=== block 1 ===
Figure 1. Power grid (block 1).
Scale bar: 20 µm. Pins as bars on the die edge.
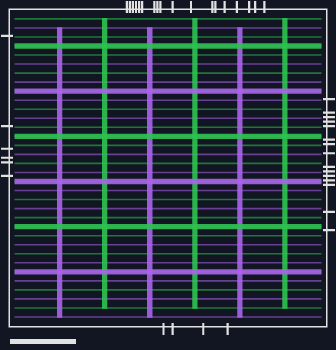
Figure 2. Placement by cell class (block 1).
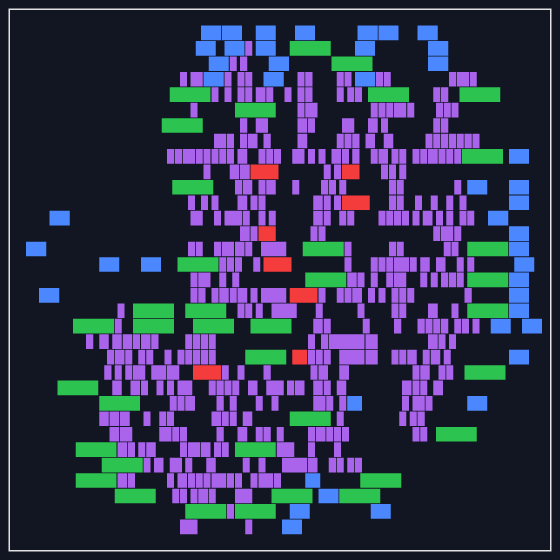
## src/rtl/dwell_timer.sv

```systemverilog
// Dwell timer: counts a loaded number of ticks (PRESCALE clk cycles each) down to zero and pulses expired.
// Optional feature macro DWELL_TIMER_HOLD_EN adds a hold input that freezes the countdown while high.
module dwell_timer #(
    parameter int unsigned TW       = 19,
    parameter int unsigned PRESCALE = 50000
) (
    input  logic          clk,
    input  logic          rst,
    input  logic          load,
    input  logic [TW-1:0] t_in,
`ifdef DWELL_TIMER_HOLD_EN
    input  logic          hold,
`endif
    output logic          busy,
    output logic          expired,
    output logic [TW-1:0] remaining
);

    localparam int unsigned PW = (PRESCALE > 1) ? $clog2(PRESCALE) : 1;
    localparam logic [PW-1:0] PRE_LAST = PW'(PRESCALE - 1);

    typedef enum logic {
        IDLE = 1'b0,
        RUN  = 1'b1
    } state_t;

    state_t        state;
    state_t        state_next;
    logic [PW-1:0] pre;
    logic [PW-1:0] pre_next;
    logic [TW-1:0] remaining_next;
    logic          expired_next;
    logic          busy_next;
    logic          frozen;

`ifdef DWELL_TIMER_HOLD_EN
    assign frozen = hold;
`else
    assign frozen = 1'b0;
`endif

    // State, prescaler and all outputs are registered together.
    always_ff @(posedge clk) begin
        if (rst) begin
            state     <= IDLE;
            pre       <= '0;
            remaining <= '0;
            busy      <= 1'b0;
            expired   <= 1'b0;
        end else begin
            state     <= state_next;
            pre       <= pre_next;
            remaining <= remaining_next;
            busy      <= busy_next;
            expired   <= expired_next;
        end
    end

    // Load beats hold and beats a coinciding terminal decrement.
    always_comb begin
        state_next     = state;
        pre_next       = pre;
        remaining_next = remaining;
        expired_next   = 1'b0;
        if (load) begin
            pre_next = '0;
            if (t_in != '0) begin
                state_next     = RUN;
                remaining_next = t_in;
            end else begin
                state_next     = IDLE;
                remaining_next = '0;
                expired_next   = 1'b1;
            end
        end else if (state == RUN && !frozen) begin
            if (pre == PRE_LAST) begin
                pre_next = '0;
                if (remaining != '0) begin
                    remaining_next = remaining - TW'(1);
                end
                if (remaining <= TW'(1)) begin
                    state_next   = IDLE;
                    expired_next = 1'b1;
                end
            end else begin
                pre_next = pre + PW'(1);
            end
        end
        busy_next = (state_next == RUN);
    end

endmodule

```

## config.mk

```make
export PLATFORM = sky130hd
export DESIGN_NAME = dwell_timer
export DESIGN_NICKNAME = d
export VERILOG_FILES = /design/src/rtl/dwell_timer.sv
export SDC_FILE = /design/constraint.sdc
export NUM_CORES = 1
export LEC_CHECK = 0
export ABC_AREA = 1
export CORE_UTILIZATION = 30
export CTS_BUF_LIST = sky130_fd_sc_hd__clkbuf_4 sky130_fd_sc_hd__clkbuf_8
export DETAILED_ROUTE_END_ITERATION = 16
export PLACE_DENSITY_LB_ADDON = 0.25
export SETUP_SLACK_MARGIN = 0.3
export SYNTH_ARGS = -nofsm -noshare
export SYNTH_HDL_FRONTEND = slang
export SYNTH_SLANG_ARGS = --single-unit
```

## constraint.sdc

```tcl
create_clock -name clk -period 3.55 [get_ports clk]
set_clock_uncertainty 0.2 [all_clocks]
set_input_delay 0.71 -clock clk [delete_from_list [all_inputs] [get_ports clk]]
set_output_delay 0.71 -clock clk [all_outputs]
set_load 0.005 [all_outputs]
```

==> flow_summary.yaml <==
# implementation run metrics
status:
  status: "complete, no violations"
final_timing:
  slew_viol_final: 0
synthesis:
  async_flop_share: 0
  logic_family: "simple AND/OR/NAND/NOR gates"
  synthTopCellsByArea: "dfxtp_1 (28%), nand2_1 (20%), nor2_1 (16%)"
  synth_xor_xnor_area_share: 0.01682
  syn-num-nets: 482
  yosysTopAreaCell: "dfxtp_1"
  ys.flop_type: "dfxtp_1"
finish:
  fill_cells: 905
  largest_registers: "remaining x19, pre x16"
  final_nets: 521
  instances_no_fill: 601
  final-clk-cell-share: 0.02957
  final_cell_mix: "nand2_1 (141), nor2_1 (109), inv_1 (49)"
  layout-drive-gt1-share: 0.05847
  mi_logic_area_mm2: 0.001580
  largest_class: "combinational gates"
clocking:
  clk_latency_ns: 0.30
  root_buffer: "clkbuf_8"
power_and_ir_drop:
  p_comb_frac: 0.273
  p_sw_uw: 381.8
  p_leak_nw: 1.464
  power.density_mw_per_mm2: 341.5
  power_leader: "registers"
critical_path:
  crit_buf_inv: 1
  r2r_cells: 11
  cp_max_fo: 11
  critPathLaunch: "state$_SDFF_PP0_"
detailed_routing:
  drc: 0
  dr.pass1.iters: 4
  first_iter_violations: 149
  wl_per_cell_um: 11.62
  drt-met1-wl_um: 3400
placement:
  place_area_mm2: 0.003079
  port_buffers: 42
  dp_hpwl_um: 5165
global_routing:
  antenna_found_initial: 0
  grt_pass1_vias: 2672
floorplan:
  die-area_mm2: 0.009055
Notes on Figure 1 above:
| net | color |
|---|---|
| VSS | purple |
| VDD | green |
signal pins: 43
rows: 33
peak supply drop: 123.3 µV
core area: 0.008299 mm²
Die H: 95.16 µm
Die Span X: 95.16 µm

Notes on Figure 2 above:
| class | color | cells |
|---|---|---|
| combinational and other logic | purple | 407 |
| flops | green | 37 |
| other buffers and delay cells | blue | 44 |
| clock drivers and dummy loads | red | 8 |
flop share of the area: 0.2334
post-layout util: 0.3823
Design Area, Final: 0.003173 mm²
site row count: 33


=== block 2 ===
Figure 3. Power grid (block 2).
Scale bar: 20 µm. Pins as bars on the die edge.
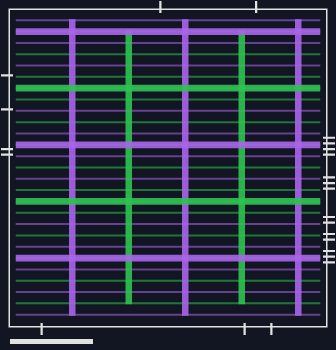
`src/rtl/display_pkg.sv`:
```
// Shared types and helpers for the seven-segment scan controller.
package display_pkg;

  typedef enum logic [1:0] {S_ADDR, S_LATCH, S_BLANK, S_SHOW} scan_state_e;

  // Width needed to hold values 0..value-1; never less than 1 bit.
  function automatic int unsigned clog2(input int unsigned value);
    int unsigned width;
    width = 0;
    while ((64'd1 << width) < 64'(value)) width++;
    return (width == 0) ? 1 : width;
  endfunction

endpackage

```
`src/rtl/scan_timer.sv`:
```
// Digit-slot counter: runs 0..SCAN_DIV-1 and flags the last cycle of each slot.
module scan_timer
  import display_pkg::*;
#(
  parameter int unsigned SCAN_DIV = 50000
) (
  input  logic                        clk,
  input  logic                        reset,
  output logic [clog2(SCAN_DIV)-1:0] cycle,
  output logic                        slot_end
);

  localparam int unsigned CW = clog2(SCAN_DIV);
  localparam logic [CW-1:0] LAST = CW'(SCAN_DIV - 1);

  logic [CW-1:0] cycle_q, cycle_d;

  assign slot_end = (cycle_q == LAST);
  assign cycle    = cycle_q;

  always_comb begin
    cycle_d = slot_end ? '0 : cycle_q + 1'b1;
  end

  always_ff @(posedge clk or posedge reset) begin
    if (reset) cycle_q <= '0;
    else       cycle_q <= cycle_d;
  end

endmodule

```
`src/rtl/display_scan_controller.sv`:
```
// Multiplexed common-anode display scanner with frame-aligned scrolling of a ROM message.
module display_scan_controller
  import display_pkg::*;
#(
  parameter int unsigned DIGITS        = 4,
  parameter int unsigned CHAR_W        = 4,
  parameter int unsigned MSG_LEN       = 16,
  parameter int unsigned SCAN_DIV      = 50000,
  parameter int unsigned BLANK_CYC     = 500,
  parameter int unsigned SCROLL_FRAMES = 200
) (
  input  logic                       clk,
  input  logic                       reset,
  input  logic                       step,
  input  logic                       auto_en,
  input  logic [CHAR_W-1:0]          msg_char,
  output logic [clog2(MSG_LEN)-1:0]  msg_addr,
  output logic [CHAR_W-1:0]          char_out,
  output logic [DIGITS-1:0]          an,
  output logic [clog2(DIGITS)-1:0]   digit_idx,
  output logic                       frame_start
);

  localparam int unsigned AW = clog2(MSG_LEN);
  localparam int unsigned DW = clog2(DIGITS);
  localparam int unsigned CW = clog2(SCAN_DIV);
  localparam int unsigned FW = clog2(SCROLL_FRAMES);
  localparam logic [DW-1:0] LAST_DIGIT  = DW'(DIGITS - 1);
  localparam logic [CW-1:0] BLANK_LAST  = CW'(BLANK_CYC - 1);
  localparam logic [FW-1:0] FRAMES_LAST = FW'(SCROLL_FRAMES - 1);

  scan_state_e       state_q, state_d;
  logic [DW-1:0]     digit_q, digit_d;
  logic [AW-1:0]     offset_q, offset_d;
  logic              pending_q, pending_d;
  logic [FW-1:0]     frames_q, frames_d;
  logic [AW-1:0]     addr_q, addr_d;
  logic [CHAR_W-1:0] char_q, char_d;
  logic [DIGITS-1:0] an_q, an_d;
  logic [CW-1:0]     cycle;
  logic              slot_end, frame_end, auto_tick;

  scan_timer #(
    .SCAN_DIV (SCAN_DIV)
  ) u_scan_timer (
    .clk      (clk),
    .reset    (reset),
    .cycle    (cycle),
    .slot_end (slot_end)
  );

  assign frame_end = slot_end && (digit_q == LAST_DIGIT);

  always_comb begin
    state_d   = state_q;
    digit_d   = digit_q;
    offset_d  = offset_q;
    pending_d = pending_q;
    frames_d  = frames_q;
    addr_d    = addr_q;
    char_d    = char_q;
    auto_tick = 1'b0;

    unique case (state_q)
      S_ADDR:  state_d = S_LATCH;
      S_LATCH: begin
        char_d  = msg_char;
        state_d = (BLANK_CYC > 2) ? S_BLANK : S_SHOW;
      end
      S_BLANK: if (cycle == BLANK_LAST) state_d = S_SHOW;
      S_SHOW:  if (slot_end) state_d = S_ADDR;
      default: state_d = S_ADDR;
    endcase

    if (!auto_en) begin
      frames_d = '0;
    end else if (frame_end) begin
      if (frames_q == FRAMES_LAST) begin
        frames_d  = '0;
        auto_tick = 1'b1;
      end else begin
        frames_d = frames_q + 1'b1;
      end
    end

    // A request arriving while one is already pending (or being applied) is dropped.
    if (frame_end && pending_q) begin
      offset_d  = offset_q + 1'b1;
      pending_d = 1'b0;
    end else if (step || auto_tick) begin
      pending_d = 1'b1;
    end

    // The address for the next slot is registered so it is valid in that slot's cycle 0.
    if (slot_end) begin
      digit_d = (digit_q == LAST_DIGIT) ? '0 : digit_q + 1'b1;
      addr_d  = offset_d + AW'(digit_d);
    end

    an_d = (state_d == S_SHOW) ? ~(DIGITS'(1) << digit_q) : '1;
  end

  always_ff @(posedge clk or posedge reset) begin
    if (reset) begin
      state_q   <= S_ADDR;
      digit_q   <= '0;
      offset_q  <= '0;
      pending_q <= 1'b0;
      frames_q  <= '0;
      addr_q    <= '0;
      char_q    <= '0;
      an_q      <= '1;
    end else begin
      state_q   <= state_d;
      digit_q   <= digit_d;
      offset_q  <= offset_d;
      pending_q <= pending_d;
      frames_q  <= frames_d;
      addr_q    <= addr_d;
      char_q    <= char_d;
      an_q      <= an_d;
    end
  end

  assign msg_addr  = addr_q;
  assign char_out  = char_q;
  assign an        = an_q;
  assign digit_idx = digit_q;
  // Combinational so the very first slot after reset release is flagged too.
  assign frame_start = (state_q == S_ADDR) && (digit_q == '0) && !reset;

endmodule
```
`config.mk`:
```
export PLATFORM = sky130hd
export DESIGN_NAME = display_scan_controller
export DESIGN_NICKNAME = d
export VERILOG_FILES = /design/src/rtl/display_pkg.sv /design/src/rtl/scan_timer.sv /design/src/rtl/display_scan_controller.sv
export SDC_FILE = /design/constraint.sdc
export NUM_CORES = 1
export LEC_CHECK = 0
export CAP_MARGIN = 15
export CELL_PAD_IN_SITES_DETAIL_PLACEMENT = 1
export CELL_PAD_IN_SITES_GLOBAL_PLACEMENT = 1
export CORE_UTILIZATION = 40
export CTS_CLUSTER_SIZE = 14
export DETAILED_ROUTE_END_ITERATION = 7
export PLACE_DENSITY = 0.79
export SETUP_SLACK_MARGIN = 0.02
export SYNTH_ARGS = -nofsm -noshare
export SYNTH_HDL_FRONTEND = slang
export SYNTH_SLANG_ARGS = --single-unit
```
`constraint.sdc`:
```
create_clock -name clk -period 2.5 [get_ports clk]
set_clock_uncertainty 0.15 [all_clocks]
set_input_delay 0.5 -clock clk [delete_from_list [all_inputs] [get_ports clk]]
set_output_delay 0.5 -clock clk [all_outputs]
set_load 0.005 [all_outputs]
```
==> flow_summary.yaml <==
# implementation run metrics
finish:
  areaGrowthSynthToFinish_pct: 24.80
  sh_comb_area: 0.3827
  fin_util: 0.5271
  register_area_mm2: 0.001131
  layout-drive-gt1-share: 0.1862
  final_cell_mix: "dfrtp_1 (41), nand2_1 (32), clkdlybuf4s50_1 (22)"
  largest_reg_flops: 16
  final-clk-cell-share: 0.03304
critical_path:
  crit_family: "simple AND/OR/NAND/NOR gates"
  crit_buf_inv: 0
synthesis:
  synth_xor_xnor_area_share: 0.07617
  yosysTopAreaCell: "dfrtp_1"
  ys_sh_aoi: 0.06529
  ys_sh_simple: 0.2360
  synthesis.area_mm2: 0.002185
  synth_top_area_share: 0.4696
  synth_seq_share: 0.5178
final_timing:
  max_freq_mhz: 387.0
  finalSetupViolations: 2
  fin_ws_ns: -0.08430
  fin_crit_sh: 1.034
  holdWs_ns: 0.3359
placement:
  place_ws_ns: -0.07462
  gp_congestion: 0.7599
floorplan:
  rows: 26
  nWellTaps: 70
clocking:
  path_clk_slew_ns: 0.09
  root_buffer: "clkbuf_8"
  cts_setup_buffers: 1
power_and_ir_drop:
  p_sw_uw: 282.5
  power_mw: 1.232
  pg_seq_uw: 732
global_routing:
  gr-usage-met1: 0.2341
  met3_usage: 0.03494
  grt_remaining_overflow: 0
  grt_max_degree: 46
status:
  failed_checks: "negative setup slack"
  status: "finished, violations left"
hold_path:
  hold_class: "reg2reg"
detailed_routing:
  dr.pass1.iters: 4
  vias_per_cell: 5.155
Notes on Figure 3 above:
| net | color |
|---|---|
| VDD | green |
| VSS | purple |
rows: 26
signal pins: 23
core area: 0.005172 mm²
Die Span X: 75.90 µm
peak supply drop: 251.5 µV
Die H: 75.90 µm


=== block 3 ===
Figure 4. Power grid (block 3).
Scale bar: 20 µm. Pins as bars on the die edge.
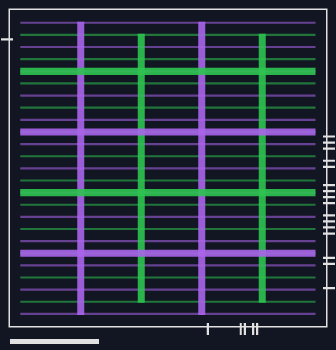
Figure 5. Placement by cell class (block 3).
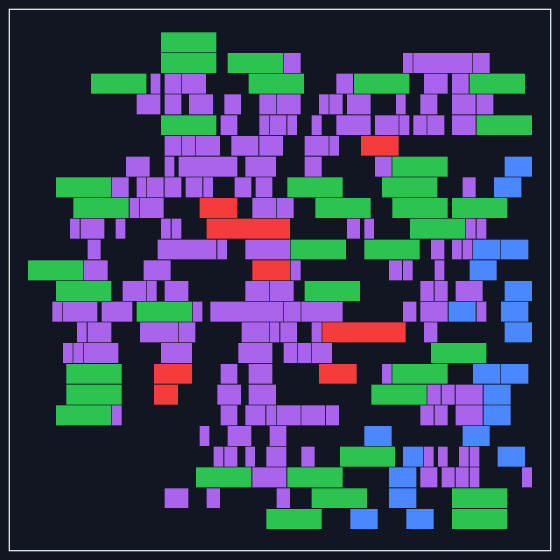
--- src/rtl/lcd_nibble_tx_if.sv ---
`default_nettype none
// ============================================================================
// Module      : lcd_nibble_tx_if
// Description : Byte request handshake between the LCD command/data
//               sequencer (master) and the nibble transmitter (slave).
//                 tx_valid  master->slave  byte request
//                 tx_ready  slave->master  transmitter idle, can accept
//                 tx_data   master->slave  byte to send
//                 tx_rs     master->slave  0 = command, 1 = data
//                 tx_long   master->slave  use the long post-byte wait
//                 done      slave->master  one-cycle byte-complete pulse
// Revision    : 1.0 - initial release
// ============================================================================
interface lcd_nibble_tx_if;
  logic       tx_valid;
  logic       tx_ready;
  logic [7:0] tx_data;
  logic       tx_rs;
  logic       tx_long;
  logic       done;

  modport master (
    output tx_valid, tx_data, tx_rs, tx_long,
    input  tx_ready, done
  );

  modport slave (
    input  tx_valid, tx_data, tx_rs, tx_long,
    output tx_ready, done
  );
endinterface
`default_nettype wire

--- src/rtl/lcd_nibble_tx.sv ---
`default_nettype none
// ============================================================================
// Module      : lcd_nibble_tx
// Description : 4-bit HD44780-style LCD write transmitter. Takes one byte per
//               valid/ready handshake and sends it as two nibbles, upper
//               first, generating setup, enable-high, hold, nibble gap and
//               post-byte wait from one internal cycle counter.
// Ports       : clk      - system clock (50 MHz)
//               reset    - synchronous active-high reset
//               bus      - slave side of lcd_nibble_tx_if (tx_valid,
//                          tx_ready, tx_data, tx_rs, tx_long, done)
//               lcd_data - SF_D[11:8] nibble
//               lcd_e    - enable strobe
//               lcd_rs   - register select
//               lcd_rw   - read/write, always 0 (write only)
// Options     : LCD_INIT_SEQ_EN - when defined, the LCD power-on nibble
//               sequence runs after reset before the first IDLE. The fixed
//               init waits (up to 750000 cycles) need CNT_W >= 20.
// Revision    : 1.0 - initial release
// ============================================================================
module lcd_nibble_tx #(
  parameter int SETUP_CYC      = 2,
  parameter int E_HIGH_CYC     = 12,
  parameter int NIBBLE_GAP_CYC = 50,
  parameter int BYTE_WAIT_CYC  = 2000,
  parameter int LONG_WAIT_CYC  = 82000,
  parameter int CNT_W          = 20
) (
  input  logic           clk,
  input  logic           reset,
  lcd_nibble_tx_if.slave bus,
  output logic [3:0]     lcd_data,
  output logic           lcd_e,
  output logic           lcd_rs,
  output logic           lcd_rw
);

  localparam logic [3:0] c_IDLE     = 4'd0;
  localparam logic [3:0] c_UP_SETUP = 4'd1;
  localparam logic [3:0] c_UP_EHIGH = 4'd2;
  localparam logic [3:0] c_UP_HOLD  = 4'd3;
  localparam logic [3:0] c_GAP      = 4'd4;
  localparam logic [3:0] c_LO_SETUP = 4'd5;
  localparam logic [3:0] c_LO_EHIGH = 4'd6;
  localparam logic [3:0] c_LO_HOLD  = 4'd7;
  localparam logic [3:0] c_WAIT     = 4'd8;
`ifdef LCD_INIT_SEQ_EN
  localparam logic [3:0] c_INIT_WAIT = 4'd9;
  localparam logic [3:0] c_I_SETUP   = 4'd10;
  localparam logic [3:0] c_I_EHIGH   = 4'd11;
  localparam logic [3:0] c_I_HOLD    = 4'd12;
  localparam logic [3:0] c_RESET_STATE = c_INIT_WAIT;
  localparam logic       c_RESET_READY = 1'b0;
`else
  localparam logic [3:0] c_RESET_STATE = c_IDLE;
  localparam logic       c_RESET_READY = 1'b1;
`endif

  // A state of length N is left when the counter reaches N-1.
  localparam logic [CNT_W-1:0] c_SETUP_LAST = CNT_W'(SETUP_CYC - 1);
  localparam logic [CNT_W-1:0] c_EHIGH_LAST = CNT_W'(E_HIGH_CYC - 1);
  localparam logic [CNT_W-1:0] c_GAP_LAST   = CNT_W'(NIBBLE_GAP_CYC - 1);
  localparam logic [CNT_W-1:0] c_BYTE_LAST  = CNT_W'(BYTE_WAIT_CYC - 1);
  localparam logic [CNT_W-1:0] c_LONG_LAST  = CNT_W'(LONG_WAIT_CYC - 1);

  logic [3:0]       r_state, w_state_next;
  logic [CNT_W-1:0] r_count, w_count_next;
  logic [3:0]       r_lo_nibble;
  logic             r_long;
  logic [3:0]       r_lcd_data, w_lcd_data_next;
  logic             r_lcd_e, w_lcd_e_next;
  logic             r_lcd_rs, w_lcd_rs_next;
  logic             r_ready, w_ready_next;
  logic             r_done, w_done_next;
  logic             w_accept;
  logic [CNT_W-1:0] w_wait_last;

  assign w_accept    = bus.tx_valid && r_ready;
  assign w_wait_last = r_long ? c_LONG_LAST : c_BYTE_LAST;

`ifdef LCD_INIT_SEQ_EN
  // Init step k is the wait preceding nibble k; step 4 is the final wait.
  logic [2:0]       r_init_step;
  logic [CNT_W-1:0] w_init_last;

  always_comb begin
    case (r_init_step)
      3'd0:    w_init_last = CNT_W'(750000 - 1);
      3'd1:    w_init_last = CNT_W'(205000 - 1);
      3'd2:    w_init_last = CNT_W'(5000 - 1);
      default: w_init_last = CNT_W'(2000 - 1);
    endcase
  end
`endif

  // State register, counter, captured byte fields and registered outputs.
  always_ff @(posedge clk) begin
    if (reset) begin
      r_state     <= c_RESET_STATE;
      r_count     <= '0;
      r_lo_nibble <= 4'd0;
      r_long      <= 1'b0;
      r_lcd_data  <= 4'd0;
      r_lcd_e     <= 1'b0;
      r_lcd_rs    <= 1'b0;
      r_ready     <= c_RESET_READY;
      r_done      <= 1'b0;
`ifdef LCD_INIT_SEQ_EN
      r_init_step <= 3'd0;
`endif
    end else begin
      r_state    <= w_state_next;
      r_count    <= w_count_next;
      r_lcd_data <= w_lcd_data_next;
      r_lcd_e    <= w_lcd_e_next;
      r_lcd_rs   <= w_lcd_rs_next;
      r_ready    <= w_ready_next;
      r_done     <= w_done_next;
      if (w_accept) begin
        r_lo_nibble <= bus.tx_data[3:0];
        r_long      <= bus.tx_long;
      end
`ifdef LCD_INIT_SEQ_EN
      if (r_state == c_I_HOLD) begin
        r_init_step <= r_init_step + 3'd1;
      end
`endif
    end
  end

  // Next-state and counter logic.
  always_comb begin
    w_state_next = r_state;
    case (r_state)
      c_IDLE:     if (w_accept)                  w_state_next = c_UP_SETUP;
      c_UP_SETUP: if (r_count == c_SETUP_LAST)   w_state_next = c_UP_EHIGH;
      c_UP_EHIGH: if (r_count == c_EHIGH_LAST)   w_state_next = c_UP_HOLD;
      c_UP_HOLD:                                 w_state_next = c_GAP;
      c_GAP:      if (r_count == c_GAP_LAST)     w_state_next = c_LO_SETUP;
      c_LO_SETUP: if (r_count == c_SETUP_LAST)   w_state_next = c_LO_EHIGH;
      c_LO_EHIGH: if (r_count == c_EHIGH_LAST)   w_state_next = c_LO_HOLD;
      c_LO_HOLD:                                 w_state_next = c_WAIT;
      c_WAIT:     if (r_count == w_wait_last)    w_state_next = c_IDLE;
`ifdef LCD_INIT_SEQ_EN
      c_INIT_WAIT: if (r_count == w_init_last)
                     w_state_next = (r_init_step == 3'd4) ? c_IDLE : c_I_SETUP;
      c_I_SETUP:  if (r_count == c_SETUP_LAST)   w_state_next = c_I_EHIGH;
      c_I_EHIGH:  if (r_count == c_EHIGH_LAST)   w_state_next = c_I_HOLD;
      c_I_HOLD:                                  w_state_next = c_INIT_WAIT;
`endif
      default:                                   w_state_next = c_IDLE;
    endcase
    // Counter restarts on every state entry and rests at zero in IDLE.
    if ((w_state_next != r_state) || (r_state == c_IDLE)) begin
      w_count_next = '0;
    end else begin
      w_count_next = r_count + 1'b1;
    end
  end

  // Output logic: computed from the next state so that the registered pins
  // change on the same edge as the state they belong to.
  always_comb begin
    w_lcd_data_next = r_lcd_data;
    w_lcd_rs_next   = r_lcd_rs;
    w_lcd_e_next    = (w_state_next == c_UP_EHIGH) || (w_state_next == c_LO_EHIGH);
    w_ready_next    = (w_state_next == c_IDLE);
    w_done_next     = (r_state == c_WAIT) && (w_state_next == c_IDLE);
    // Data and rs only move on entry to a SETUP state, so they are stable
    // for the whole strobe and its hold cycle.
    if (w_accept) begin
      w_lcd_data_next = bus.tx_data[7:4];
      w_lcd_rs_next   = bus.tx_rs;
    end else if ((r_state == c_GAP) && (w_state_next == c_LO_SETUP)) begin
      w_lcd_data_next = r_lo_nibble;
    end
`ifdef LCD_INIT_SEQ_EN
    w_lcd_e_next = w_lcd_e_next || (w_state_next == c_I_EHIGH);
    if ((r_state == c_INIT_WAIT) && (w_state_next == c_I_SETUP)) begin
      w_lcd_data_next = (r_init_step == 3'd3) ? 4'h2 : 4'h3;
      w_lcd_rs_next   = 1'b0;
    end
`endif
  end

  assign bus.tx_ready = r_ready;
  assign bus.done     = r_done;
  assign lcd_data     = r_lcd_data;
  assign lcd_e        = r_lcd_e;
  assign lcd_rs       = r_lcd_rs;
  assign lcd_rw       = 1'b0;

endmodule
`default_nettype wire
--- src/flat_wrapper.sv ---
// flat-port wrapper written by rule: the top's interface ports become plain ports
module lcd_nibble_tx_flat 
#(
  parameter int SETUP_CYC      = 2,
  parameter int E_HIGH_CYC     = 12,
  parameter int NIBBLE_GAP_CYC = 50,
  parameter int BYTE_WAIT_CYC  = 2000,
  parameter int LONG_WAIT_CYC  = 82000,
  parameter int CNT_W          = 20
)
  (clk, reset, lcd_data, lcd_e, lcd_rs, lcd_rw, bus_tx_valid, bus_tx_data, bus_tx_rs, bus_tx_long, bus_tx_ready, bus_done);
  lcd_nibble_tx_if bus_i ();
  input  logic clk;
  input  logic reset;
  output logic [3:0] lcd_data;
  output logic lcd_e;
  output logic lcd_rs;
  output logic lcd_rw;
  input wire logic [$bits(bus_i.tx_valid)-1:0] bus_tx_valid;
  input wire logic [$bits(bus_i.tx_data)-1:0] bus_tx_data;
  input wire logic [$bits(bus_i.tx_rs)-1:0] bus_tx_rs;
  input wire logic [$bits(bus_i.tx_long)-1:0] bus_tx_long;
  output wire logic [$bits(bus_i.tx_ready)-1:0] bus_tx_ready;
  output wire logic [$bits(bus_i.done)-1:0] bus_done;
  assign bus_i.tx_valid = bus_tx_valid;
  assign bus_i.tx_data = bus_tx_data;
  assign bus_i.tx_rs = bus_tx_rs;
  assign bus_i.tx_long = bus_tx_long;
  assign bus_tx_ready = bus_i.tx_ready;
  assign bus_done = bus_i.done;
  lcd_nibble_tx #(.SETUP_CYC(SETUP_CYC), .E_HIGH_CYC(E_HIGH_CYC), .NIBBLE_GAP_CYC(NIBBLE_GAP_CYC), .BYTE_WAIT_CYC(BYTE_WAIT_CYC), .LONG_WAIT_CYC(LONG_WAIT_CYC), .CNT_W(CNT_W)) u_core (.clk(clk), .reset(reset), .bus(bus_i), .lcd_data(lcd_data), .lcd_e(lcd_e), .lcd_rs(lcd_rs), .lcd_rw(lcd_rw));
endmodule
--- config.mk ---
export PLATFORM = sky130hd
export DESIGN_NAME = lcd_nibble_tx_flat
export DESIGN_NICKNAME = d
export VERILOG_FILES = /design/src/rtl/lcd_nibble_tx_if.sv /design/src/rtl/lcd_nibble_tx.sv /design/src/flat_wrapper.sv
export SDC_FILE = /design/constraint.sdc
export NUM_CORES = 1
export LEC_CHECK = 0
export ABC_CLOCK_PERIOD_IN_PS = 3100
export CORE_MARGIN = 2
export CORE_UTILIZATION = 42
export DETAILED_ROUTE_END_ITERATION = 8
export PLACE_DENSITY = 0.6
export SLEW_MARGIN = 10
export SYNTH_ARGS = -nofsm -noshare
export SYNTH_HDL_FRONTEND = slang
export SYNTH_SLANG_ARGS = --single-unit
--- constraint.sdc ---
create_clock -name clk -period 3.1 [get_ports clk]
set_input_delay 0.62 -clock clk [delete_from_list [all_inputs] [get_ports clk]]
set_output_delay 0.62 -clock clk [all_outputs]
set_load 0.01 [all_outputs]
==> flow_summary.yaml <==
# implementation run metrics
status:
  status: "complete, no violations"
finish:
  final-clk-cell-share: 0.06201
  n_all_inverters: 6
  buffer_area_frac: 0.09357
  mi_logic_area_mm2: 0.001046
global_routing:
  grt_max_degree: 17
  antenna_found_initial: 0
  met2_usage: 0.2783
synthesis:
  synth-edff-count: 0
  netlist-cell-type-count: 51
  synthesis.area_mm2: 0.001878
critical_path:
  crit_cells: 6
  reg2reg_to: "u_core.r_count[6]$_SDFF_PP0_"
detailed_routing:
  top_layer: "met4"
  drc: 0
  wl_met3_um: 185
power_and_ir_drop:
  p_leak_nw: 0.7274
  ir_worst_vdd_uv: 305.1
  clock_power_share: 0.450
final_timing:
  slew_headroom: 0.4580
clocking:
  cts_max_level: 2
  clk_path_buf_depth: 2
## Picture notes: Figure 4
| net | color |
|---|---|
| VDD | green |
| VSS | purple |
rows: 24
met4 straps: 4
met5 straps: 4

## Picture notes: Figure 5
| class | color | cells |
|---|---|---|
| combinational and other logic | purple | 156 |
| flops | green | 37 |
| other buffers and delay cells | blue | 21 |
| clock drivers and dummy loads | red | 8 |
site row count: 24
post-layout util: 0.5133
Design Area, Final: 0.002220 mm²
core area: 0.004324 mm²
flop share of the area: 0.3337


=== block 4 ===
Figure 6. Power grid (block 4).
Scale bar: 20 µm. Pins as bars on the die edge.
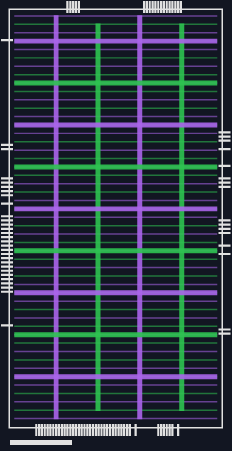
Figure 7. Placement by cell class (block 4).
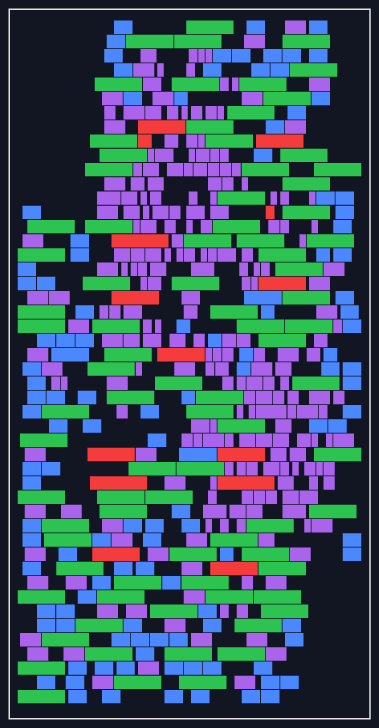
**config.mk**
```make
export PLATFORM = sky130hd
export DESIGN_NAME = mn_matrix_loader_flat
export DESIGN_NICKNAME = d
export VERILOG_FILES = /design/src/rtl/mn_matrix_loader_if.sv /design/src/rtl/mn_matrix_loader.sv /design/src/flat_wrapper.sv
export SDC_FILE = /design/constraint.sdc
export NUM_CORES = 1
export LEC_CHECK = 0
export CORE_ASPECT_RATIO = 2
export CORE_UTILIZATION = 44
export DETAILED_ROUTE_END_ITERATION = 8
export PLACE_DENSITY = 0.77
export SYNTH_ARGS = -nofsm -noshare
export SYNTH_HDL_FRONTEND = slang
export SYNTH_SLANG_ARGS = --single-unit
```
**constraint.sdc**
```tcl
create_clock -name clk -period 2.72 [get_ports clk]
set_input_delay 0.544 -clock clk [delete_from_list [all_inputs] [get_ports clk]]
set_output_delay 0.544 -clock clk [all_outputs]
set_load 0.05 [all_outputs]
```
**src/rtl/mn_matrix_loader_if.sv**
```systemverilog
// Valid/ready word stream feeding the matrix loader.
// master drives words; slave (the loader) drives ready.
interface mn_matrix_loader_if #(
  parameter int DW = 32
);
  logic          s_valid;
  logic [DW-1:0] s_data;
  logic          s_ready;

  modport master (output s_valid, output s_data, input s_ready);
  modport slave  (input s_valid, input s_data, output s_ready);
endinterface

```
**src/rtl/mn_matrix_loader.sv**
```systemverilog
// Turns a word stream into row-major m x n matrix-store write cycles.
// Optional running checksum output when LOADER_CHECKSUM_EN is defined.
module mn_matrix_loader #(
  parameter int DW      = 32,
  parameter int AW      = 8,
  parameter int MAX_DIM = 128
) (
  input  logic          clk,
  input  logic          reset,
  input  logic          start,
  input  logic          abort,
  input  logic [AW-1:0] m_dim,
  input  logic [AW-1:0] n_dim,
  mn_matrix_loader_if.slave stream,
  output logic          mat_write,
  output logic [AW-1:0] mat_m_addr,
  output logic [AW-1:0] mat_n_addr,
  output logic [DW-1:0] mat_data,
  output logic          busy,
  output logic          done,
  output logic          err_dim
`ifdef LOADER_CHECKSUM_EN
  ,
  output logic [DW-1:0] checksum
`endif
);

  typedef enum logic {IDLE, LOAD} state_t;

  localparam logic [AW-1:0] ONE   = {{(AW-1){1'b0}}, 1'b1};
  localparam logic [AW:0]   MAX_W = (AW+1)'(MAX_DIM);

  state_t        state_reg, state_next;
  logic [AW-1:0] row_reg, row_next;
  logic [AW-1:0] col_reg, col_next;
  logic [AW-1:0] m_reg, m_next;
  logic [AW-1:0] n_reg, n_next;
  logic          wr_reg, wr_next;
  logic [AW-1:0] m_addr_reg, m_addr_next;
  logic [AW-1:0] n_addr_reg, n_addr_next;
  logic [DW-1:0] data_reg, data_next;
  logic          done_reg, done_next;
  logic          err_reg, err_next;
`ifdef LOADER_CHECKSUM_EN
  logic [DW-1:0] sum_reg, sum_next;
`endif

  logic dims_bad;
  logic last_col;
  logic last_row;

  assign dims_bad = (m_dim == '0) || (n_dim == '0) ||
                    ({1'b0, m_dim} > MAX_W) || ({1'b0, n_dim} > MAX_W);
  assign last_col = (col_reg == n_reg - ONE);
  assign last_row = (row_reg == m_reg - ONE);

  // Abort blocks the handshake so an aborted cycle can never transfer.
  assign stream.s_ready = (state_reg == LOAD) && !abort && !reset;

  always_comb begin
    state_next  = state_reg;
    row_next    = row_reg;
    col_next    = col_reg;
    m_next      = m_reg;
    n_next      = n_reg;
    wr_next     = 1'b0;
    m_addr_next = m_addr_reg;
    n_addr_next = n_addr_reg;
    data_next   = data_reg;
    done_next   = 1'b0;
    err_next    = 1'b0;
`ifdef LOADER_CHECKSUM_EN
    sum_next    = sum_reg;
`endif
    case (state_reg)
      IDLE: begin
        if (start) begin
          if (dims_bad) begin
            err_next = 1'b1;
          end else begin
            m_next     = m_dim;
            n_next     = n_dim;
            row_next   = '0;
            col_next   = '0;
            state_next = LOAD;
`ifdef LOADER_CHECKSUM_EN
            sum_next   = '0;
`endif
          end
        end
      end
      LOAD: begin
        if (abort) begin
          state_next = IDLE;
          row_next   = '0;
          col_next   = '0;
        end else if (stream.s_valid) begin
          wr_next     = 1'b1;
          m_addr_next = row_reg;
          n_addr_next = col_reg;
          data_next   = stream.s_data;
`ifdef LOADER_CHECKSUM_EN
          sum_next    = sum_reg + stream.s_data;
`endif
          if (last_col) begin
            col_next = '0;
            // Final element: wrap the row counter too so it never exceeds m-1.
            if (last_row) begin
              row_next   = '0;
              state_next = IDLE;
              done_next  = 1'b1;
            end else begin
              row_next = row_reg + ONE;
            end
          end else begin
            col_next = col_reg + ONE;
          end
        end
      end
      default: state_next = IDLE;
    endcase
  end

  always_ff @(posedge clk or posedge reset) begin
    if (reset) begin
      state_reg  <= IDLE;
      row_reg    <= '0;
      col_reg    <= '0;
      m_reg      <= '0;
      n_reg      <= '0;
      wr_reg     <= 1'b0;
      m_addr_reg <= '0;
      n_addr_reg <= '0;
      data_reg   <= '0;
      done_reg   <= 1'b0;
      err_reg    <= 1'b0;
`ifdef LOADER_CHECKSUM_EN
      sum_reg    <= '0;
`endif
    end else begin
      state_reg  <= state_next;
      row_reg    <= row_next;
      col_reg    <= col_next;
      m_reg      <= m_next;
      n_reg      <= n_next;
      wr_reg     <= wr_next;
      m_addr_reg <= m_addr_next;
      n_addr_reg <= n_addr_next;
      data_reg   <= data_next;
      done_reg   <= done_next;
      err_reg    <= err_next;
`ifdef LOADER_CHECKSUM_EN
      sum_reg    <= sum_next;
`endif
    end
  end

  assign mat_write  = wr_reg;
  assign mat_m_addr = m_addr_reg;
  assign mat_n_addr = n_addr_reg;
  assign mat_data   = data_reg;
  assign done       = done_reg;
  assign err_dim    = err_reg;
  assign busy       = (state_reg == LOAD);
`ifdef LOADER_CHECKSUM_EN
  assign checksum   = sum_reg;
`endif

endmodule

```
**src/flat_wrapper.sv**
```systemverilog
// flat-port wrapper written by rule: the top's interface ports become plain ports
module mn_matrix_loader_flat 
#(
  parameter int DW      = 32,
  parameter int AW      = 8,
  parameter int MAX_DIM = 128
)
  (clk, reset, start, abort, m_dim, n_dim, mat_write, mat_m_addr, mat_n_addr, mat_data, busy, done, err_dim, stream_s_valid, stream_s_data, stream_s_ready);
  mn_matrix_loader_if #(.DW(DW)) stream_i ();
  input  logic clk;
  input  logic reset;
  input  logic start;
  input  logic abort;
  input  logic [AW-1:0] m_dim;
  input  logic [AW-1:0] n_dim;
  output logic mat_write;
  output logic [AW-1:0] mat_m_addr;
  output logic [AW-1:0] mat_n_addr;
  output logic [DW-1:0] mat_data;
  output logic busy;
  output logic done;
  output logic err_dim;
  input wire logic [$bits(stream_i.s_valid)-1:0] stream_s_valid;
  input wire logic [$bits(stream_i.s_data)-1:0] stream_s_data;
  output wire logic [$bits(stream_i.s_ready)-1:0] stream_s_ready;
  assign stream_i.s_valid = stream_s_valid;
  assign stream_i.s_data = stream_s_data;
  assign stream_s_ready = stream_i.s_ready;
  mn_matrix_loader #(.DW(DW), .AW(AW), .MAX_DIM(MAX_DIM)) u_core (.clk(clk), .reset(reset), .start(start), .abort(abort), .m_dim(m_dim), .n_dim(n_dim), .stream(stream_i), .mat_write(mat_write), .mat_m_addr(mat_m_addr), .mat_n_addr(mat_n_addr), .mat_data(mat_data), .busy(busy), .done(done), .err_dim(err_dim));
endmodule
```
==> flow_summary.yaml <==
# implementation run metrics
critical_path:
  start_kind: "flop"
  crit_chain: "inv_1, ha_1, nand2b_1, or4_1, xnor2_1, o41ai_2, buf_4, nand3_2, o22ai_1"
  r2r_cells: 9
  critPathLaunch: "u_core.n_reg[1]$_DFFE_PP0P_"
  crit_arrival_ns: 2.80
floorplan:
  nWellTaps: 100
  die-area_mm2: 0.009276
final_timing:
  tns_ns: 0
  hold_viol: 0
synthesis:
  ys.flops: 84
  syn-instance-count: 327
  yosysTopAreaCell: "dfrtp_1"
  ys_sh_simple: 0.1083
  post-synth-top-count-cell: "dfrtp_1"
  adder_share: 0.01282
  yosys_cells: 327
clocking:
  cts_tree: "done"
  cts-buffers-inserted: 9
finish:
  clockBufferCount: 9
  largest_class: "flip-flops and latches"
  sh_comb_area: 0.3088
  flops: 84
  lay_top_count: "clkdlybuf4s50_1"
  final-clk-cell-share: 0.05963
  logic_gates: 214
hold_path:
  hold_class: "reg2reg"
  hp-start: "u_core.mat_n_addr[3]$_DFFE_PP0P_"
  hold_path_depth: 2
global_routing:
  met2_usage: 0.3987
  grt_pass1_wl_um: 15700
  grt_use_total: 0.2343
power_and_ir_drop:
  pg_seq_mw: 1.66
  share_seq_of_total_power: 0.355
  clock_power_mw: 1.36
  power.density_mw_per_mm2: 848.4
placement:
  dp.cells: 533
  gp_congestion: 0.8463
  place_ws_ns: -0.03552
detailed_routing:
  met2_length_um: 5397
  ant_nets: 0
  drc: 0
status:
  status: "complete, no violations"
## Picture notes: Figure 6
| net | color |
|---|---|
| VDD | green |
| VSS | purple |
rows: 48
met1 rails: 49
met5 straps: 9
met4 straps: 4

## Picture notes: Figure 7
| class | color | cells |
|---|---|---|
| combinational and other logic | purple | 232 |
| flops | green | 84 |
| clock drivers and dummy loads | red | 14 |
| other buffers and delay cells | blue | 117 |
flop share of the area: 0.3823
core area: 0.008588 mm²
site row count: 48
post-layout util: 0.6402


=== block 5 ===
Figure 8. Power grid (block 5).
Scale bar: 20 µm. Pins as bars on the die edge.
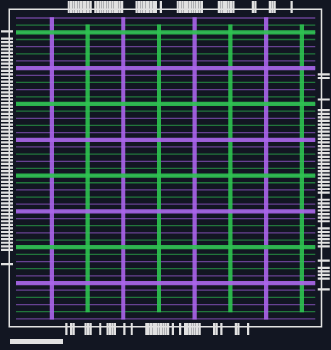
$ cat src/rtl/fetch_pkg.sv
// rtl/fetch_pkg.sv - shared types and constants for the instruction-fetch stage
// Contents: fetch FSM state enum, instruction size, NOP encoding, default reset PC,
// and a word-alignment helper.
package fetch_pkg;

  typedef enum logic [1:0] {
    S_IDLE = 2'd0,
    S_REQ  = 2'd1,
    S_WAIT = 2'd2,
    S_DONE = 2'd3
  } fetch_state_e;

  localparam int          INSTR_BYTES      = 4;
  localparam logic [31:0] NOP_INSTR        = 32'h0000_0013;
  localparam logic [31:0] DEFAULT_RESET_PC = 32'h0000_0000;

  function automatic logic is_word_aligned(input logic [31:0] addr);
    return addr[1:0] == 2'b00;
  endfunction

endpackage

$ cat src/rtl/fetch_if.sv
// rtl/fetch_if.sv - instruction-memory read bus (req/gnt/rvalid handshake)
// Signals: req/addr from the fetch unit, gnt/rvalid/rdata from memory.
// master: fetch unit side; slave: instruction memory side.
interface fetch_if;

  logic        req;
  logic [31:0] addr;
  logic        gnt;
  logic        rvalid;
  logic [31:0] rdata;

  modport master (
    output req,
    output addr,
    input  gnt,
    input  rvalid,
    input  rdata
  );

  modport slave (
    input  req,
    input  addr,
    output gnt,
    output rvalid,
    output rdata
  );

endinterface

$ cat src/rtl/pc_reg.sv
// rtl/pc_reg.sv - program counter register with load and increment ports
// Ports: clk_i, rst_i (sync, active-high), load_i/load_val_i (target load),
// inc_i/inc_base_i (pc <= inc_base_i + 4), pc_o (current PC).
module pc_reg
  import fetch_pkg::*;
#(
  parameter logic [31:0] RESET_PC = DEFAULT_RESET_PC
) (
  input  logic        clk_i,
  input  logic        rst_i,
  input  logic        load_i,
  input  logic [31:0] load_val_i,
  input  logic        inc_i,
  input  logic [31:0] inc_base_i,
  output logic [31:0] pc_o
);

  logic [31:0] pc_q;

  // Increment is relative to the fetched address rather than pc_q so the PC
  // always follows the instruction that was actually fetched; wraps mod 2^32.
  always_ff @(posedge clk_i) begin
    if (rst_i) begin
      pc_q <= RESET_PC;
    end else if (load_i) begin
      pc_q <= load_val_i;
    end else if (inc_i) begin
      pc_q <= inc_base_i + 32'(INSTR_BYTES);
    end
  end

  assign pc_o = pc_q;

endmodule

$ cat src/rtl/fetch_unit.sv
// rtl/fetch_unit.sv - instruction-fetch stage: PC ownership and one-word memory reads
// Ports: clk_i, rst_i (sync, active-high); fetch_start_i, pc_load_i, pc_next_i from
// the controller; pc_o, busy_o status; mem (fetch_if.master) memory bus;
// ir_en_o/ir_data_o to the instruction register; fault_o misaligned-fetch pulse;
// fetch_cnt_o completed-fetch count.
module fetch_unit
  import fetch_pkg::*;
#(
  parameter logic [31:0] RESET_PC = DEFAULT_RESET_PC,
  parameter int          CNT_W    = 32
) (
  input  logic             clk_i,
  input  logic             rst_i,
  input  logic             fetch_start_i,
  input  logic             pc_load_i,
  input  logic [31:0]      pc_next_i,
  output logic [31:0]      pc_o,
  output logic             busy_o,
  fetch_if.master          mem,
  output logic             ir_en_o,
  output logic [31:0]      ir_data_o,
  output logic             fault_o,
  output logic [CNT_W-1:0] fetch_cnt_o
);

  fetch_state_e     state_q;
  logic [31:0]      addr_q;
  logic             req_q;
  logic             ir_en_q;
  logic             fault_q;
  logic [31:0]      ir_data_q;
  logic [CNT_W-1:0] cnt_q;
  logic [31:0]      pc;
  logic [31:0]      fetch_addr;

  // A same-cycle load redirects the fetch to the new target.
  always_comb begin
    fetch_addr = pc_load_i ? pc_next_i : pc;
  end

  pc_reg #(
    .RESET_PC (RESET_PC)
  ) u_pc_reg (
    .clk_i      (clk_i),
    .rst_i      (rst_i),
    .load_i     (state_q == S_IDLE && pc_load_i),
    .load_val_i (pc_next_i),
    .inc_i      (state_q == S_DONE),
    .inc_base_i (addr_q),
    .pc_o       (pc)
  );

  always_ff @(posedge clk_i) begin
    if (rst_i) begin
      state_q   <= S_IDLE;
      addr_q    <= RESET_PC;
      req_q     <= 1'b0;
      ir_en_q   <= 1'b0;
      fault_q   <= 1'b0;
      ir_data_q <= NOP_INSTR;
      cnt_q     <= '0;
    end else begin
      ir_en_q <= 1'b0;
      fault_q <= 1'b0;
      unique case (state_q)
        S_IDLE: begin
          if (fetch_start_i) begin
            if (!is_word_aligned(fetch_addr)) begin
              fault_q <= 1'b1;
            end else begin
              addr_q  <= fetch_addr;
              req_q   <= 1'b1;
              state_q <= S_REQ;
            end
          end
        end
        S_REQ: begin
          if (mem.gnt) begin
            req_q   <= 1'b0;
            state_q <= S_WAIT;
          end
        end
        S_WAIT: begin
          // ir_en is raised here so it is high for exactly the DONE cycle.
          if (mem.rvalid) begin
            ir_data_q <= mem.rdata;
            ir_en_q   <= 1'b1;
            state_q   <= S_DONE;
          end
        end
        S_DONE: begin
          cnt_q   <= cnt_q + CNT_W'(1);
          state_q <= S_IDLE;
        end
        default: state_q <= S_IDLE;
      endcase
    end
  end

  assign pc_o        = pc;
  assign busy_o      = (state_q != S_IDLE);
  assign mem.req     = req_q;
  assign mem.addr    = addr_q;
  assign ir_en_o     = ir_en_q;
  assign ir_data_o   = ir_data_q;
  assign fault_o     = fault_q;
  assign fetch_cnt_o = cnt_q;

endmodule

$ cat src/flat_wrapper.sv
// flat-port wrapper written by rule: the top's interface ports become plain ports
module fetch_unit_flat import fetch_pkg::*;
#(
  parameter logic [31:0] RESET_PC = DEFAULT_RESET_PC,
  parameter int          CNT_W    = 32
)
  (clk_i, rst_i, fetch_start_i, pc_load_i, pc_next_i, pc_o, busy_o, ir_en_o, ir_data_o, fault_o, fetch_cnt_o, mem_req, mem_addr, mem_gnt, mem_rvalid, mem_rdata);
  fetch_if mem_i ();
  input  logic clk_i;
  input  logic rst_i;
  input  logic fetch_start_i;
  input  logic pc_load_i;
  input  logic [31:0] pc_next_i;
  output logic [31:0] pc_o;
  output logic busy_o;
  output logic ir_en_o;
  output logic [31:0] ir_data_o;
  output logic fault_o;
  output logic [CNT_W-1:0] fetch_cnt_o;
  output wire logic [$bits(mem_i.req)-1:0] mem_req;
  output wire logic [$bits(mem_i.addr)-1:0] mem_addr;
  input wire logic [$bits(mem_i.gnt)-1:0] mem_gnt;
  input wire logic [$bits(mem_i.rvalid)-1:0] mem_rvalid;
  input wire logic [$bits(mem_i.rdata)-1:0] mem_rdata;
  assign mem_req = mem_i.req;
  assign mem_addr = mem_i.addr;
  assign mem_i.gnt = mem_gnt;
  assign mem_i.rvalid = mem_rvalid;
  assign mem_i.rdata = mem_rdata;
  fetch_unit #(.RESET_PC(RESET_PC), .CNT_W(CNT_W)) u_core (.clk_i(clk_i), .rst_i(rst_i), .fetch_start_i(fetch_start_i), .pc_load_i(pc_load_i), .pc_next_i(pc_next_i), .pc_o(pc_o), .busy_o(busy_o), .mem(mem_i), .ir_en_o(ir_en_o), .ir_data_o(ir_data_o), .fault_o(fault_o), .fetch_cnt_o(fetch_cnt_o));
endmodule
$ cat config.mk
export PLATFORM = sky130hd
export DESIGN_NAME = fetch_unit_flat
export DESIGN_NICKNAME = d
export VERILOG_FILES = /design/src/rtl/fetch_pkg.sv /design/src/rtl/fetch_if.sv /design/src/rtl/pc_reg.sv /design/src/rtl/fetch_unit.sv /design/src/flat_wrapper.sv
export SDC_FILE = /design/constraint.sdc
export NUM_CORES = 1
export LEC_CHECK = 0
export CAP_MARGIN = 20
export CORE_AREA = 2 2 116 118
export DETAILED_ROUTE_END_ITERATION = 8
export DIE_AREA = 0 0 118 120
export PLACE_DENSITY_LB_ADDON = 0.08
export SETUP_SLACK_MARGIN = 0.02
export SYNTH_ARGS = -nofsm -noshare
export SYNTH_HDL_FRONTEND = slang
export SYNTH_SLANG_ARGS = --single-unit
$ cat constraint.sdc
create_clock -name clk_i -period 6.4 [get_ports clk_i]
set_input_delay 0.64 -clock clk_i [delete_from_list [all_inputs] [get_ports clk_i]]
set_output_delay 0.64 -clock clk_i [all_outputs]
set_load 0.05 [all_outputs]
==> flow_summary.yaml <==
# implementation run metrics
status:
  status: "complete, no violations"
detailed_routing:
  drc: 0
  met2_length_um: 9080
finish:
  lay_top_count: "clkdlybuf4s50_1"
  register_area_mm2: 0.002663
  clockBufferCount: 22
  n_antenna_cell: 0
synthesis:
  yosys_warnings: 0
  synth_top_area_share: 0.4242
  yosys_cells: 756
  syn-num-nets: 832
  logic_family: "simple AND/OR/NAND/NOR gates"
  synth_seq_share: 0.4242
floorplan:
  die-area_mm2: 0.01416
final_timing:
  tns_ns: 0
  holdWs_ns: 0.4534
  slew_viol_final: 0
critical_path:
  reg2reg_to: "u_core.u_pc_reg.pc_o[21]$_SDFFE_PP0P_"
  end_kind: "output port"
  critPathSlowestCell: "clkdlybuf4s50_1"
  start_kind: "flop"
global_routing:
  grt_use_total: 0.2597
  gr-usage-met1: 0.3186
placement:
  gp_congestion: 0.8135
hold_path:
  hp-start: "u_core.ir_data_o[3]$_SDFFE_PP0P_"
clocking:
  cts-buffers-inserted: 17
About Figure 8:
| net | color |
|---|---|
| VSS | purple |
| VDD | green |
rows: 42
met1 rails: 43
signal pins: 202
met5 straps: 8
Die H: 120 µm
Die Span X: 118 µm
core area: 0.01298 mm²
peak supply drop: 203.0 µV


=== block 6 ===
Figure 9. Power grid (block 6).
Scale bar: 20 µm. Pins as bars on the die edge.
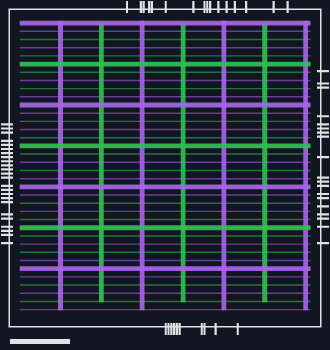
Figure 10. Placement by cell class (block 6).
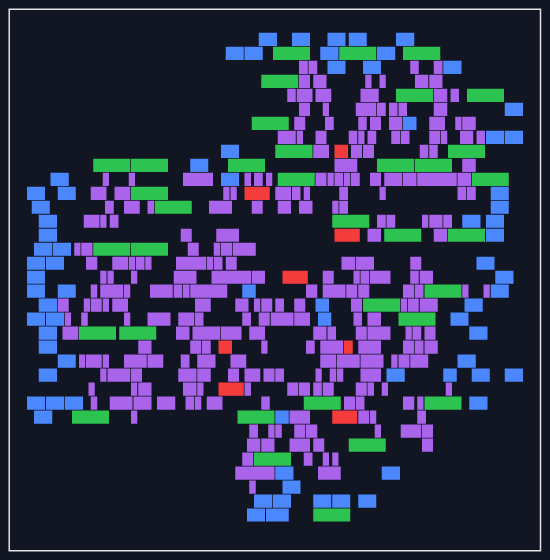
`config.mk`:
```
export PLATFORM = sky130hd
export DESIGN_NAME = sfifo_wr_control
export DESIGN_NICKNAME = d
export VERILOG_FILES = /design/src/rtl/sfifo_pkg.sv /design/src/rtl/sfifo_sat_counter.sv /design/src/rtl/sfifo_wr_control.sv
export SDC_FILE = /design/constraint.sdc
export NUM_CORES = 1
export LEC_CHECK = 0
export ABC_CLOCK_PERIOD_IN_PS = 4400
export CORE_AREA = 3 3 100 102
export CTS_BUF_LIST = sky130_fd_sc_hd__clkbuf_4 sky130_fd_sc_hd__clkbuf_8
export DETAILED_ROUTE_END_ITERATION = 6
export DIE_AREA = 0 0 103 105
export PLACE_DENSITY = 0.6
export SYNTH_ARGS = -nofsm -noshare
export SYNTH_HDL_FRONTEND = slang
export SYNTH_HIERARCHICAL = 1
export SYNTH_SLANG_ARGS = --single-unit
export TNS_END_PERCENT = 1
```
`constraint.sdc`:
```
create_clock -name clk -period 4.4 [get_ports clk]
set_input_delay 0.66 -clock clk [delete_from_list [all_inputs] [get_ports clk]]
set_output_delay 0.66 -clock clk [all_outputs]
set_load 0.02 [all_outputs]
```
`src/rtl/sfifo_pkg.sv`:
```
// Shared definitions for the synchronous FIFO write and read controllers.
// Extended pointers carry one wrap bit above the RAM address.
package sfifo_pkg;

  localparam int DROP_CNT_W_DEFAULT = 16;

  // Pointers are zero-extended to this width before being compared.
  localparam int PTR_MAX_W = 32;

  function automatic int ptr_width(input int addr_lines);
    return addr_lines + 1;
  endfunction

  // Full: the wrap bits differ and the address bits match.
  function automatic logic ptr_full(input logic [PTR_MAX_W-1:0] wr_ptr,
                                    input logic [PTR_MAX_W-1:0] rd_ptr,
                                    input int addr_lines);
    logic [PTR_MAX_W-1:0] diff;
    logic [PTR_MAX_W-1:0] wrap_bit;
    diff     = wr_ptr ^ rd_ptr;
    wrap_bit = PTR_MAX_W'(1) << addr_lines;
    return diff == wrap_bit;
  endfunction

  function automatic logic ptr_empty(input logic [PTR_MAX_W-1:0] wr_ptr,
                                     input logic [PTR_MAX_W-1:0] rd_ptr);
    return wr_ptr == rd_ptr;
  endfunction

endpackage

```
`src/rtl/sfifo_sat_counter.sv`:
```
// Saturating up-counter with synchronous clear.
// A clear and an increment in the same cycle leave the count at 1.
module sfifo_sat_counter #(
  parameter int W = 16
) (
  input  logic         clk,
  input  logic         reset,
  input  logic         clr,
  input  logic         inc,
  output logic [W-1:0] count
);

  localparam logic [W-1:0] MaxCnt = '1;

  always_ff @(posedge clk) begin
    if (reset) begin
      count <= '0;
    end else if (clr) begin
      count <= inc ? W'(1) : '0;
    end else if (inc && (count != MaxCnt)) begin
      count <= count + W'(1);
    end
  end

endmodule

```
`src/rtl/sfifo_wr_control.sv`:
```
// Write-side pointer controller for the synchronous FIFO: gates producer
// writes against the read pointer and reports fill, high-water and overflow.
module sfifo_wr_control
  import sfifo_pkg::*;
#(
  parameter int AddrLines = 8,
  parameter int AFThresh  = (1 << AddrLines) - 2,
  parameter int DropCntW  = DROP_CNT_W_DEFAULT
) (
  input  logic                clk,
  input  logic                reset,
  input  logic                FIFOWrReq,
  input  logic [AddrLines:0]  SyncRdAddr,
  input  logic                OvfClr,
  input  logic                HwmClr,
  output logic                WrEn,
  output logic [AddrLines-1:0] WrAddr,
  output logic [AddrLines:0]  SyncWrAddr,
  output logic                FIFOFull,
  output logic                FIFOAlmostFull,
  output logic [AddrLines:0]  FillLevel,
  output logic [AddrLines:0]  HighWater,
  output logic                Overflow,
  output logic [DropCntW-1:0] DropCount
);

  localparam int PtrW = ptr_width(AddrLines);
  localparam logic [PtrW-1:0] AfLevel = PtrW'(AFThresh);

  logic [PtrW-1:0] wr_ptr;
  logic [PtrW-1:0] hw_q;
  logic            ovf_q;
  logic            full;
  logic            refused;

  // Full reacts to the read pointer in the same cycle it moves.
  assign full    = ptr_full(PTR_MAX_W'(wr_ptr), PTR_MAX_W'(SyncRdAddr), AddrLines);
  assign WrEn    = FIFOWrReq && !full;
  assign refused = FIFOWrReq && full;

  assign FillLevel      = wr_ptr - SyncRdAddr;
  assign FIFOAlmostFull = FillLevel >= AfLevel;
  assign FIFOFull       = full;
  assign SyncWrAddr     = wr_ptr;
  assign WrAddr         = wr_ptr[AddrLines-1:0];
  assign HighWater      = hw_q;
  assign Overflow       = ovf_q;

  always_ff @(posedge clk) begin
    if (reset) begin
      wr_ptr <= '0;
    end else if (WrEn) begin
      wr_ptr <= wr_ptr + PtrW'(1);
    end
  end

  // A refusal in the same cycle as the clear wins so the event is kept.
  always_ff @(posedge clk) begin
    if (reset) begin
      ovf_q <= 1'b0;
    end else if (refused) begin
      ovf_q <= 1'b1;
    end else if (OvfClr) begin
      ovf_q <= 1'b0;
    end
  end

  // Clearing restarts tracking from the present level, not from zero.
  always_ff @(posedge clk) begin
    if (reset) begin
      hw_q <= '0;
    end else if (HwmClr) begin
      hw_q <= FillLevel;
    end else if (FillLevel > hw_q) begin
      hw_q <= FillLevel;
    end
  end

  sfifo_sat_counter #(
    .W (DropCntW)
  ) u_drop_cnt (
    .clk   (clk),
    .reset (reset),
    .clr   (OvfClr),
    .inc   (refused),
    .count (DropCount)
  );

endmodule

```
==> flow_summary.yaml <==
# implementation run metrics
synthesis:
  yosys_cells: 324
  mux_area_frac: 0.01516
  ys.flops: 35
  synth-edff-count: 0
  logic_family: "simple AND/OR/NAND/NOR gates"
detailed_routing:
  first_iter_violations: 102
  vias: 2628
flow_run:
  maxCapViolations: 0
critical_path:
  crit_arrival_ns: 4.37
  crit_required_ns: 4.64
  critPathSlowestCell: "clkdlybuf4s50_1"
final_timing:
  hold_viol: 0
  fin_ws_ns: 0.2648
  tns_ns: 0
power_and_ir_drop:
  p_comb_frac: 0.351
  power.density_mw_per_mm2: 265.4
  power_uw: 922.4
floorplan:
  die.size.y_um: 105
  design.core.area_mm2: 0.009196
finish:
  fin_util: 0.3780
  clockBufferCount: 6
  buffer_area_frac: 0.2095
  final-clk-cell-share: 0.02556
clocking:
  path_clk_slew_ns: 0.08
  root_buffer: "clkbuf_8"
status:
  status: "complete, no violations"
## Picture notes: Figure 9
| net | color |
|---|---|
| VSS | purple |
| VDD | green |
met5 straps: 7
signal pins: 69
rows: 35
met1 rails: 36
met4 straps: 7

## Picture notes: Figure 10
| class | color | cells |
|---|---|---|
| flops | green | 35 |
| combinational and other logic | purple | 270 |
| other buffers and delay cells | blue | 74 |
| clock drivers and dummy loads | red | 8 |


=== block 7 ===
## src/rtl/gfe_div_stream_if.sv

```systemverilog
// Handshake bundle for gfe_div_stream: operand input side, result output side
// and the error event counter.
interface gfe_div_stream_if;
    logic       in_valid;
    logic       in_ready;
    logic [1:0] in_num;
    logic [1:0] in_den;
    logic       out_valid;
    logic       out_ready;
    logic [1:0] out_q;
    logic       out_err;
    logic [7:0] err_count;

    modport slave (
        input  in_valid, in_num, in_den, out_ready,
        output in_ready, out_valid, out_q, out_err, err_count
    );

    modport master (
        output in_valid, in_num, in_den, out_ready,
        input  in_ready, out_valid, out_q, out_err, err_count
    );
endinterface

```

## src/rtl/gfe_div_stream.sv

```systemverilog
// Streaming GF(3) divider: one compute register (s1) feeding a DEPTH-entry result FIFO.
// Define GFE_DIV_ERRCNT_EN to build the saturating error event counter on err_count.
module gfe_div_stream #(
    parameter int DEPTH = 4
) (
    input  logic clk,
    input  logic rst,
    gfe_div_stream_if.slave bus
);
    localparam int AW = $clog2(DEPTH);
    localparam int CW = $clog2(DEPTH + 1);

    typedef struct packed {
        logic       err;
        logic [1:0] q;
    } res_t;

    logic                s1_vld_q, s1_vld_d;
    res_t                s1_q, s1_d;
    res_t [DEPTH-1:0]    fifo_q, fifo_d;
    logic [AW-1:0]       wr_ptr_q, wr_ptr_d;
    logic [AW-1:0]       rd_ptr_q, rd_ptr_d;
    logic [CW-1:0]       cnt_q, cnt_d;

    res_t                in_res;
    logic [3:0]          prod;
    logic                fifo_full, out_vld, pop, s1_move, in_rdy, accept;

    // In GF(3) every nonzero element is its own inverse, so division is a product mod 3.
    always_comb begin
        prod       = {2'b00, bus.in_num} * {2'b00, bus.in_den};
        in_res     = '0;
        if (bus.in_den == 2'd0 || bus.in_num == 2'd3 || bus.in_den == 2'd3) begin
            in_res.err = 1'b1;
        end else begin
            in_res.q = (prod >= 4'd3) ? 2'(prod - 4'd3) : prod[1:0];
        end
    end

    always_comb begin
        fifo_full = (cnt_q == CW'(DEPTH));
        out_vld   = (cnt_q != '0);
        pop       = out_vld && bus.out_ready;
        s1_move   = s1_vld_q && (!fifo_full || pop);
        in_rdy    = !rst && (!s1_vld_q || s1_move);
        accept    = bus.in_valid && in_rdy;

        s1_vld_d  = accept || (s1_vld_q && !s1_move);
        s1_d      = accept ? in_res : s1_q;

        fifo_d    = fifo_q;
        if (s1_move) fifo_d[wr_ptr_q] = s1_q;

        wr_ptr_d  = wr_ptr_q + AW'(s1_move);
        rd_ptr_d  = rd_ptr_q + AW'(pop);
        cnt_d     = cnt_q + CW'(s1_move) - CW'(pop);
    end

    // FIFO storage is left unreset; the output mux hides it whenever count is zero.
    always_ff @(posedge clk) begin
        fifo_q <= fifo_d;
        if (rst) begin
            s1_vld_q <= 1'b0;
            s1_q     <= '0;
            wr_ptr_q <= '0;
            rd_ptr_q <= '0;
            cnt_q    <= '0;
        end else begin
            s1_vld_q <= s1_vld_d;
            s1_q     <= s1_d;
            wr_ptr_q <= wr_ptr_d;
            rd_ptr_q <= rd_ptr_d;
            cnt_q    <= cnt_d;
        end
    end

    assign bus.in_ready  = in_rdy;
    assign bus.out_valid = out_vld;
    assign bus.out_q     = out_vld ? fifo_q[rd_ptr_q].q   : 2'd0;
    assign bus.out_err   = out_vld ? fifo_q[rd_ptr_q].err : 1'b0;

`ifdef GFE_DIV_ERRCNT_EN
    logic [7:0] err_cnt_q, err_cnt_d;

    // Counts at acceptance time, so errors still in flight are already included.
    always_comb begin
        err_cnt_d = err_cnt_q;
        if (accept && in_res.err && err_cnt_q != 8'hFF) err_cnt_d = err_cnt_q + 8'd1;
    end

    always_ff @(posedge clk) begin
        if (rst) err_cnt_q <= '0;
        else     err_cnt_q <= err_cnt_d;
    end

    assign bus.err_count = err_cnt_q;
`else
    assign bus.err_count = 8'd0;
`endif
endmodule

```

## src/flat_wrapper.sv

```systemverilog
// flat-port wrapper written by rule: the top's interface ports become plain ports
module gfe_div_stream_flat 
#(
    parameter int DEPTH = 4
)
  (clk, rst, bus_in_valid, bus_in_num, bus_in_den, bus_out_ready, bus_in_ready, bus_out_valid, bus_out_q, bus_out_err, bus_err_count);
  gfe_div_stream_if bus_i ();
  input  logic clk;
  input  logic rst;
  input wire logic [$bits(bus_i.in_valid)-1:0] bus_in_valid;
  input wire logic [$bits(bus_i.in_num)-1:0] bus_in_num;
  input wire logic [$bits(bus_i.in_den)-1:0] bus_in_den;
  input wire logic [$bits(bus_i.out_ready)-1:0] bus_out_ready;
  output wire logic [$bits(bus_i.in_ready)-1:0] bus_in_ready;
  output wire logic [$bits(bus_i.out_valid)-1:0] bus_out_valid;
  output wire logic [$bits(bus_i.out_q)-1:0] bus_out_q;
  output wire logic [$bits(bus_i.out_err)-1:0] bus_out_err;
  output wire logic [$bits(bus_i.err_count)-1:0] bus_err_count;
  assign bus_i.in_valid = bus_in_valid;
  assign bus_i.in_num = bus_in_num;
  assign bus_i.in_den = bus_in_den;
  assign bus_i.out_ready = bus_out_ready;
  assign bus_in_ready = bus_i.in_ready;
  assign bus_out_valid = bus_i.out_valid;
  assign bus_out_q = bus_i.out_q;
  assign bus_out_err = bus_i.out_err;
  assign bus_err_count = bus_i.err_count;
  gfe_div_stream #(.DEPTH(DEPTH)) u_core (.clk(clk), .rst(rst), .bus(bus_i));
endmodule
```

## config.mk

```make
export PLATFORM = sky130hd
export DESIGN_NAME = gfe_div_stream_flat
export DESIGN_NICKNAME = d
export VERILOG_FILES = /design/src/rtl/gfe_div_stream_if.sv /design/src/rtl/gfe_div_stream.sv /design/src/flat_wrapper.sv
export SDC_FILE = /design/constraint.sdc
export NUM_CORES = 1
export LEC_CHECK = 0
export ABC_AREA = 1
export CAP_MARGIN = 20
export CORE_UTILIZATION = 51
export CTS_CLUSTER_DIAMETER = 100
export DETAILED_ROUTE_END_ITERATION = 8
export PLACE_DENSITY_LB_ADDON = 0.3
export SLEW_MARGIN = 20
export SYNTH_ARGS = -nofsm -noshare
export SYNTH_HDL_FRONTEND = slang
export SYNTH_SLANG_ARGS = --single-unit
```

## constraint.sdc

```tcl
create_clock -name clk -period 2.2 [get_ports clk]
set_clock_uncertainty 0.1 [all_clocks]
set_input_delay 0.22 -clock clk [delete_from_list [all_inputs] [get_ports clk]]
set_output_delay 0.22 -clock clk [all_outputs]
set_load 0.005 [all_outputs]
```

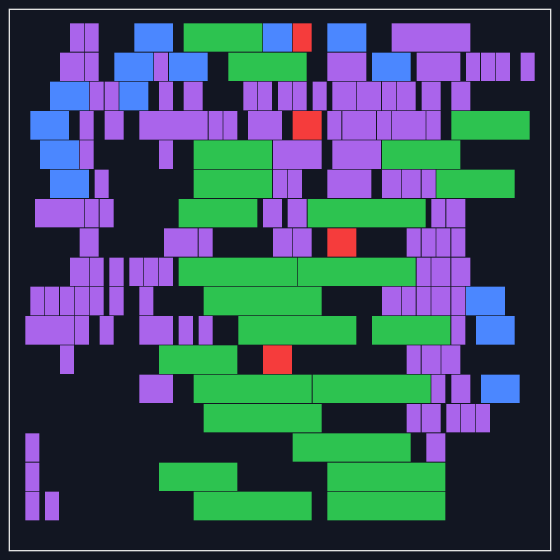
Figure 11: block 7, placement by cell class.
| class | color | cells |
|---|---|---|
| flops | green | 23 |
| clock drivers and dummy loads | red | 4 |
| other buffers and delay cells | blue | 14 |
| combinational and other logic | purple | 110 |

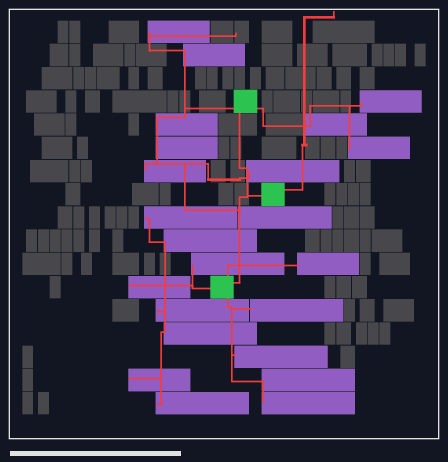
Figure 12: block 7, clock distribution.
Scale bar: 20 µm.
[clock wires] red | length: 227 µm
[clock drivers] green | count: 3
[flip-flops] purple | count: 23
routed clock nets: 4
P_clk: 187 µW
clock share of power: 0.170
clk ins delay skew pair: 0.31 ns

==> flow_summary.yaml <==
# implementation run metrics
finish:
  largest_reg_flops: 12
  n_all_buffers: 14
  n_antenna_cell: 0
  logic_gates: 91
  fill_cells: 189
  sh_comb_area: 0.3678
critical_path:
  crit_cells: 5
  crit_family: "buffers and inverters"
hold_path:
  hold_class: "reg2reg"
  holdPathEnd: "u_core.fifo_q[0]$_DFFE_PP_"
global_routing:
  met3_usage: 0.01818
status:
  status: "complete, no violations"
clocking:
  cts_setup_buffers: 0
final_timing:
  slew_viol_final: 0
synthesis:
  synth_top_area_share: 0.3048
  mux_area_frac: 0
  synth_xor_xnor_area_share: 0.02222
placement:
  dp.cells: 175
detailed_routing:
  wl_met3_um: 57

=== block 8 ===
Figure 13. Power grid (block 8).
Scale bar: 50 µm. Pins as bars on the die edge.
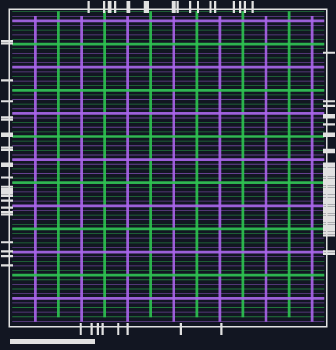
Figure 14. Placement by cell class (block 8).
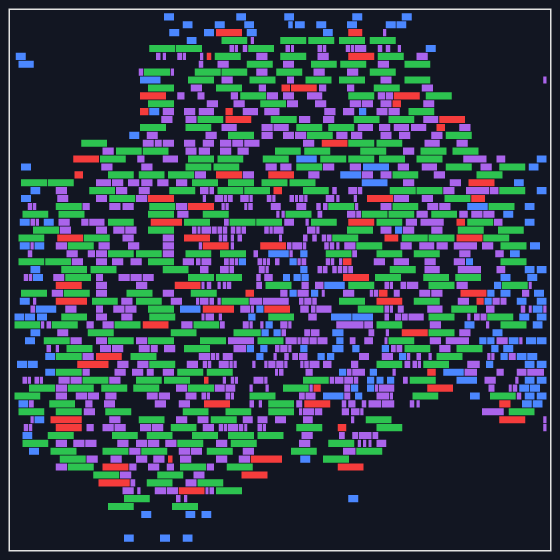
Figure 15. Clock distribution (block 8).
Scale bar: 50 µm.
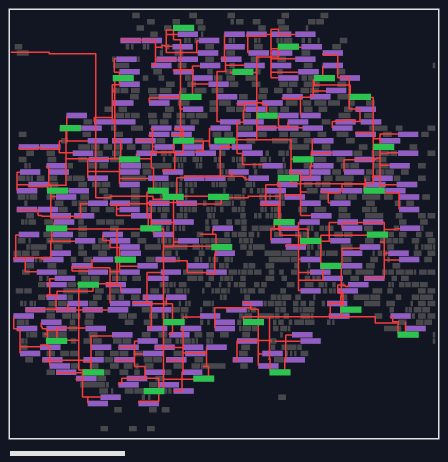
`config.mk`:
```
export PLATFORM = sky130hd
export DESIGN_NAME = xvc_jtag_shifter_flat
export DESIGN_NICKNAME = d
export VERILOG_FILES = /design/src/rtl/xvc_pkg.sv /design/src/rtl/xvc_jtag_shifter_if.sv /design/src/rtl/xvc_tck_div.sv /design/src/rtl/xvc_jtag_shifter.sv /design/src/flat_wrapper.sv
export SDC_FILE = /design/constraint.sdc
export NUM_CORES = 1
export LEC_CHECK = 0
export ABC_AREA = 0
export CORE_UTILIZATION = 35
export CTS_CLUSTER_DIAMETER = 40
export DETAILED_ROUTE_END_ITERATION = 7
export SETUP_SLACK_MARGIN = 0.02
export SLEW_MARGIN = 20
export SYNTH_ARGS = -nofsm -noshare
export SYNTH_HDL_FRONTEND = slang
export SYNTH_SLANG_ARGS = --single-unit
```
`constraint.sdc`:
```
create_clock -name clk100 -period 2.4 [get_ports clk100]
set_input_delay 0.36 -clock clk100 [delete_from_list [all_inputs] [get_ports clk100]]
set_output_delay 0.36 -clock clk100 [all_outputs]
set_load 0.02 [all_outputs]
```
`src/rtl/xvc_pkg.sv`:
```
// Shared definitions for the XVC JTAG shift engine: register offsets,
// control bit index, shift FSM states and length clamp helper.
package xvc_pkg;

    localparam int unsigned OFF_LEN  = 32'h0000_0000;
    localparam int unsigned OFF_TMS  = 32'h0000_0004;
    localparam int unsigned OFF_TDI  = 32'h0000_0008;
    localparam int unsigned OFF_TDO  = 32'h0000_000C;
    localparam int unsigned OFF_CTRL = 32'h0000_0010;

    localparam int unsigned CTRL_START_BIT = 32'd0;
    localparam int unsigned MAX_LEN        = 32'd32;

    typedef enum logic [1:0] {
        IDLE = 2'd0,
        LOW  = 2'd1,
        HIGH = 2'd2,
        DONE = 2'd3
    } xvc_state_e;

    // Lengths beyond the vector width shift the full vector.
    function automatic logic [5:0] clamp_len(input logic [5:0] raw);
        logic [5:0] res;
        if (raw > 6'(MAX_LEN)) begin
            res = 6'(MAX_LEN);
        end else begin
            res = raw;
        end
        return res;
    endfunction

endpackage

```
`src/rtl/xvc_jtag_shifter_if.sv`:
```
// AXI4-Lite slave bundle for the XVC shift engine register window.
interface xvc_jtag_shifter_if #(
    parameter int ADDR_W = 5
);
    logic [ADDR_W-1:0] s_axil_awaddr;
    logic              s_axil_awvalid;
    logic              s_axil_awready;
    logic [31:0]       s_axil_wdata;
    logic [3:0]        s_axil_wstrb;
    logic              s_axil_wvalid;
    logic              s_axil_wready;
    logic [1:0]        s_axil_bresp;
    logic              s_axil_bvalid;
    logic              s_axil_bready;
    logic [ADDR_W-1:0] s_axil_araddr;
    logic              s_axil_arvalid;
    logic              s_axil_arready;
    logic [31:0]       s_axil_rdata;
    logic [1:0]        s_axil_rresp;
    logic              s_axil_rvalid;
    logic              s_axil_rready;

    modport slave (
        input  s_axil_awaddr, s_axil_awvalid, s_axil_wdata, s_axil_wstrb, s_axil_wvalid,
        input  s_axil_bready, s_axil_araddr, s_axil_arvalid, s_axil_rready,
        output s_axil_awready, s_axil_wready, s_axil_bresp, s_axil_bvalid,
        output s_axil_arready, s_axil_rdata, s_axil_rresp, s_axil_rvalid
    );

    modport master (
        output s_axil_awaddr, s_axil_awvalid, s_axil_wdata, s_axil_wstrb, s_axil_wvalid,
        output s_axil_bready, s_axil_araddr, s_axil_arvalid, s_axil_rready,
        input  s_axil_awready, s_axil_wready, s_axil_bresp, s_axil_bvalid,
        input  s_axil_arready, s_axil_rdata, s_axil_rresp, s_axil_rvalid
    );
endinterface

```
`src/rtl/xvc_tck_div.sv`:
```
// TCK half-period timer: one-cycle tick every TCK_DIV enabled cycles,
// count held at zero while disabled so each enable rise starts fresh.
module xvc_tck_div #(
    parameter int TCK_DIV = 5
) (
    input  logic clk100,
    input  logic resetn,
    input  logic en,
    output logic tick
);

    localparam int CW = (TCK_DIV > 1) ? $clog2(TCK_DIV) : 1;
    localparam logic [CW-1:0] LAST = CW'(TCK_DIV - 1);

    logic [CW-1:0] cnt_q;
    logic [CW-1:0] cnt_d;

    assign tick = en & (cnt_q == LAST);

    // Next count: clear when idle or at wrap, otherwise advance.
    always_comb begin
        cnt_d = cnt_q;
        if (!en || tick) begin
            cnt_d = '0;
        end else begin
            cnt_d = cnt_q + CW'(1);
        end
    end

    // Count register.
    always_ff @(posedge clk100 or negedge resetn) begin
        if (!resetn) begin
            cnt_q <= '0;
        end else begin
            cnt_q <= cnt_d;
        end
    end

endmodule

```
`src/rtl/xvc_jtag_shifter.sv`:
```
// XVC shift engine: AXI-Lite register window plus TCK/TMS/TDI/TDO shift FSM.
// Define XVC_LOOPBACK_EN to sample TDO from the internal TDI bit for self-test.
module xvc_jtag_shifter
    import xvc_pkg::*;
#(
    parameter int TCK_DIV = 5,
    parameter int ADDR_W  = 5
) (
    input  logic                clk100,
    input  logic                resetn,
    xvc_jtag_shifter_if.slave   axil,
    output logic                jtag_tck,
    output logic                jtag_tms,
    output logic                jtag_tdi,
    input  logic                jtag_tdo,
    output logic                busy
);

    xvc_state_e  state_q, state_d;
    logic [5:0]  len_q, len_d, len_w_q, len_w_d, idx_q, idx_d;
    logic [31:0] tms_q, tms_d, tdi_q, tdi_d, tdo_q, tdo_d;
    logic [31:0] tms_w_q, tms_w_d, tdi_w_q, tdi_w_d, tdo_w_q, tdo_w_d;
    logic        tck_q, tck_d, busy_q, busy_d;
    logic        awready_q, awready_d, bvalid_q, bvalid_d;
    logic        arready_q, arready_d, rvalid_q, rvalid_d;
    logic [31:0] rdata_q, rdata_d;

    logic [ADDR_W-1:0] waddr_s, raddr_s;
    logic        wr_fire_s, wr_ok_s, rd_fire_s, start_s, tick_s, div_en_s, sample_s;

    assign waddr_s   = axil.s_axil_awaddr;
    assign raddr_s   = axil.s_axil_araddr;
    assign wr_fire_s = awready_q & axil.s_axil_awvalid & axil.s_axil_wvalid;
    assign wr_ok_s   = wr_fire_s & (axil.s_axil_wstrb == 4'hF) & ~busy_q;
    assign rd_fire_s = arready_q & axil.s_axil_arvalid;
    assign start_s   = wr_ok_s & (32'(waddr_s) == OFF_CTRL)
                       & axil.s_axil_wdata[CTRL_START_BIT];
    assign div_en_s  = (state_q == LOW) || (state_q == HIGH);

`ifdef XVC_LOOPBACK_EN
    assign sample_s = tdi_w_q[0];
`else
    assign sample_s = jtag_tdo;
`endif

    xvc_tck_div #(.TCK_DIV(TCK_DIV)) u_tck_div (
        .clk100 (clk100),
        .resetn (resetn),
        .en     (div_en_s),
        .tick   (tick_s)
    );

    assign axil.s_axil_awready = awready_q;
    assign axil.s_axil_wready  = awready_q;
    assign axil.s_axil_bresp   = 2'b00;
    assign axil.s_axil_bvalid  = bvalid_q;
    assign axil.s_axil_arready = arready_q;
    assign axil.s_axil_rdata   = rdata_q;
    assign axil.s_axil_rresp   = 2'b00;
    assign axil.s_axil_rvalid  = rvalid_q;

    assign jtag_tck = tck_q;
    assign jtag_tms = tms_w_q[0];
    assign jtag_tdi = tdi_w_q[0];
    assign busy     = busy_q;

    // AXI-Lite channel handshakes, register writes and read mux.
    always_comb begin
        awready_d = axil.s_axil_awvalid & axil.s_axil_wvalid & ~bvalid_q & ~awready_q;
        arready_d = axil.s_axil_arvalid & ~rvalid_q & ~arready_q;
        len_d     = len_q;
        tms_d     = tms_q;
        tdi_d     = tdi_q;
        rdata_d   = rdata_q;

        if (wr_fire_s) begin
            bvalid_d = 1'b1;
        end else if (axil.s_axil_bready) begin
            bvalid_d = 1'b0;
        end else begin
            bvalid_d = bvalid_q;
        end

        if (rd_fire_s) begin
            rvalid_d = 1'b1;
        end else if (axil.s_axil_rready) begin
            rvalid_d = 1'b0;
        end else begin
            rvalid_d = rvalid_q;
        end

        if (wr_ok_s) begin
            case (32'(waddr_s))
                OFF_LEN: len_d = axil.s_axil_wdata[5:0];
                OFF_TMS: tms_d = axil.s_axil_wdata;
                OFF_TDI: tdi_d = axil.s_axil_wdata;
                default: len_d = len_q;
            endcase
        end else begin
            len_d = len_q;
        end

        if (rd_fire_s) begin
            case (32'(raddr_s))
                OFF_LEN:  rdata_d = {26'd0, len_q};
                OFF_TMS:  rdata_d = tms_q;
                OFF_TDI:  rdata_d = tdi_q;
                OFF_TDO:  rdata_d = tdo_q;
                OFF_CTRL: rdata_d = {31'd0, busy_q};
                default:  rdata_d = 32'd0;
            endcase
        end else begin
            rdata_d = rdata_q;
        end
    end

    // Shift FSM: vectors shift right so bit 0 of each working copy drives the pin.
    always_comb begin
        state_d = state_q;
        len_w_d = len_w_q;
        idx_d   = idx_q;
        tms_w_d = tms_w_q;
        tdi_w_d = tdi_w_q;
        tdo_w_d = tdo_w_q;
        tdo_d   = tdo_q;
        tck_d   = tck_q;
        busy_d  = busy_q;

        case (state_q)
            IDLE: begin
                if (start_s) begin
                    len_w_d = clamp_len(len_q);
                    idx_d   = 6'd0;
                    tms_w_d = tms_q;
                    tdi_w_d = tdi_q;
                    tdo_w_d = 32'd0;
                    busy_d  = 1'b1;
                    state_d = (clamp_len(len_q) == 6'd0) ? DONE : LOW;
                end else begin
                    state_d = IDLE;
                end
            end
            LOW: begin
                if (tick_s) begin
                    tck_d                = 1'b1;
                    tdo_w_d[idx_q[4:0]]  = sample_s;
                    state_d              = HIGH;
                end else begin
                    state_d = LOW;
                end
            end
            HIGH: begin
                if (tick_s) begin
                    tck_d = 1'b0;
                    if ((idx_q + 6'd1) == len_w_q) begin
                        state_d = DONE;
                    end else begin
                        idx_d   = idx_q + 6'd1;
                        tms_w_d = tms_w_q >> 1;
                        tdi_w_d = tdi_w_q >> 1;
                        state_d = LOW;
                    end
                end else begin
                    state_d = HIGH;
                end
            end
            DONE: begin
                tdo_d   = tdo_w_q;
                busy_d  = 1'b0;
                state_d = IDLE;
            end
            default: begin
                state_d = IDLE;
            end
        endcase
    end

    // State and register update; reset drops TCK and discards any shift.
    always_ff @(posedge clk100 or negedge resetn) begin
        if (!resetn) begin
            state_q   <= IDLE;
            len_q     <= 6'd0;
            tms_q     <= 32'd0;
            tdi_q     <= 32'd0;
            tdo_q     <= 32'd0;
            len_w_q   <= 6'd0;
            idx_q     <= 6'd0;
            tms_w_q   <= 32'd0;
            tdi_w_q   <= 32'd0;
            tdo_w_q   <= 32'd0;
            tck_q     <= 1'b0;
            busy_q    <= 1'b0;
            awready_q <= 1'b0;
            bvalid_q  <= 1'b0;
            arready_q <= 1'b0;
            rvalid_q  <= 1'b0;
            rdata_q   <= 32'd0;
        end else begin
            state_q   <= state_d;
            len_q     <= len_d;
            tms_q     <= tms_d;
            tdi_q     <= tdi_d;
            tdo_q     <= tdo_d;
            len_w_q   <= len_w_d;
            idx_q     <= idx_d;
            tms_w_q   <= tms_w_d;
            tdi_w_q   <= tdi_w_d;
            tdo_w_q   <= tdo_w_d;
            tck_q     <= tck_d;
            busy_q    <= busy_d;
            awready_q <= awready_d;
            bvalid_q  <= bvalid_d;
            arready_q <= arready_d;
            rvalid_q  <= rvalid_d;
            rdata_q   <= rdata_d;
        end
    end

endmodule

```
`src/flat_wrapper.sv`:
```
// flat-port wrapper written by rule: the top's interface ports become plain ports
module xvc_jtag_shifter_flat import xvc_pkg::*;
#(
    parameter int TCK_DIV = 5,
    parameter int ADDR_W  = 5
)
  (clk100, resetn, jtag_tck, jtag_tms, jtag_tdi, jtag_tdo, busy, axil_s_axil_awaddr, axil_s_axil_awvalid, axil_s_axil_wdata, axil_s_axil_wstrb, axil_s_axil_wvalid, axil_s_axil_bready, axil_s_axil_araddr, axil_s_axil_arvalid, axil_s_axil_rready, axil_s_axil_awready, axil_s_axil_wready, axil_s_axil_bresp, axil_s_axil_bvalid, axil_s_axil_arready, axil_s_axil_rdata, axil_s_axil_rresp, axil_s_axil_rvalid);
  xvc_jtag_shifter_if #(.ADDR_W(ADDR_W)) axil_i ();
  input  logic clk100;
  input  logic resetn;
  output logic jtag_tck;
  output logic jtag_tms;
  output logic jtag_tdi;
  input  logic jtag_tdo;
  output logic busy;
  input wire logic [$bits(axil_i.s_axil_awaddr)-1:0] axil_s_axil_awaddr;
  input wire logic [$bits(axil_i.s_axil_awvalid)-1:0] axil_s_axil_awvalid;
  input wire logic [$bits(axil_i.s_axil_wdata)-1:0] axil_s_axil_wdata;
  input wire logic [$bits(axil_i.s_axil_wstrb)-1:0] axil_s_axil_wstrb;
  input wire logic [$bits(axil_i.s_axil_wvalid)-1:0] axil_s_axil_wvalid;
  input wire logic [$bits(axil_i.s_axil_bready)-1:0] axil_s_axil_bready;
  input wire logic [$bits(axil_i.s_axil_araddr)-1:0] axil_s_axil_araddr;
  input wire logic [$bits(axil_i.s_axil_arvalid)-1:0] axil_s_axil_arvalid;
  input wire logic [$bits(axil_i.s_axil_rready)-1:0] axil_s_axil_rready;
  output wire logic [$bits(axil_i.s_axil_awready)-1:0] axil_s_axil_awready;
  output wire logic [$bits(axil_i.s_axil_wready)-1:0] axil_s_axil_wready;
  output wire logic [$bits(axil_i.s_axil_bresp)-1:0] axil_s_axil_bresp;
  output wire logic [$bits(axil_i.s_axil_bvalid)-1:0] axil_s_axil_bvalid;
  output wire logic [$bits(axil_i.s_axil_arready)-1:0] axil_s_axil_arready;
  output wire logic [$bits(axil_i.s_axil_rdata)-1:0] axil_s_axil_rdata;
  output wire logic [$bits(axil_i.s_axil_rresp)-1:0] axil_s_axil_rresp;
  output wire logic [$bits(axil_i.s_axil_rvalid)-1:0] axil_s_axil_rvalid;
  assign axil_i.s_axil_awaddr = axil_s_axil_awaddr;
  assign axil_i.s_axil_awvalid = axil_s_axil_awvalid;
  assign axil_i.s_axil_wdata = axil_s_axil_wdata;
  assign axil_i.s_axil_wstrb = axil_s_axil_wstrb;
  assign axil_i.s_axil_wvalid = axil_s_axil_wvalid;
  assign axil_i.s_axil_bready = axil_s_axil_bready;
  assign axil_i.s_axil_araddr = axil_s_axil_araddr;
  assign axil_i.s_axil_arvalid = axil_s_axil_arvalid;
  assign axil_i.s_axil_rready = axil_s_axil_rready;
  assign axil_s_axil_awready = axil_i.s_axil_awready;
  assign axil_s_axil_wready = axil_i.s_axil_wready;
  assign axil_s_axil_bresp = axil_i.s_axil_bresp;
  assign axil_s_axil_bvalid = axil_i.s_axil_bvalid;
  assign axil_s_axil_arready = axil_i.s_axil_arready;
  assign axil_s_axil_rdata = axil_i.s_axil_rdata;
  assign axil_s_axil_rresp = axil_i.s_axil_rresp;
  assign axil_s_axil_rvalid = axil_i.s_axil_rvalid;
  xvc_jtag_shifter #(.TCK_DIV(TCK_DIV), .ADDR_W(ADDR_W)) u_core (.clk100(clk100), .resetn(resetn), .axil(axil_i), .jtag_tck(jtag_tck), .jtag_tms(jtag_tms), .jtag_tdi(jtag_tdi), .jtag_tdo(jtag_tdo), .busy(busy));
endmodule
```
==> flow_summary.yaml <==
# implementation run metrics
status:
  status: "finished, violations left"
  failed_checks: "design-rule violations"
flow_run:
  maxCapViolations: 0
floorplan:
  nWellTaps: 448
detailed_routing:
  ant_nets: 0
  first_iter_violations: 408
  drc: 2
critical_path:
  crit_required_ns: 2.78
  start_kind: "flop"
  critPathLaunch: "u_core.idx_q[1]$_DFFE_PN0P_"
  end_kind: "flop"
  crit_buf_inv: 4
clocking:
  clk_path_buf_depth: 3
  ctsResizeCount: 5
placement:
  port_buffers: 94
  place_ws_ns: -0.5850
power_and_ir_drop:
  p_sw_mw: 2.401
finish:
  final_nets: 1148
  buffer_area_frac: 0.1053
  lay_top_count: "dfrtp_1"
## Picture notes: Figure 13
| net | color |
|---|---|
| VDD | green |
| VSS | purple |
met5 straps: 13
signal pins: 99
rows: 67
met4 straps: 13

## Picture notes: Figure 14
| class | color | cells |
|---|---|---|
| flops | green | 253 |
| combinational and other logic | purple | 636 |
| clock drivers and dummy loads | red | 68 |
| other buffers and delay cells | blue | 155 |

## Picture notes: Figure 15
[clock wires] red | length: 3530 µm
[clock drivers] green | count: 38
[flip-flops] purple | count: 253
flops lie: widely spread


=== block 9 ===
Figure 16. Power grid (block 9).
Scale bar: 20 µm. Pins as bars on the die edge.
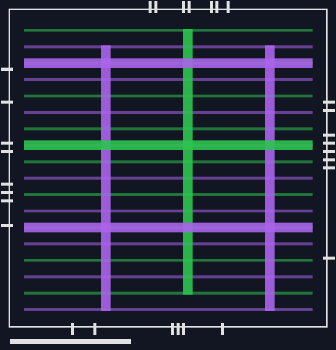
Figure 17. Placement by cell class (block 9).
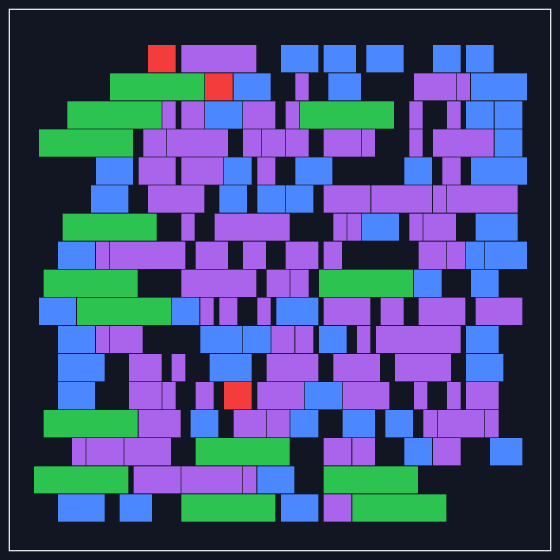
$ cat src/rtl/seyahat_pkg.sv
// Shared types and route table for the trip validator.
// The optional refuel feature is enabled with SEYAHAT_YAKIT_IKMAL_EN.
package seyahat_pkg;

  typedef enum logic [1:0] {
    S_IDLE = 2'd0,
    S_RUN  = 2'd1,
    S_DONE = 2'd2
  } state_e;

  localparam logic [2:0] HATA_YOK      = 3'd0;
  localparam logic [2:0] HATA_YAKIT    = 3'd1;
  localparam logic [2:0] HATA_ROTA     = 3'd2;
  localparam logic [2:0] HATA_YETERSIZ = 3'd3;
  localparam logic [2:0] HATA_LIMIT    = 3'd4;

  localparam int ROTA_N = 4;

  localparam logic [5:0] ROTA_KOD [ROTA_N] = '{
    6'b111000, 6'b100011, 6'b100101, 6'b100110
  };

  localparam int ROTA_MALIYET [ROTA_N] = '{3, 2, 4, 5};

endpackage

$ cat src/rtl/seyahat_denetleyici_rota_tablo.sv
// Combinational route lookup: route code -> {valid, fuel cost}.
// Part of the trip validator (optional refuel: SEYAHAT_YAKIT_IKMAL_EN).
module rota_tablo
  import seyahat_pkg::*;
#(
  parameter int ROUTE_W = 6,
  parameter int FUEL_W  = 4
) (
  input  logic [ROUTE_W-1:0] rota,
  output logic               gecerli,
  output logic [FUEL_W-1:0]  maliyet
);

  always_comb begin
    gecerli = 1'b0;
    maliyet = '0;
    for (int i = 0; i < ROTA_N; i++) begin
      if (rota == ROUTE_W'(ROTA_KOD[i])) begin
        gecerli = 1'b1;
        maliyet = FUEL_W'(ROTA_MALIYET[i]);
      end
    end
  end

endmodule

$ cat src/rtl/seyahat_denetleyici.sv
// Multi-leg trip validator with fuel tracking and leg limit.
// Define SEYAHAT_YAKIT_IKMAL_EN to add the in-trip refuel inputs.
module seyahat_denetleyici
  import seyahat_pkg::*;
#(
  parameter int FUEL_W   = 4,
  parameter int ROUTE_W  = 6,
  parameter int MAX_LEGS = 4,
  parameter int MIN_FUEL = 12
) (
  input  logic                             clk,
  input  logic                             rst,
  input  logic                             start,
  input  logic [FUEL_W-1:0]                yakit,
  input  logic                             leg_valid,
  output logic                             leg_ready,
  input  logic [ROUTE_W-1:0]               rota,
  input  logic                             leg_last,
`ifdef SEYAHAT_YAKIT_IKMAL_EN
  input  logic                             ikmal_valid,
  input  logic [FUEL_W-1:0]                ikmal_miktar,
`endif
  output logic                             busy,
  output logic                             done,
  output logic                             seyahat_dogru,
  output logic [FUEL_W-1:0]                kalan_yakit,
  output logic [$clog2(MAX_LEGS+1)-1:0]    leg_count,
  output logic [2:0]                       hata_kodu
);

  localparam int CW = $clog2(MAX_LEGS + 1);
  localparam logic [FUEL_W-1:0] MIN_F = FUEL_W'(MIN_FUEL);
  localparam logic [CW-1:0]     MAX_C = CW'(MAX_LEGS);

  state_e state_q, state_d;
  logic [FUEL_W-1:0] yakit_q, yakit_d;
  logic [CW-1:0]     cnt_q, cnt_d;
  logic [2:0]        hata_q, hata_d;
  logic              dogru_q, dogru_d;
  logic              done_q, done_d;

  logic              run, accept, start_ok, low;
  logic              rv, short;
  logic [FUEL_W-1:0] cost, fuel_eff;
  logic [CW-1:0]     cnt_inc;

  rota_tablo #(.ROUTE_W(ROUTE_W), .FUEL_W(FUEL_W)) u_tablo (
    .rota    (rota),
    .gecerli (rv),
    .maliyet (cost)
  );

  assign run      = (state_q == S_RUN);
  assign accept   = leg_valid && run;
  assign start_ok = start && !run;
  assign low      = (yakit < MIN_F);
  assign cnt_inc  = cnt_q + CW'(1);

  // Refuel lands before the cost check of a same-cycle leg.
`ifdef SEYAHAT_YAKIT_IKMAL_EN
  logic [FUEL_W:0] sum;
  assign sum = {1'b0, yakit_q} + {1'b0, ikmal_miktar};
  always_comb begin
    fuel_eff = yakit_q;
    if (ikmal_valid)
      fuel_eff = sum[FUEL_W] ? '1 : sum[FUEL_W-1:0];
  end
`else
  assign fuel_eff = yakit_q;
`endif

  assign short = (cost > fuel_eff);

  always_ff @(posedge clk or posedge rst) begin
    if (rst) state_q <= S_IDLE;
    else     state_q <= state_d;
  end

  always_comb begin
    state_d = state_q;
    if (start_ok) begin
      state_d = low ? S_DONE : S_RUN;
    end else if (accept) begin
      if (!rv || short || leg_last || cnt_inc == MAX_C)
        state_d = S_DONE;
    end
  end

  always_comb begin
    yakit_d = yakit_q;
    cnt_d   = cnt_q;
    hata_d  = hata_q;
    dogru_d = dogru_q;
    done_d  = 1'b0;
    if (start_ok) begin
      yakit_d = yakit;
      cnt_d   = '0;
      hata_d  = low ? HATA_YAKIT : HATA_YOK;
      dogru_d = 1'b0;
      done_d  = low;
    end else if (run) begin
      yakit_d = fuel_eff;
      if (accept) begin
        if (!rv) begin
          hata_d = HATA_ROTA;
          done_d = 1'b1;
        end else if (short) begin
          hata_d = HATA_YETERSIZ;
          done_d = 1'b1;
        end else begin
          yakit_d = fuel_eff - cost;
          cnt_d   = cnt_inc;
          if (leg_last) begin
            dogru_d = 1'b1;
            hata_d  = HATA_YOK;
            done_d  = 1'b1;
          end else if (cnt_inc == MAX_C) begin
            hata_d = HATA_LIMIT;
            done_d = 1'b1;
          end
        end
      end
    end
  end

  always_ff @(posedge clk or posedge rst) begin
    if (rst) begin
      yakit_q <= '0;
      cnt_q   <= '0;
      hata_q  <= '0;
      dogru_q <= 1'b0;
      done_q  <= 1'b0;
    end else begin
      yakit_q <= yakit_d;
      cnt_q   <= cnt_d;
      hata_q  <= hata_d;
      dogru_q <= dogru_d;
      done_q  <= done_d;
    end
  end

  assign leg_ready     = run;
  assign busy          = run;
  assign done          = done_q;
  assign seyahat_dogru = dogru_q;
  assign kalan_yakit   = yakit_q;
  assign leg_count     = cnt_q;
  assign hata_kodu     = hata_q;

endmodule
$ cat config.mk
export PLATFORM = sky130hd
export DESIGN_NAME = seyahat_denetleyici
export DESIGN_NICKNAME = d
export VERILOG_FILES = /design/src/rtl/seyahat_pkg.sv /design/src/rtl/seyahat_denetleyici_rota_tablo.sv /design/src/rtl/seyahat_denetleyici.sv
export SDC_FILE = /design/constraint.sdc
export NUM_CORES = 1
export LEC_CHECK = 0
export ABC_CLOCK_PERIOD_IN_PS = 1800
export CORE_MARGIN = 2
export CORE_UTILIZATION = 42
export CTS_CLUSTER_DIAMETER = 40
export DETAILED_ROUTE_END_ITERATION = 7
export PLACE_DENSITY_LB_ADDON = 0.1
export SYNTH_ARGS = -nofsm -noshare
export SYNTH_HDL_FRONTEND = slang
export SYNTH_HIERARCHICAL = 1
export SYNTH_SLANG_ARGS = --single-unit
$ cat constraint.sdc
create_clock -name clk -period 1.8 [get_ports clk]
set_input_delay 0.45 -clock clk [delete_from_list [all_inputs] [get_ports clk]]
set_output_delay 0.45 -clock clk [all_outputs]
set_load 0.02 [all_outputs]
==> flow_summary.yaml <==
# implementation run metrics
critical_path:
  crit_path_max_incr_delay_ns: 0.34
  end_kind: "flop"
  critPathLaunch: "rota[3]"
  crit_cells: 12
  crit_chain: "buf_8, and4bb_2, a21oi_2, nor3b_2, ha_2, fa_2, nand2b_4, a211oi_4, buf_6, buf_4, xnor2_2, nor2_1"
  critPathKind: "in2reg"
  rr_startpoint: "kalan_yakit[0]$_DFFE_PP0P_"
  crit_required_ns: 1.99
  reg2reg_slack_ns: -0.17
finish:
  n_antenna_cell: 0
  fill_cells: 176
  areaGrowthSynthToFinish_pct: 64.41
  logic_gates: 75
  buffer_area_frac: 0.2925
  n_all_buffers: 51
  finalInstanceArea_mm2: 0.001613
  fin_util: 0.7291
  sh_comb_area: 0.4267
synthesis:
  yosysTopAreaCell: "dfrtp_1"
  syn-instance-count: 106
  synth-edff-count: 0
  async_flop_share: 1.000
  synth_xor_xnor_area_share: 0.04464
  syn_avg_cell_area_um2: 9.254
power_and_ir_drop:
  clock_power_uw: 180
  p_sw_uw: 265.8
  p_comb_frac: 0.365
  pg_seq_uw: 349
  internal_power_uw: 566.2
  p_sw_frac: 0.3195
final_timing:
  tns_ns: -5.140
  finalSetupViolations: 14
  clock_skew_ns: 0.006489
  fin_ws_ns: -0.4361
floorplan:
  ios: 29
  rows: 17
detailed_routing:
  drt-met1-wl_um: 1062
  wl_met3_um: 84
  wl_per_cell_um: 13.44
status:
  status: "finished, violations left"
  failed_checks: "negative setup slack"
global_routing:
  antenna_found_initial: 0
  grt_use_total: 0.1954
placement:
  place_area_mm2: 0.001400
About Figure 16:
| net | color |
|---|---|
| VSS | purple |
| VDD | green |
met5 straps: 3
met1 rails: 18
rows: 17
met4 straps: 3

About Figure 17:
| class | color | cells |
|---|---|---|
| clock drivers | red | 3 |
| flops | green | 14 |
| combinational and other logic | purple | 87 |
| other buffers and delay cells | blue | 51 |


=== block 10 ===
## src/rtl/route_fifo_1to2_16b.sv

```systemverilog
// Routes 16-bit words by in_sel into two independent per-channel FIFOs of DEPTH entries; optional ROUTE_FIFO_STATS_EN adds per-channel push counters.
// Latency: a word accepted on a rising edge is at the channel head the following cycle (no bypass).
// Backpressure: in_ready follows only the selected channel's full flag; a pop in the same cycle does not reopen a full channel.

module route_fifo_chan #(
    parameter int DEPTH = 2
) (
    input  logic                     clk,
    input  logic                     rst_n,
    input  logic                     push,
    input  logic [15:0]              wdata,
    input  logic                     pop_ready,
    output logic [15:0]              rdata,
    output logic                     valid,
    output logic                     full,
    output logic [$clog2(DEPTH):0]   count
);
    localparam int AW = $clog2(DEPTH);
    localparam logic [AW:0] FULL_CNT = (AW + 1)'(DEPTH);

    logic [15:0]   mem [DEPTH];
    logic [AW-1:0] wr_ptr;
    logic [AW-1:0] rd_ptr;
    logic          pop;

    assign valid = (count != '0);
    assign full  = (count == FULL_CNT);
    assign pop   = valid & pop_ready;
    // Head is forced to zero when empty so stale storage never leaks out.
    assign rdata = valid ? mem[rd_ptr] : 16'h0000;

    always_ff @(posedge clk or negedge rst_n) begin
        if (!rst_n) begin
            wr_ptr <= '0;
            rd_ptr <= '0;
            count  <= '0;
        end else begin
            if (push)
                wr_ptr <= wr_ptr + 1'b1;
            if (pop)
                rd_ptr <= rd_ptr + 1'b1;
            if (push && !pop)
                count <= count + 1'b1;
            else if (pop && !push)
                count <= count - 1'b1;
        end
    end

    always_ff @(posedge clk) begin
        if (push)
            mem[wr_ptr] <= wdata;
    end
endmodule

module route_fifo_1to2_16b #(
    parameter int DEPTH = 2
) (
    input  logic                     clk,
    input  logic                     rst_n,
    input  logic [15:0]              in_data,
    input  logic                     in_sel,
    input  logic                     in_valid,
    output logic                     in_ready,
    output logic [15:0]              out0_data,
    output logic                     out0_valid,
    input  logic                     out0_ready,
    output logic [$clog2(DEPTH):0]   out0_count,
    output logic [15:0]              out1_data,
    output logic                     out1_valid,
    input  logic                     out1_ready,
    output logic [$clog2(DEPTH):0]   out1_count
`ifdef ROUTE_FIFO_STATS_EN
    ,
    output logic [7:0]               stat0,
    output logic [7:0]               stat1
`endif
);
    logic full0;
    logic full1;
    logic push0;
    logic push1;

    assign in_ready = in_sel ? ~full1 : ~full0;
    assign push0    = in_valid & in_ready & ~in_sel;
    assign push1    = in_valid & in_ready &  in_sel;

    route_fifo_chan #(.DEPTH(DEPTH)) u_chan0 (
        .clk       (clk),
        .rst_n     (rst_n),
        .push      (push0),
        .wdata     (in_data),
        .pop_ready (out0_ready),
        .rdata     (out0_data),
        .valid     (out0_valid),
        .full      (full0),
        .count     (out0_count)
    );

    route_fifo_chan #(.DEPTH(DEPTH)) u_chan1 (
        .clk       (clk),
        .rst_n     (rst_n),
        .push      (push1),
        .wdata     (in_data),
        .pop_ready (out1_ready),
        .rdata     (out1_data),
        .valid     (out1_valid),
        .full      (full1),
        .count     (out1_count)
    );

`ifdef ROUTE_FIFO_STATS_EN
    // Free-running 8-bit counters; wrap naturally at 255.
    always_ff @(posedge clk or negedge rst_n) begin
        if (!rst_n) begin
            stat0 <= 8'd0;
            stat1 <= 8'd0;
        end else begin
            if (push0)
                stat0 <= stat0 + 8'd1;
            if (push1)
                stat1 <= stat1 + 8'd1;
        end
    end
`endif
endmodule
```

## config.mk

```make
export PLATFORM = sky130hd
export DESIGN_NAME = route_fifo_1to2_16b
export DESIGN_NICKNAME = d
export VERILOG_FILES = /design/src/rtl/route_fifo_1to2_16b.sv
export SDC_FILE = /design/constraint.sdc
export NUM_CORES = 1
export LEC_CHECK = 0
export CAP_MARGIN = 20
export CORE_MARGIN = 2
export CORE_UTILIZATION = 23
export CTS_CLUSTER_SIZE = 40
export DETAILED_ROUTE_END_ITERATION = 7
export GPL_ROUTABILITY_DRIVEN = 0
export GPL_TIMING_DRIVEN = 0
export SLEW_MARGIN = 10
export SYNTH_ARGS = -nofsm -noshare
export SYNTH_HDL_FRONTEND = slang
export SYNTH_HIERARCHICAL = 1
export SYNTH_SLANG_ARGS = --single-unit
```

## constraint.sdc

```tcl
create_clock -name clk -period 2.1 [get_ports clk]
set_input_delay 0.315 -clock clk [delete_from_list [all_inputs] [get_ports clk]]
set_output_delay 0.315 -clock clk [all_outputs]
set_load 0.02 [all_outputs]
```

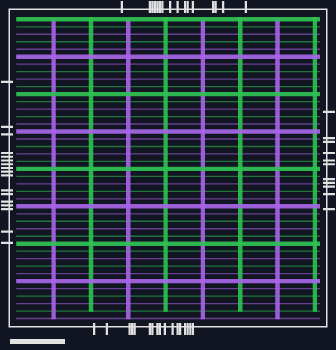
Figure 18: block 10, power grid.
Scale bar: 20 µm. Pins as bars on the die edge.
| net | color |
|---|---|
| VSS | purple |
| VDD | green |
met4 straps: 8
rows: 40
signal pins: 61
met5 straps: 8
met1 rails: 41
Die Span X: 114.9 µm
Die H: 114.9 µm
peak supply drop: 534.1 µV

==> flow_summary.yaml <==
# implementation run metrics
detailed_routing:
  vias_per_cell: 3.955
  top_layer: "met4"
  wl_um: 6014
final_timing:
  hold_viol: 0
  holdWs_ns: 0.2769
  finalSetupViolations: 0
  fin_crit_sh: 0.9601
  clock_skew_ns: 0.006227
critical_path:
  crit_chain: "buf_4, mux2i_1, nor2_1, clkdlybuf4s50_1"
  reg2reg_to: "u_chan0/mem[0][10]$_DFFE_PP_"
  crit_required_ns: 1.78
  crit_cells: 4
  end_kind: "output port"
placement:
  dp.cells: 378
  dp_hpwl_um: 3928
  place_area_mm2: 0.003618
  port_buffers: 60
hold_path:
  hold_class: "in2async"
power_and_ir_drop:
  clock_power_mw: 1.47
  power_leader: "combinational cells"
  p_sw_mw: 2.065
  share_seq_of_total_power: 0.338
synthesis:
  ys_sh_aoi: 0.003538
  syn-instance-count: 171
  ys.flop_type: "edfxtp_1"
  synth_top_area_share: 0.6793
  logic_family: "multiplexers"
  yosysTopAreaCell: "edfxtp_1"
global_routing:
  met2_usage: 0.1741
  grt_max_degree: 17
  grt_pass1_wl_um: 9218
clocking:
  cts_hold_buf: 0
  cts-buffers-inserted: 9
  clk_path_buf_depth: 2
  clk_latency_ns: 0.32
floorplan:
  fp_util: 0.2355
  ios: 61
status:
  status: "complete, no violations"
finish:
  fill_cells: 1167
  areaGrowthSynthToFinish_pct: 41.44

=== block 11 ===
Figure 19. Power grid (block 11).
Scale bar: 20 µm. Pins as bars on the die edge.
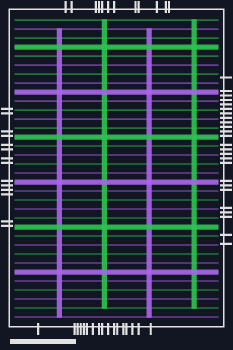
Figure 20. Placement by cell class (block 11).
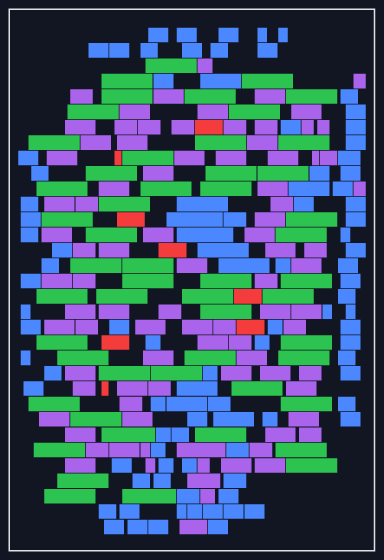
**src/rtl/instruction_decode_stage_pkg.sv**
```systemverilog
// Shared definitions for the instruction decode stage: default field widths,
// field-position helper and the decoded-instruction type held by both buffer entries.
package instruction_decode_stage_pkg;

  localparam int unsigned DefInstrWidth  = 32;
  localparam int unsigned DefOpcodeWidth = 4;
  localparam int unsigned DefImmWidth    = 8;
  localparam int unsigned DefRegSelWidth = 2;

  // Storage ceilings for the decoded type; narrower parameterisations zero-extend into it.
  localparam int unsigned MaxOpcodeWidth = 8;
  localparam int unsigned MaxImmWidth    = 16;
  localparam int unsigned MaxRegSelWidth = 8;

  typedef enum logic [2:0] {
    FieldOpcode,
    FieldType1,
    FieldOperand1,
    FieldType2,
    FieldOperand2,
    FieldOutSel
  } field_e;

  typedef struct packed {
    logic [MaxOpcodeWidth-1:0] opcode;
    logic                      type_1;
    logic [MaxRegSelWidth-1:0] sel_1;
    logic [MaxImmWidth-1:0]    imm_1;
    logic                      type_2;
    logic [MaxRegSelWidth-1:0] sel_2;
    logic [MaxImmWidth-1:0]    imm_2;
    logic [MaxRegSelWidth-1:0] out_sel;
    logic                      illegal;
  } decoded_instr_t;

  // LSB position of a field; fields are packed from the MSB downwards and the
  // out-select LSB doubles as the width of the reserved low bits.
  function automatic int unsigned field_lsb(field_e field, int unsigned instr_w,
                                            int unsigned opcode_w, int unsigned imm_w,
                                            int unsigned sel_w);
    int unsigned opc_lsb;
    int unsigned t1_lsb;
    int unsigned op1_lsb;
    int unsigned t2_lsb;
    int unsigned op2_lsb;
    opc_lsb = instr_w - opcode_w;
    t1_lsb  = opc_lsb - 1;
    op1_lsb = t1_lsb - imm_w;
    t2_lsb  = op1_lsb - 1;
    op2_lsb = t2_lsb - imm_w;
    case (field)
      FieldOpcode:   return opc_lsb;
      FieldType1:    return t1_lsb;
      FieldOperand1: return op1_lsb;
      FieldType2:    return t2_lsb;
      FieldOperand2: return op2_lsb;
      FieldOutSel:   return op2_lsb - sel_w;
      default:       return 0;
    endcase
  endfunction

endpackage

```
**src/rtl/instruction_decode_stage_extract.sv**
```systemverilog
// Combinational field extraction and legality check for one raw instruction word.
module instruction_field_extract
  import instruction_decode_stage_pkg::*;
#(
  parameter int unsigned INSTR_WIDTH   = DefInstrWidth,
  parameter int unsigned OPCODE_WIDTH  = DefOpcodeWidth,
  parameter int unsigned IMM_WIDTH     = DefImmWidth,
  parameter int unsigned REG_SEL_WIDTH = DefRegSelWidth,
  parameter logic [2**OPCODE_WIDTH-1:0] LEGAL_OPCODE_MASK = '1
) (
  input  logic [INSTR_WIDTH-1:0] instr_i,
  output decoded_instr_t         dec_o
);

  localparam int unsigned OpcLsb =
      field_lsb(FieldOpcode, INSTR_WIDTH, OPCODE_WIDTH, IMM_WIDTH, REG_SEL_WIDTH);
  localparam int unsigned Type1Lsb =
      field_lsb(FieldType1, INSTR_WIDTH, OPCODE_WIDTH, IMM_WIDTH, REG_SEL_WIDTH);
  localparam int unsigned Op1Lsb =
      field_lsb(FieldOperand1, INSTR_WIDTH, OPCODE_WIDTH, IMM_WIDTH, REG_SEL_WIDTH);
  localparam int unsigned Type2Lsb =
      field_lsb(FieldType2, INSTR_WIDTH, OPCODE_WIDTH, IMM_WIDTH, REG_SEL_WIDTH);
  localparam int unsigned Op2Lsb =
      field_lsb(FieldOperand2, INSTR_WIDTH, OPCODE_WIDTH, IMM_WIDTH, REG_SEL_WIDTH);
  localparam int unsigned OutSelLsb =
      field_lsb(FieldOutSel, INSTR_WIDTH, OPCODE_WIDTH, IMM_WIDTH, REG_SEL_WIDTH);

  // Reserved bits are everything below the out-select field; an empty field gives a zero mask.
  localparam logic [INSTR_WIDTH-1:0] ResMask =
      (INSTR_WIDTH'(1) << OutSelLsb) - INSTR_WIDTH'(1);

  logic [OPCODE_WIDTH-1:0]  opcode;
  logic [IMM_WIDTH-1:0]     operand_1;
  logic [IMM_WIDTH-1:0]     operand_2;
  logic [REG_SEL_WIDTH-1:0] out_sel;

  assign opcode    = OPCODE_WIDTH'(instr_i >> OpcLsb);
  assign operand_1 = IMM_WIDTH'(instr_i >> Op1Lsb);
  assign operand_2 = IMM_WIDTH'(instr_i >> Op2Lsb);
  assign out_sel   = REG_SEL_WIDTH'(instr_i >> OutSelLsb);

  // Pack the decoded fields; selectors and immediates are both driven whatever the type bits say.
  always_comb begin
    dec_o         = '0;
    dec_o.opcode  = MaxOpcodeWidth'(opcode);
    dec_o.type_1  = instr_i[Type1Lsb];
    dec_o.sel_1   = MaxRegSelWidth'(operand_1[IMM_WIDTH-1 -: REG_SEL_WIDTH]);
    dec_o.imm_1   = MaxImmWidth'(operand_1);
    dec_o.type_2  = instr_i[Type2Lsb];
    dec_o.sel_2   = MaxRegSelWidth'(operand_2[IMM_WIDTH-1 -: REG_SEL_WIDTH]);
    dec_o.imm_2   = MaxImmWidth'(operand_2);
    dec_o.out_sel = MaxRegSelWidth'(out_sel);
    dec_o.illegal = ~LEGAL_OPCODE_MASK[opcode] | (|(instr_i & ResMask));
  end

endmodule

```
**src/rtl/instruction_decode_stage.sv**
```systemverilog
// Instruction decode stage: decodes at the input and holds results in a two-entry
// skid buffer (output register plus skid register) with a registered in_ready.
module instruction_decode_stage
  import instruction_decode_stage_pkg::*;
#(
  parameter int unsigned INSTR_WIDTH   = DefInstrWidth,
  parameter int unsigned OPCODE_WIDTH  = DefOpcodeWidth,
  parameter int unsigned IMM_WIDTH     = DefImmWidth,
  parameter int unsigned REG_SEL_WIDTH = DefRegSelWidth,
  parameter logic [2**OPCODE_WIDTH-1:0] LEGAL_OPCODE_MASK = '1
) (
  input  logic                     clk,
  input  logic                     reset,
  input  logic                     in_valid,
  output logic                     in_ready,
  input  logic [INSTR_WIDTH-1:0]   in_instruction,
  input  logic                     flush,
  output logic                     out_valid,
  input  logic                     out_ready,
  output logic [OPCODE_WIDTH-1:0]  opcode,
  output logic                     input_type_1,
  output logic                     input_type_2,
  output logic [REG_SEL_WIDTH-1:0] input_register_selector_1,
  output logic [REG_SEL_WIDTH-1:0] input_register_selector_2,
  output logic [IMM_WIDTH-1:0]     input_immediate_1,
  output logic [IMM_WIDTH-1:0]     input_immediate_2,
  output logic [REG_SEL_WIDTH-1:0] output_register_selector,
  output logic                     illegal
);

  if (OPCODE_WIDTH + 2 * (1 + IMM_WIDTH) + REG_SEL_WIDTH > INSTR_WIDTH) begin : gen_width_err
    $error("instruction fields do not fit in INSTR_WIDTH");
  end
  if (REG_SEL_WIDTH > IMM_WIDTH) begin : gen_sel_err
    $error("REG_SEL_WIDTH must not exceed IMM_WIDTH");
  end
  if (OPCODE_WIDTH > MaxOpcodeWidth || IMM_WIDTH > MaxImmWidth ||
      REG_SEL_WIDTH > MaxRegSelWidth) begin : gen_max_err
    $error("field width exceeds decoded_instr_t storage");
  end

  decoded_instr_t dec_in;
  decoded_instr_t out_q, out_d, skid_q, skid_d;
  logic           out_valid_q, out_valid_d, skid_valid_q, skid_valid_d;
  logic           accept, drain;

  instruction_field_extract #(
    .INSTR_WIDTH      (INSTR_WIDTH),
    .OPCODE_WIDTH     (OPCODE_WIDTH),
    .IMM_WIDTH        (IMM_WIDTH),
    .REG_SEL_WIDTH    (REG_SEL_WIDTH),
    .LEGAL_OPCODE_MASK(LEGAL_OPCODE_MASK)
  ) u_extract (
    .instr_i(in_instruction),
    .dec_o  (dec_in)
  );

  // in_ready comes straight from the skid flag so out_ready never reaches it.
  assign in_ready = ~skid_valid_q;
  assign accept   = in_valid & ~skid_valid_q;
  assign drain    = out_valid_q & out_ready;

  // Next-state for both entries; flush overrides every transfer.
  always_comb begin
    out_d        = out_q;
    skid_d       = skid_q;
    out_valid_d  = out_valid_q;
    skid_valid_d = skid_valid_q;
    if (flush) begin
      out_valid_d  = 1'b0;
      skid_valid_d = 1'b0;
    end else if (!out_valid_q || drain) begin
      // Output slot frees up: the older skid word goes first, otherwise the new word bypasses.
      if (skid_valid_q) begin
        out_d        = skid_q;
        out_valid_d  = 1'b1;
        skid_valid_d = 1'b0;
      end else if (accept) begin
        out_d       = dec_in;
        out_valid_d = 1'b1;
      end else begin
        out_valid_d = 1'b0;
      end
    end else if (accept) begin
      skid_d       = dec_in;
      skid_valid_d = 1'b1;
    end
  end

  // Buffer state; reset zeroes data too so the decoded outputs read zero.
  always_ff @(posedge clk or posedge reset) begin
    if (reset) begin
      out_q        <= '0;
      skid_q       <= '0;
      out_valid_q  <= 1'b0;
      skid_valid_q <= 1'b0;
    end else begin
      out_q        <= out_d;
      skid_q       <= skid_d;
      out_valid_q  <= out_valid_d;
      skid_valid_q <= skid_valid_d;
    end
  end

  assign out_valid                 = out_valid_q;
  assign opcode                    = out_q.opcode[OPCODE_WIDTH-1:0];
  assign input_type_1              = out_q.type_1;
  assign input_type_2              = out_q.type_2;
  assign input_register_selector_1 = out_q.sel_1[REG_SEL_WIDTH-1:0];
  assign input_register_selector_2 = out_q.sel_2[REG_SEL_WIDTH-1:0];
  assign input_immediate_1         = out_q.imm_1[IMM_WIDTH-1:0];
  assign input_immediate_2         = out_q.imm_2[IMM_WIDTH-1:0];
  assign output_register_selector  = out_q.out_sel[REG_SEL_WIDTH-1:0];
  assign illegal                   = out_q.illegal;

  // Zero-extension headroom in the stored type is never read.
  logic unused_out_bits;
  assign unused_out_bits = ^out_q;

endmodule

```
**config.mk**
```make
export PLATFORM = sky130hd
export DESIGN_NAME = instruction_decode_stage
export DESIGN_NICKNAME = d
export VERILOG_FILES = /design/src/rtl/instruction_decode_stage_pkg.sv /design/src/rtl/instruction_decode_stage_extract.sv /design/src/rtl/instruction_decode_stage.sv
export SDC_FILE = /design/constraint.sdc
export NUM_CORES = 1
export LEC_CHECK = 0
export CAP_MARGIN = 20
export CORE_ASPECT_RATIO = 1.5
export CORE_UTILIZATION = 40
export DETAILED_ROUTE_END_ITERATION = 12
export HOLD_SLACK_MARGIN = 0.06
export PLACE_DENSITY = 0.83
export SETUP_SLACK_MARGIN = 0.1
export SLEW_MARGIN = 20
export SYNTH_ARGS = -nofsm -noshare
export SYNTH_HDL_FRONTEND = slang
export SYNTH_SLANG_ARGS = --single-unit
```
**constraint.sdc**
```tcl
create_clock -name clk -period 1.5 [get_ports clk]
set_input_delay 0.3 -clock clk [delete_from_list [all_inputs] [get_ports clk]]
set_output_delay 0.3 -clock clk [all_outputs]
set_load 0.03 [all_outputs]
```
==> flow_summary.yaml <==
# implementation run metrics
status:
  failed_checks: "negative setup slack"
  status: "finished, violations left"
finish:
  areaGrowthSynthToFinish_pct: 54.91
final_timing:
  fin_ws_ns: -0.05034
  finalSetupViolations: 38
  period_minus_slack_ns: 1.550
synthesis:
  ys.flops: 52
  synthesis.area_mm2: 0.002333
power_and_ir_drop:
  power_mw: 3.960
critical_path:
  rr_startpoint: "out_valid$_DFFE_PP0N_"
  critPathLaunch: "out_valid$_DFFE_PP0N_"
global_routing:
  gr-usage-met1: 0.1981
  grt_use_total: 0.1605
clocking:
  clk_path_buf_depth: 2
  cts_hold_buf: 0
  root_buffer: "clkbuf_8"
Notes on Figure 19 above:
| net | color |
|---|---|
| VSS | purple |
| VDD | green |
met1 rails: 34
met4 straps: 4
signal pins: 68
met5 straps: 6
rows: 33
core area: 0.005533 mm²
Die Span X: 64.37 µm

Notes on Figure 20 above:
| class | color | cells |
|---|---|---|
| combinational and other logic | purple | 88 |
| other buffers and delay cells | blue | 94 |
| flops | green | 52 |
| clock drivers and dummy loads | red | 8 |


=== block 12 ===
--- config.mk ---
export PLATFORM = sky130hd
export DESIGN_NAME = cc_cond_unit
export DESIGN_NICKNAME = d
export VERILOG_FILES = /design/src/rtl/cc_cond_unit.sv
export SDC_FILE = /design/constraint.sdc
export NUM_CORES = 1
export LEC_CHECK = 0
export ABC_AREA = 1
export CAP_MARGIN = 30
export CORE_MARGIN = 10
export CORE_UTILIZATION = 40
export DETAILED_ROUTE_END_ITERATION = 10
export PLACE_DENSITY = 0.67
export SYNTH_ARGS = -nofsm -noshare
export SYNTH_HDL_FRONTEND = slang
export SYNTH_SLANG_ARGS = --single-unit
--- constraint.sdc ---
create_clock -name clk -period 2.75 [get_ports clk]
set_clock_uncertainty 0.2 [all_clocks]
set_input_delay 0.825 -clock clk [delete_from_list [all_inputs] [get_ports clk]]
set_output_delay 0.825 -clock clk [all_outputs]
set_load 0.005 [all_outputs]
--- src/rtl/cc_cond_unit.sv ---
// rtl/cc_cond_unit.sv - Y86 condition-code register, jXX/cmovXX evaluator and fault freeze (option: CC_BYPASS_EN)
module cc_cond_unit #(
    parameter int         CNT_W    = 16,
    parameter logic [2:0] CC_RESET = 3'b100
) (
    input  logic             clk,
    input  logic             rst_n,
    input  logic             set_cc,
    input  logic [2:0]       alu_cc,
    input  logic             e_stall,
    input  logic             m_stat_bad,
    input  logic             w_stat_bad,
    input  logic             eval_valid,
    input  logic [3:0]       e_ifun,
    output logic [2:0]       cc,
    output logic             e_cnd,
    output logic             illegal_ifun,
    output logic             frozen,
    output logic [CNT_W-1:0] taken_cnt
);

    typedef enum logic {
        S_RUN    = 1'b0,
        S_FREEZE = 1'b1
    } state_t;

    state_t           state_q, state_d;
    logic [2:0]       cc_q, cc_d;
    logic [CNT_W-1:0] cnt_q, cnt_d;
    logic             wr_ok;
    logic [2:0]       eval_cc;
    logic             zf, sf, of, lt;

    // An in-flight exception in M or W blocks the write; W also starts the freeze.
    assign wr_ok = set_cc && !e_stall && !m_stat_bad && !w_stat_bad && (state_q == S_RUN);

`ifdef CC_BYPASS_EN
    assign eval_cc = wr_ok ? alu_cc : cc_q;
`else
    assign eval_cc = cc_q;
`endif

    assign zf = eval_cc[2];
    assign sf = eval_cc[1];
    assign of = eval_cc[0];
    assign lt = sf ^ of;

    always_comb begin
        e_cnd = 1'b0;
        case (e_ifun)
            4'd0:    e_cnd = 1'b1;
            4'd1:    e_cnd = lt | zf;
            4'd2:    e_cnd = lt;
            4'd3:    e_cnd = zf;
            4'd4:    e_cnd = ~zf;
            4'd5:    e_cnd = ~lt;
            4'd6:    e_cnd = ~lt & ~zf;
            default: e_cnd = 1'b0;
        endcase
    end

    assign illegal_ifun = eval_valid && (e_ifun > 4'd6);

    always_comb begin
        state_d = state_q;
        cc_d    = cc_q;
        cnt_d   = cnt_q;
        if (state_q == S_RUN) begin
            if (w_stat_bad) begin
                state_d = S_FREEZE;
            end
            if (wr_ok) begin
                cc_d = alu_cc;
            end
            if (eval_valid && e_cnd && !illegal_ifun && !e_stall) begin
                cnt_d = cnt_q + 1'b1;
            end
        end
    end

    always_ff @(posedge clk) begin
        if (!rst_n) begin
            state_q <= S_RUN;
            cc_q    <= CC_RESET;
            cnt_q   <= '0;
        end else begin
            state_q <= state_d;
            cc_q    <= cc_d;
            cnt_q   <= cnt_d;
        end
    end

    assign cc        = cc_q;
    assign frozen    = (state_q == S_FREEZE);
    assign taken_cnt = cnt_q;

endmodule

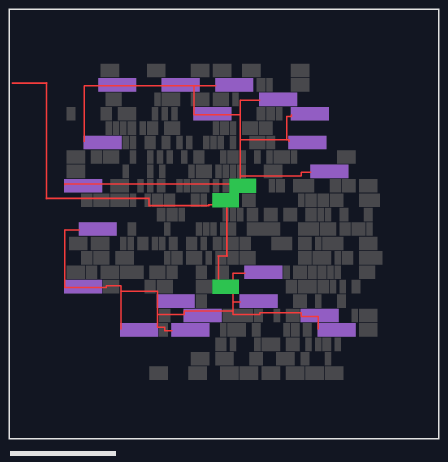
Figure 21: block 12, clock distribution.
Scale bar: 20 µm.
[clock wires] red | length: 315 µm
[flip-flops] purple | count: 20
[clock drivers] green | count: 3
routed clock nets: 4

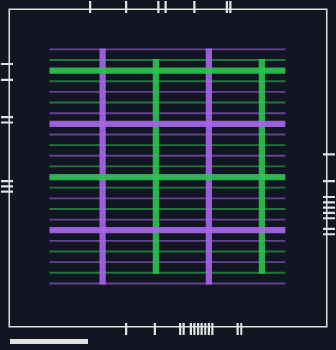
Figure 22: block 12, power grid.
Scale bar: 20 µm. Pins as bars on the die edge.
| net | color |
|---|---|
| VDD | green |
| VSS | purple |
rows: 22
met4 straps: 4
met5 straps: 4
met1 rails: 23
peak supply drop: 177.5 µV
core area: 0.003606 mm²
Die H: 80.78 µm
Die Span X: 80.78 µm

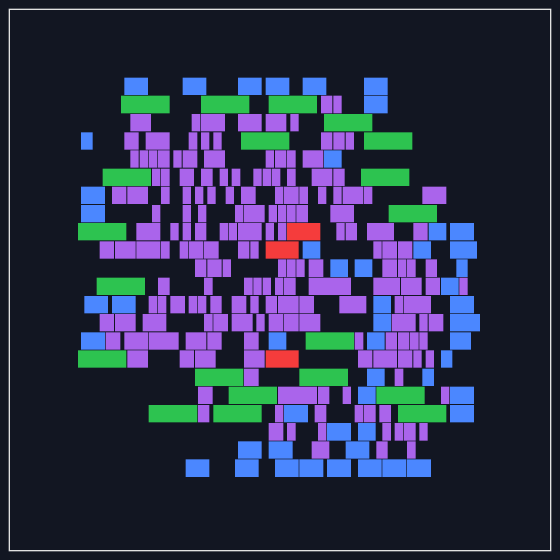
Figure 23: block 12, placement by cell class.
| class | color | cells |
|---|---|---|
| combinational and other logic | purple | 183 |
| clock drivers | red | 3 |
| other buffers and delay cells | blue | 50 |
| flops | green | 20 |

==> flow_summary.yaml <==
# implementation run metrics
finish:
  n_all_inverters: 25
  buffer_area_frac: 0.2256
  clockBufferCount: 3
  areaGrowthSynthToFinish_pct: 34.38
  seq_share: 0.2016
  fill_cells: 368
placement:
  gp_congestion: 0.7873
  dp_hpwl_um: 2954
  dp.cells: 300
critical_path:
  crit_cells: 7
  critPathLaunch: "e_ifun[2]"
  r2r_cells: 7
  rr_startpoint: "taken_cnt[0]$_SDFFE_PN0P_"
  crit_arrival_ns: 1.67
synthesis:
  synth_seq_share: 0.2710
  synth_xor_xnor_area_share: 0.02964
  ys.flops: 20
  adder_share: 0.008467
  synthesis.area_mm2: 0.001478
  yosys_cells: 207
  synth-edff-count: 0
clocking:
  cts_max_level: 1
  root_buffer: "clkbuf_8"
flow_run:
  maxCapViolations: 0
detailed_routing:
  drt-met1-wl_um: 1753
  ant_nets: 0
  wl_met3_um: 228
status:
  status: "complete, no violations"
final_timing:
  period_minus_slack_ns: 2.692
  max_freq_mhz: 371.5
global_routing:
  met3_usage: 0.03311
  met2_usage: 0.2070
power_and_ir_drop:
  clock_power_share: 0.326
  power.density_mw_per_mm2: 304.3
hold_path:
  hold_path_depth: 2
floorplan:
  die-area_mm2: 0.006525


==> layout pictures side by side <==
The clock network.
Plate I
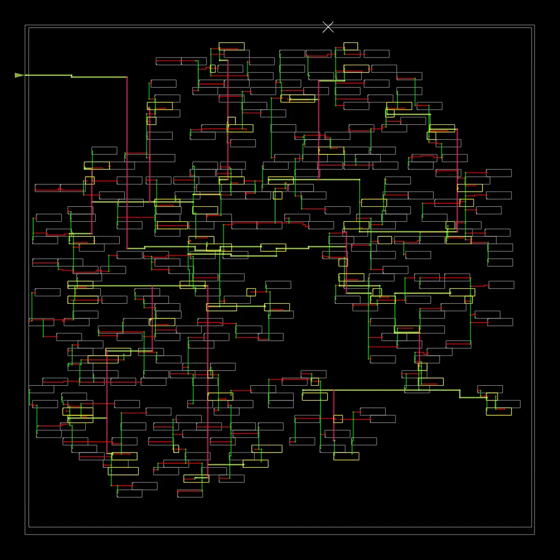
Plate II
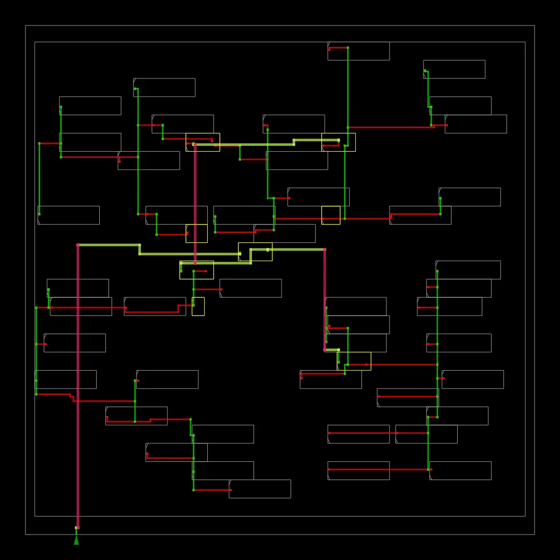
Plate III
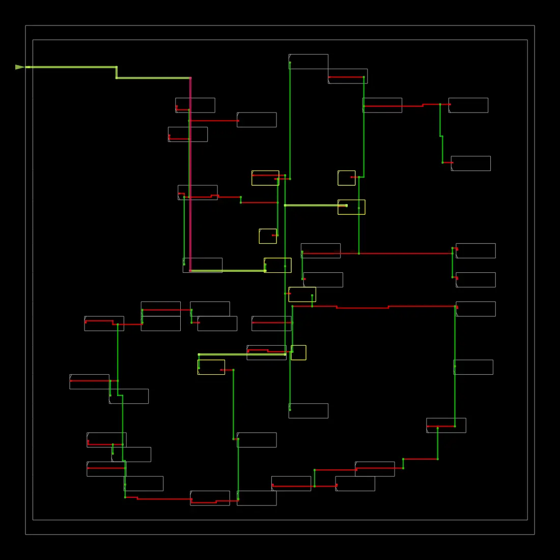
Plate IV
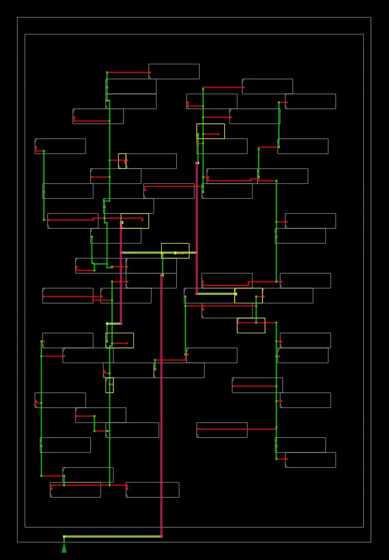
Plate V
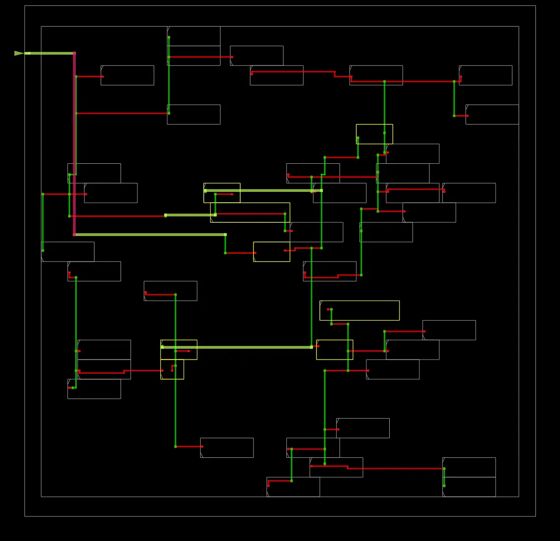
Plate VI
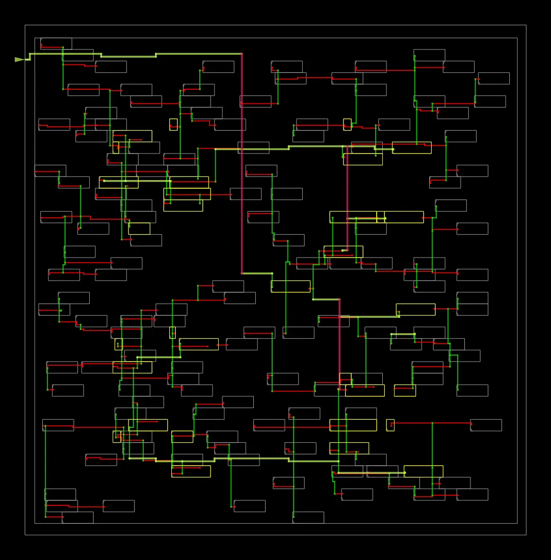
Plate IV -> block 11
Plate I -> block 8
Plate VI -> block 5
Plate II -> block 2
Plate V -> block 3
Plate III -> block 1
- most sequential cells: Plate I
- most clock buffers: Plate I


==> gallery <==
Placement by cell class.
panel A
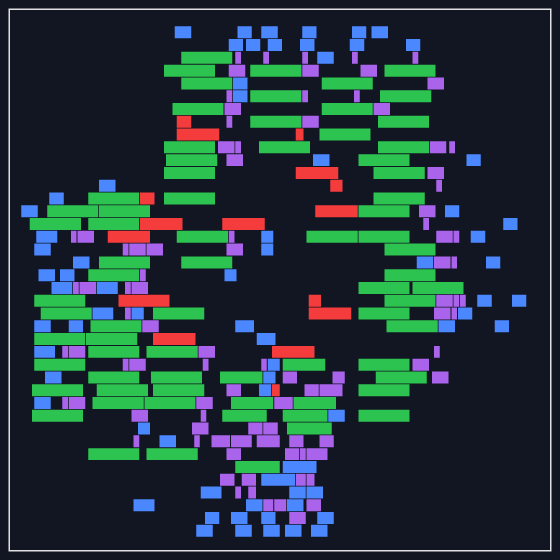
panel B
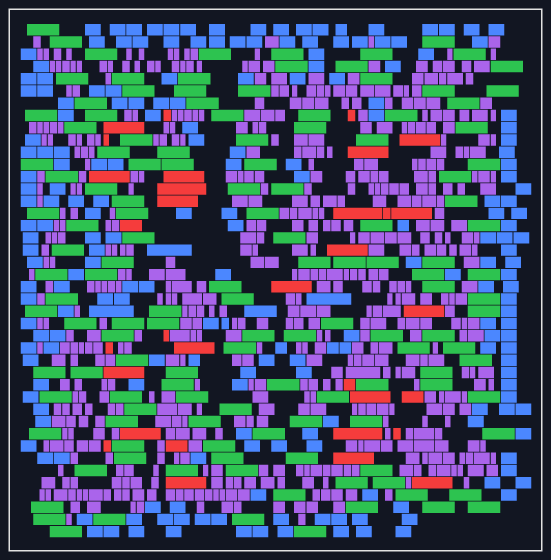
panel C
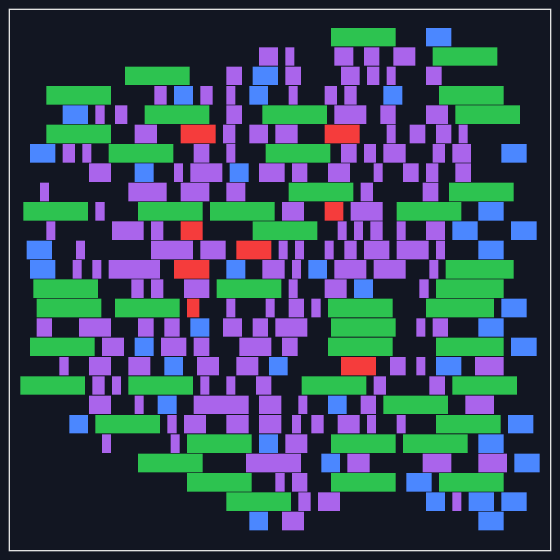
- block 2 = panel C
- block 10 = panel A
- block 5 = panel B
- fewest cells: panel C

Power is estimated from default activity; no workload was simulated.
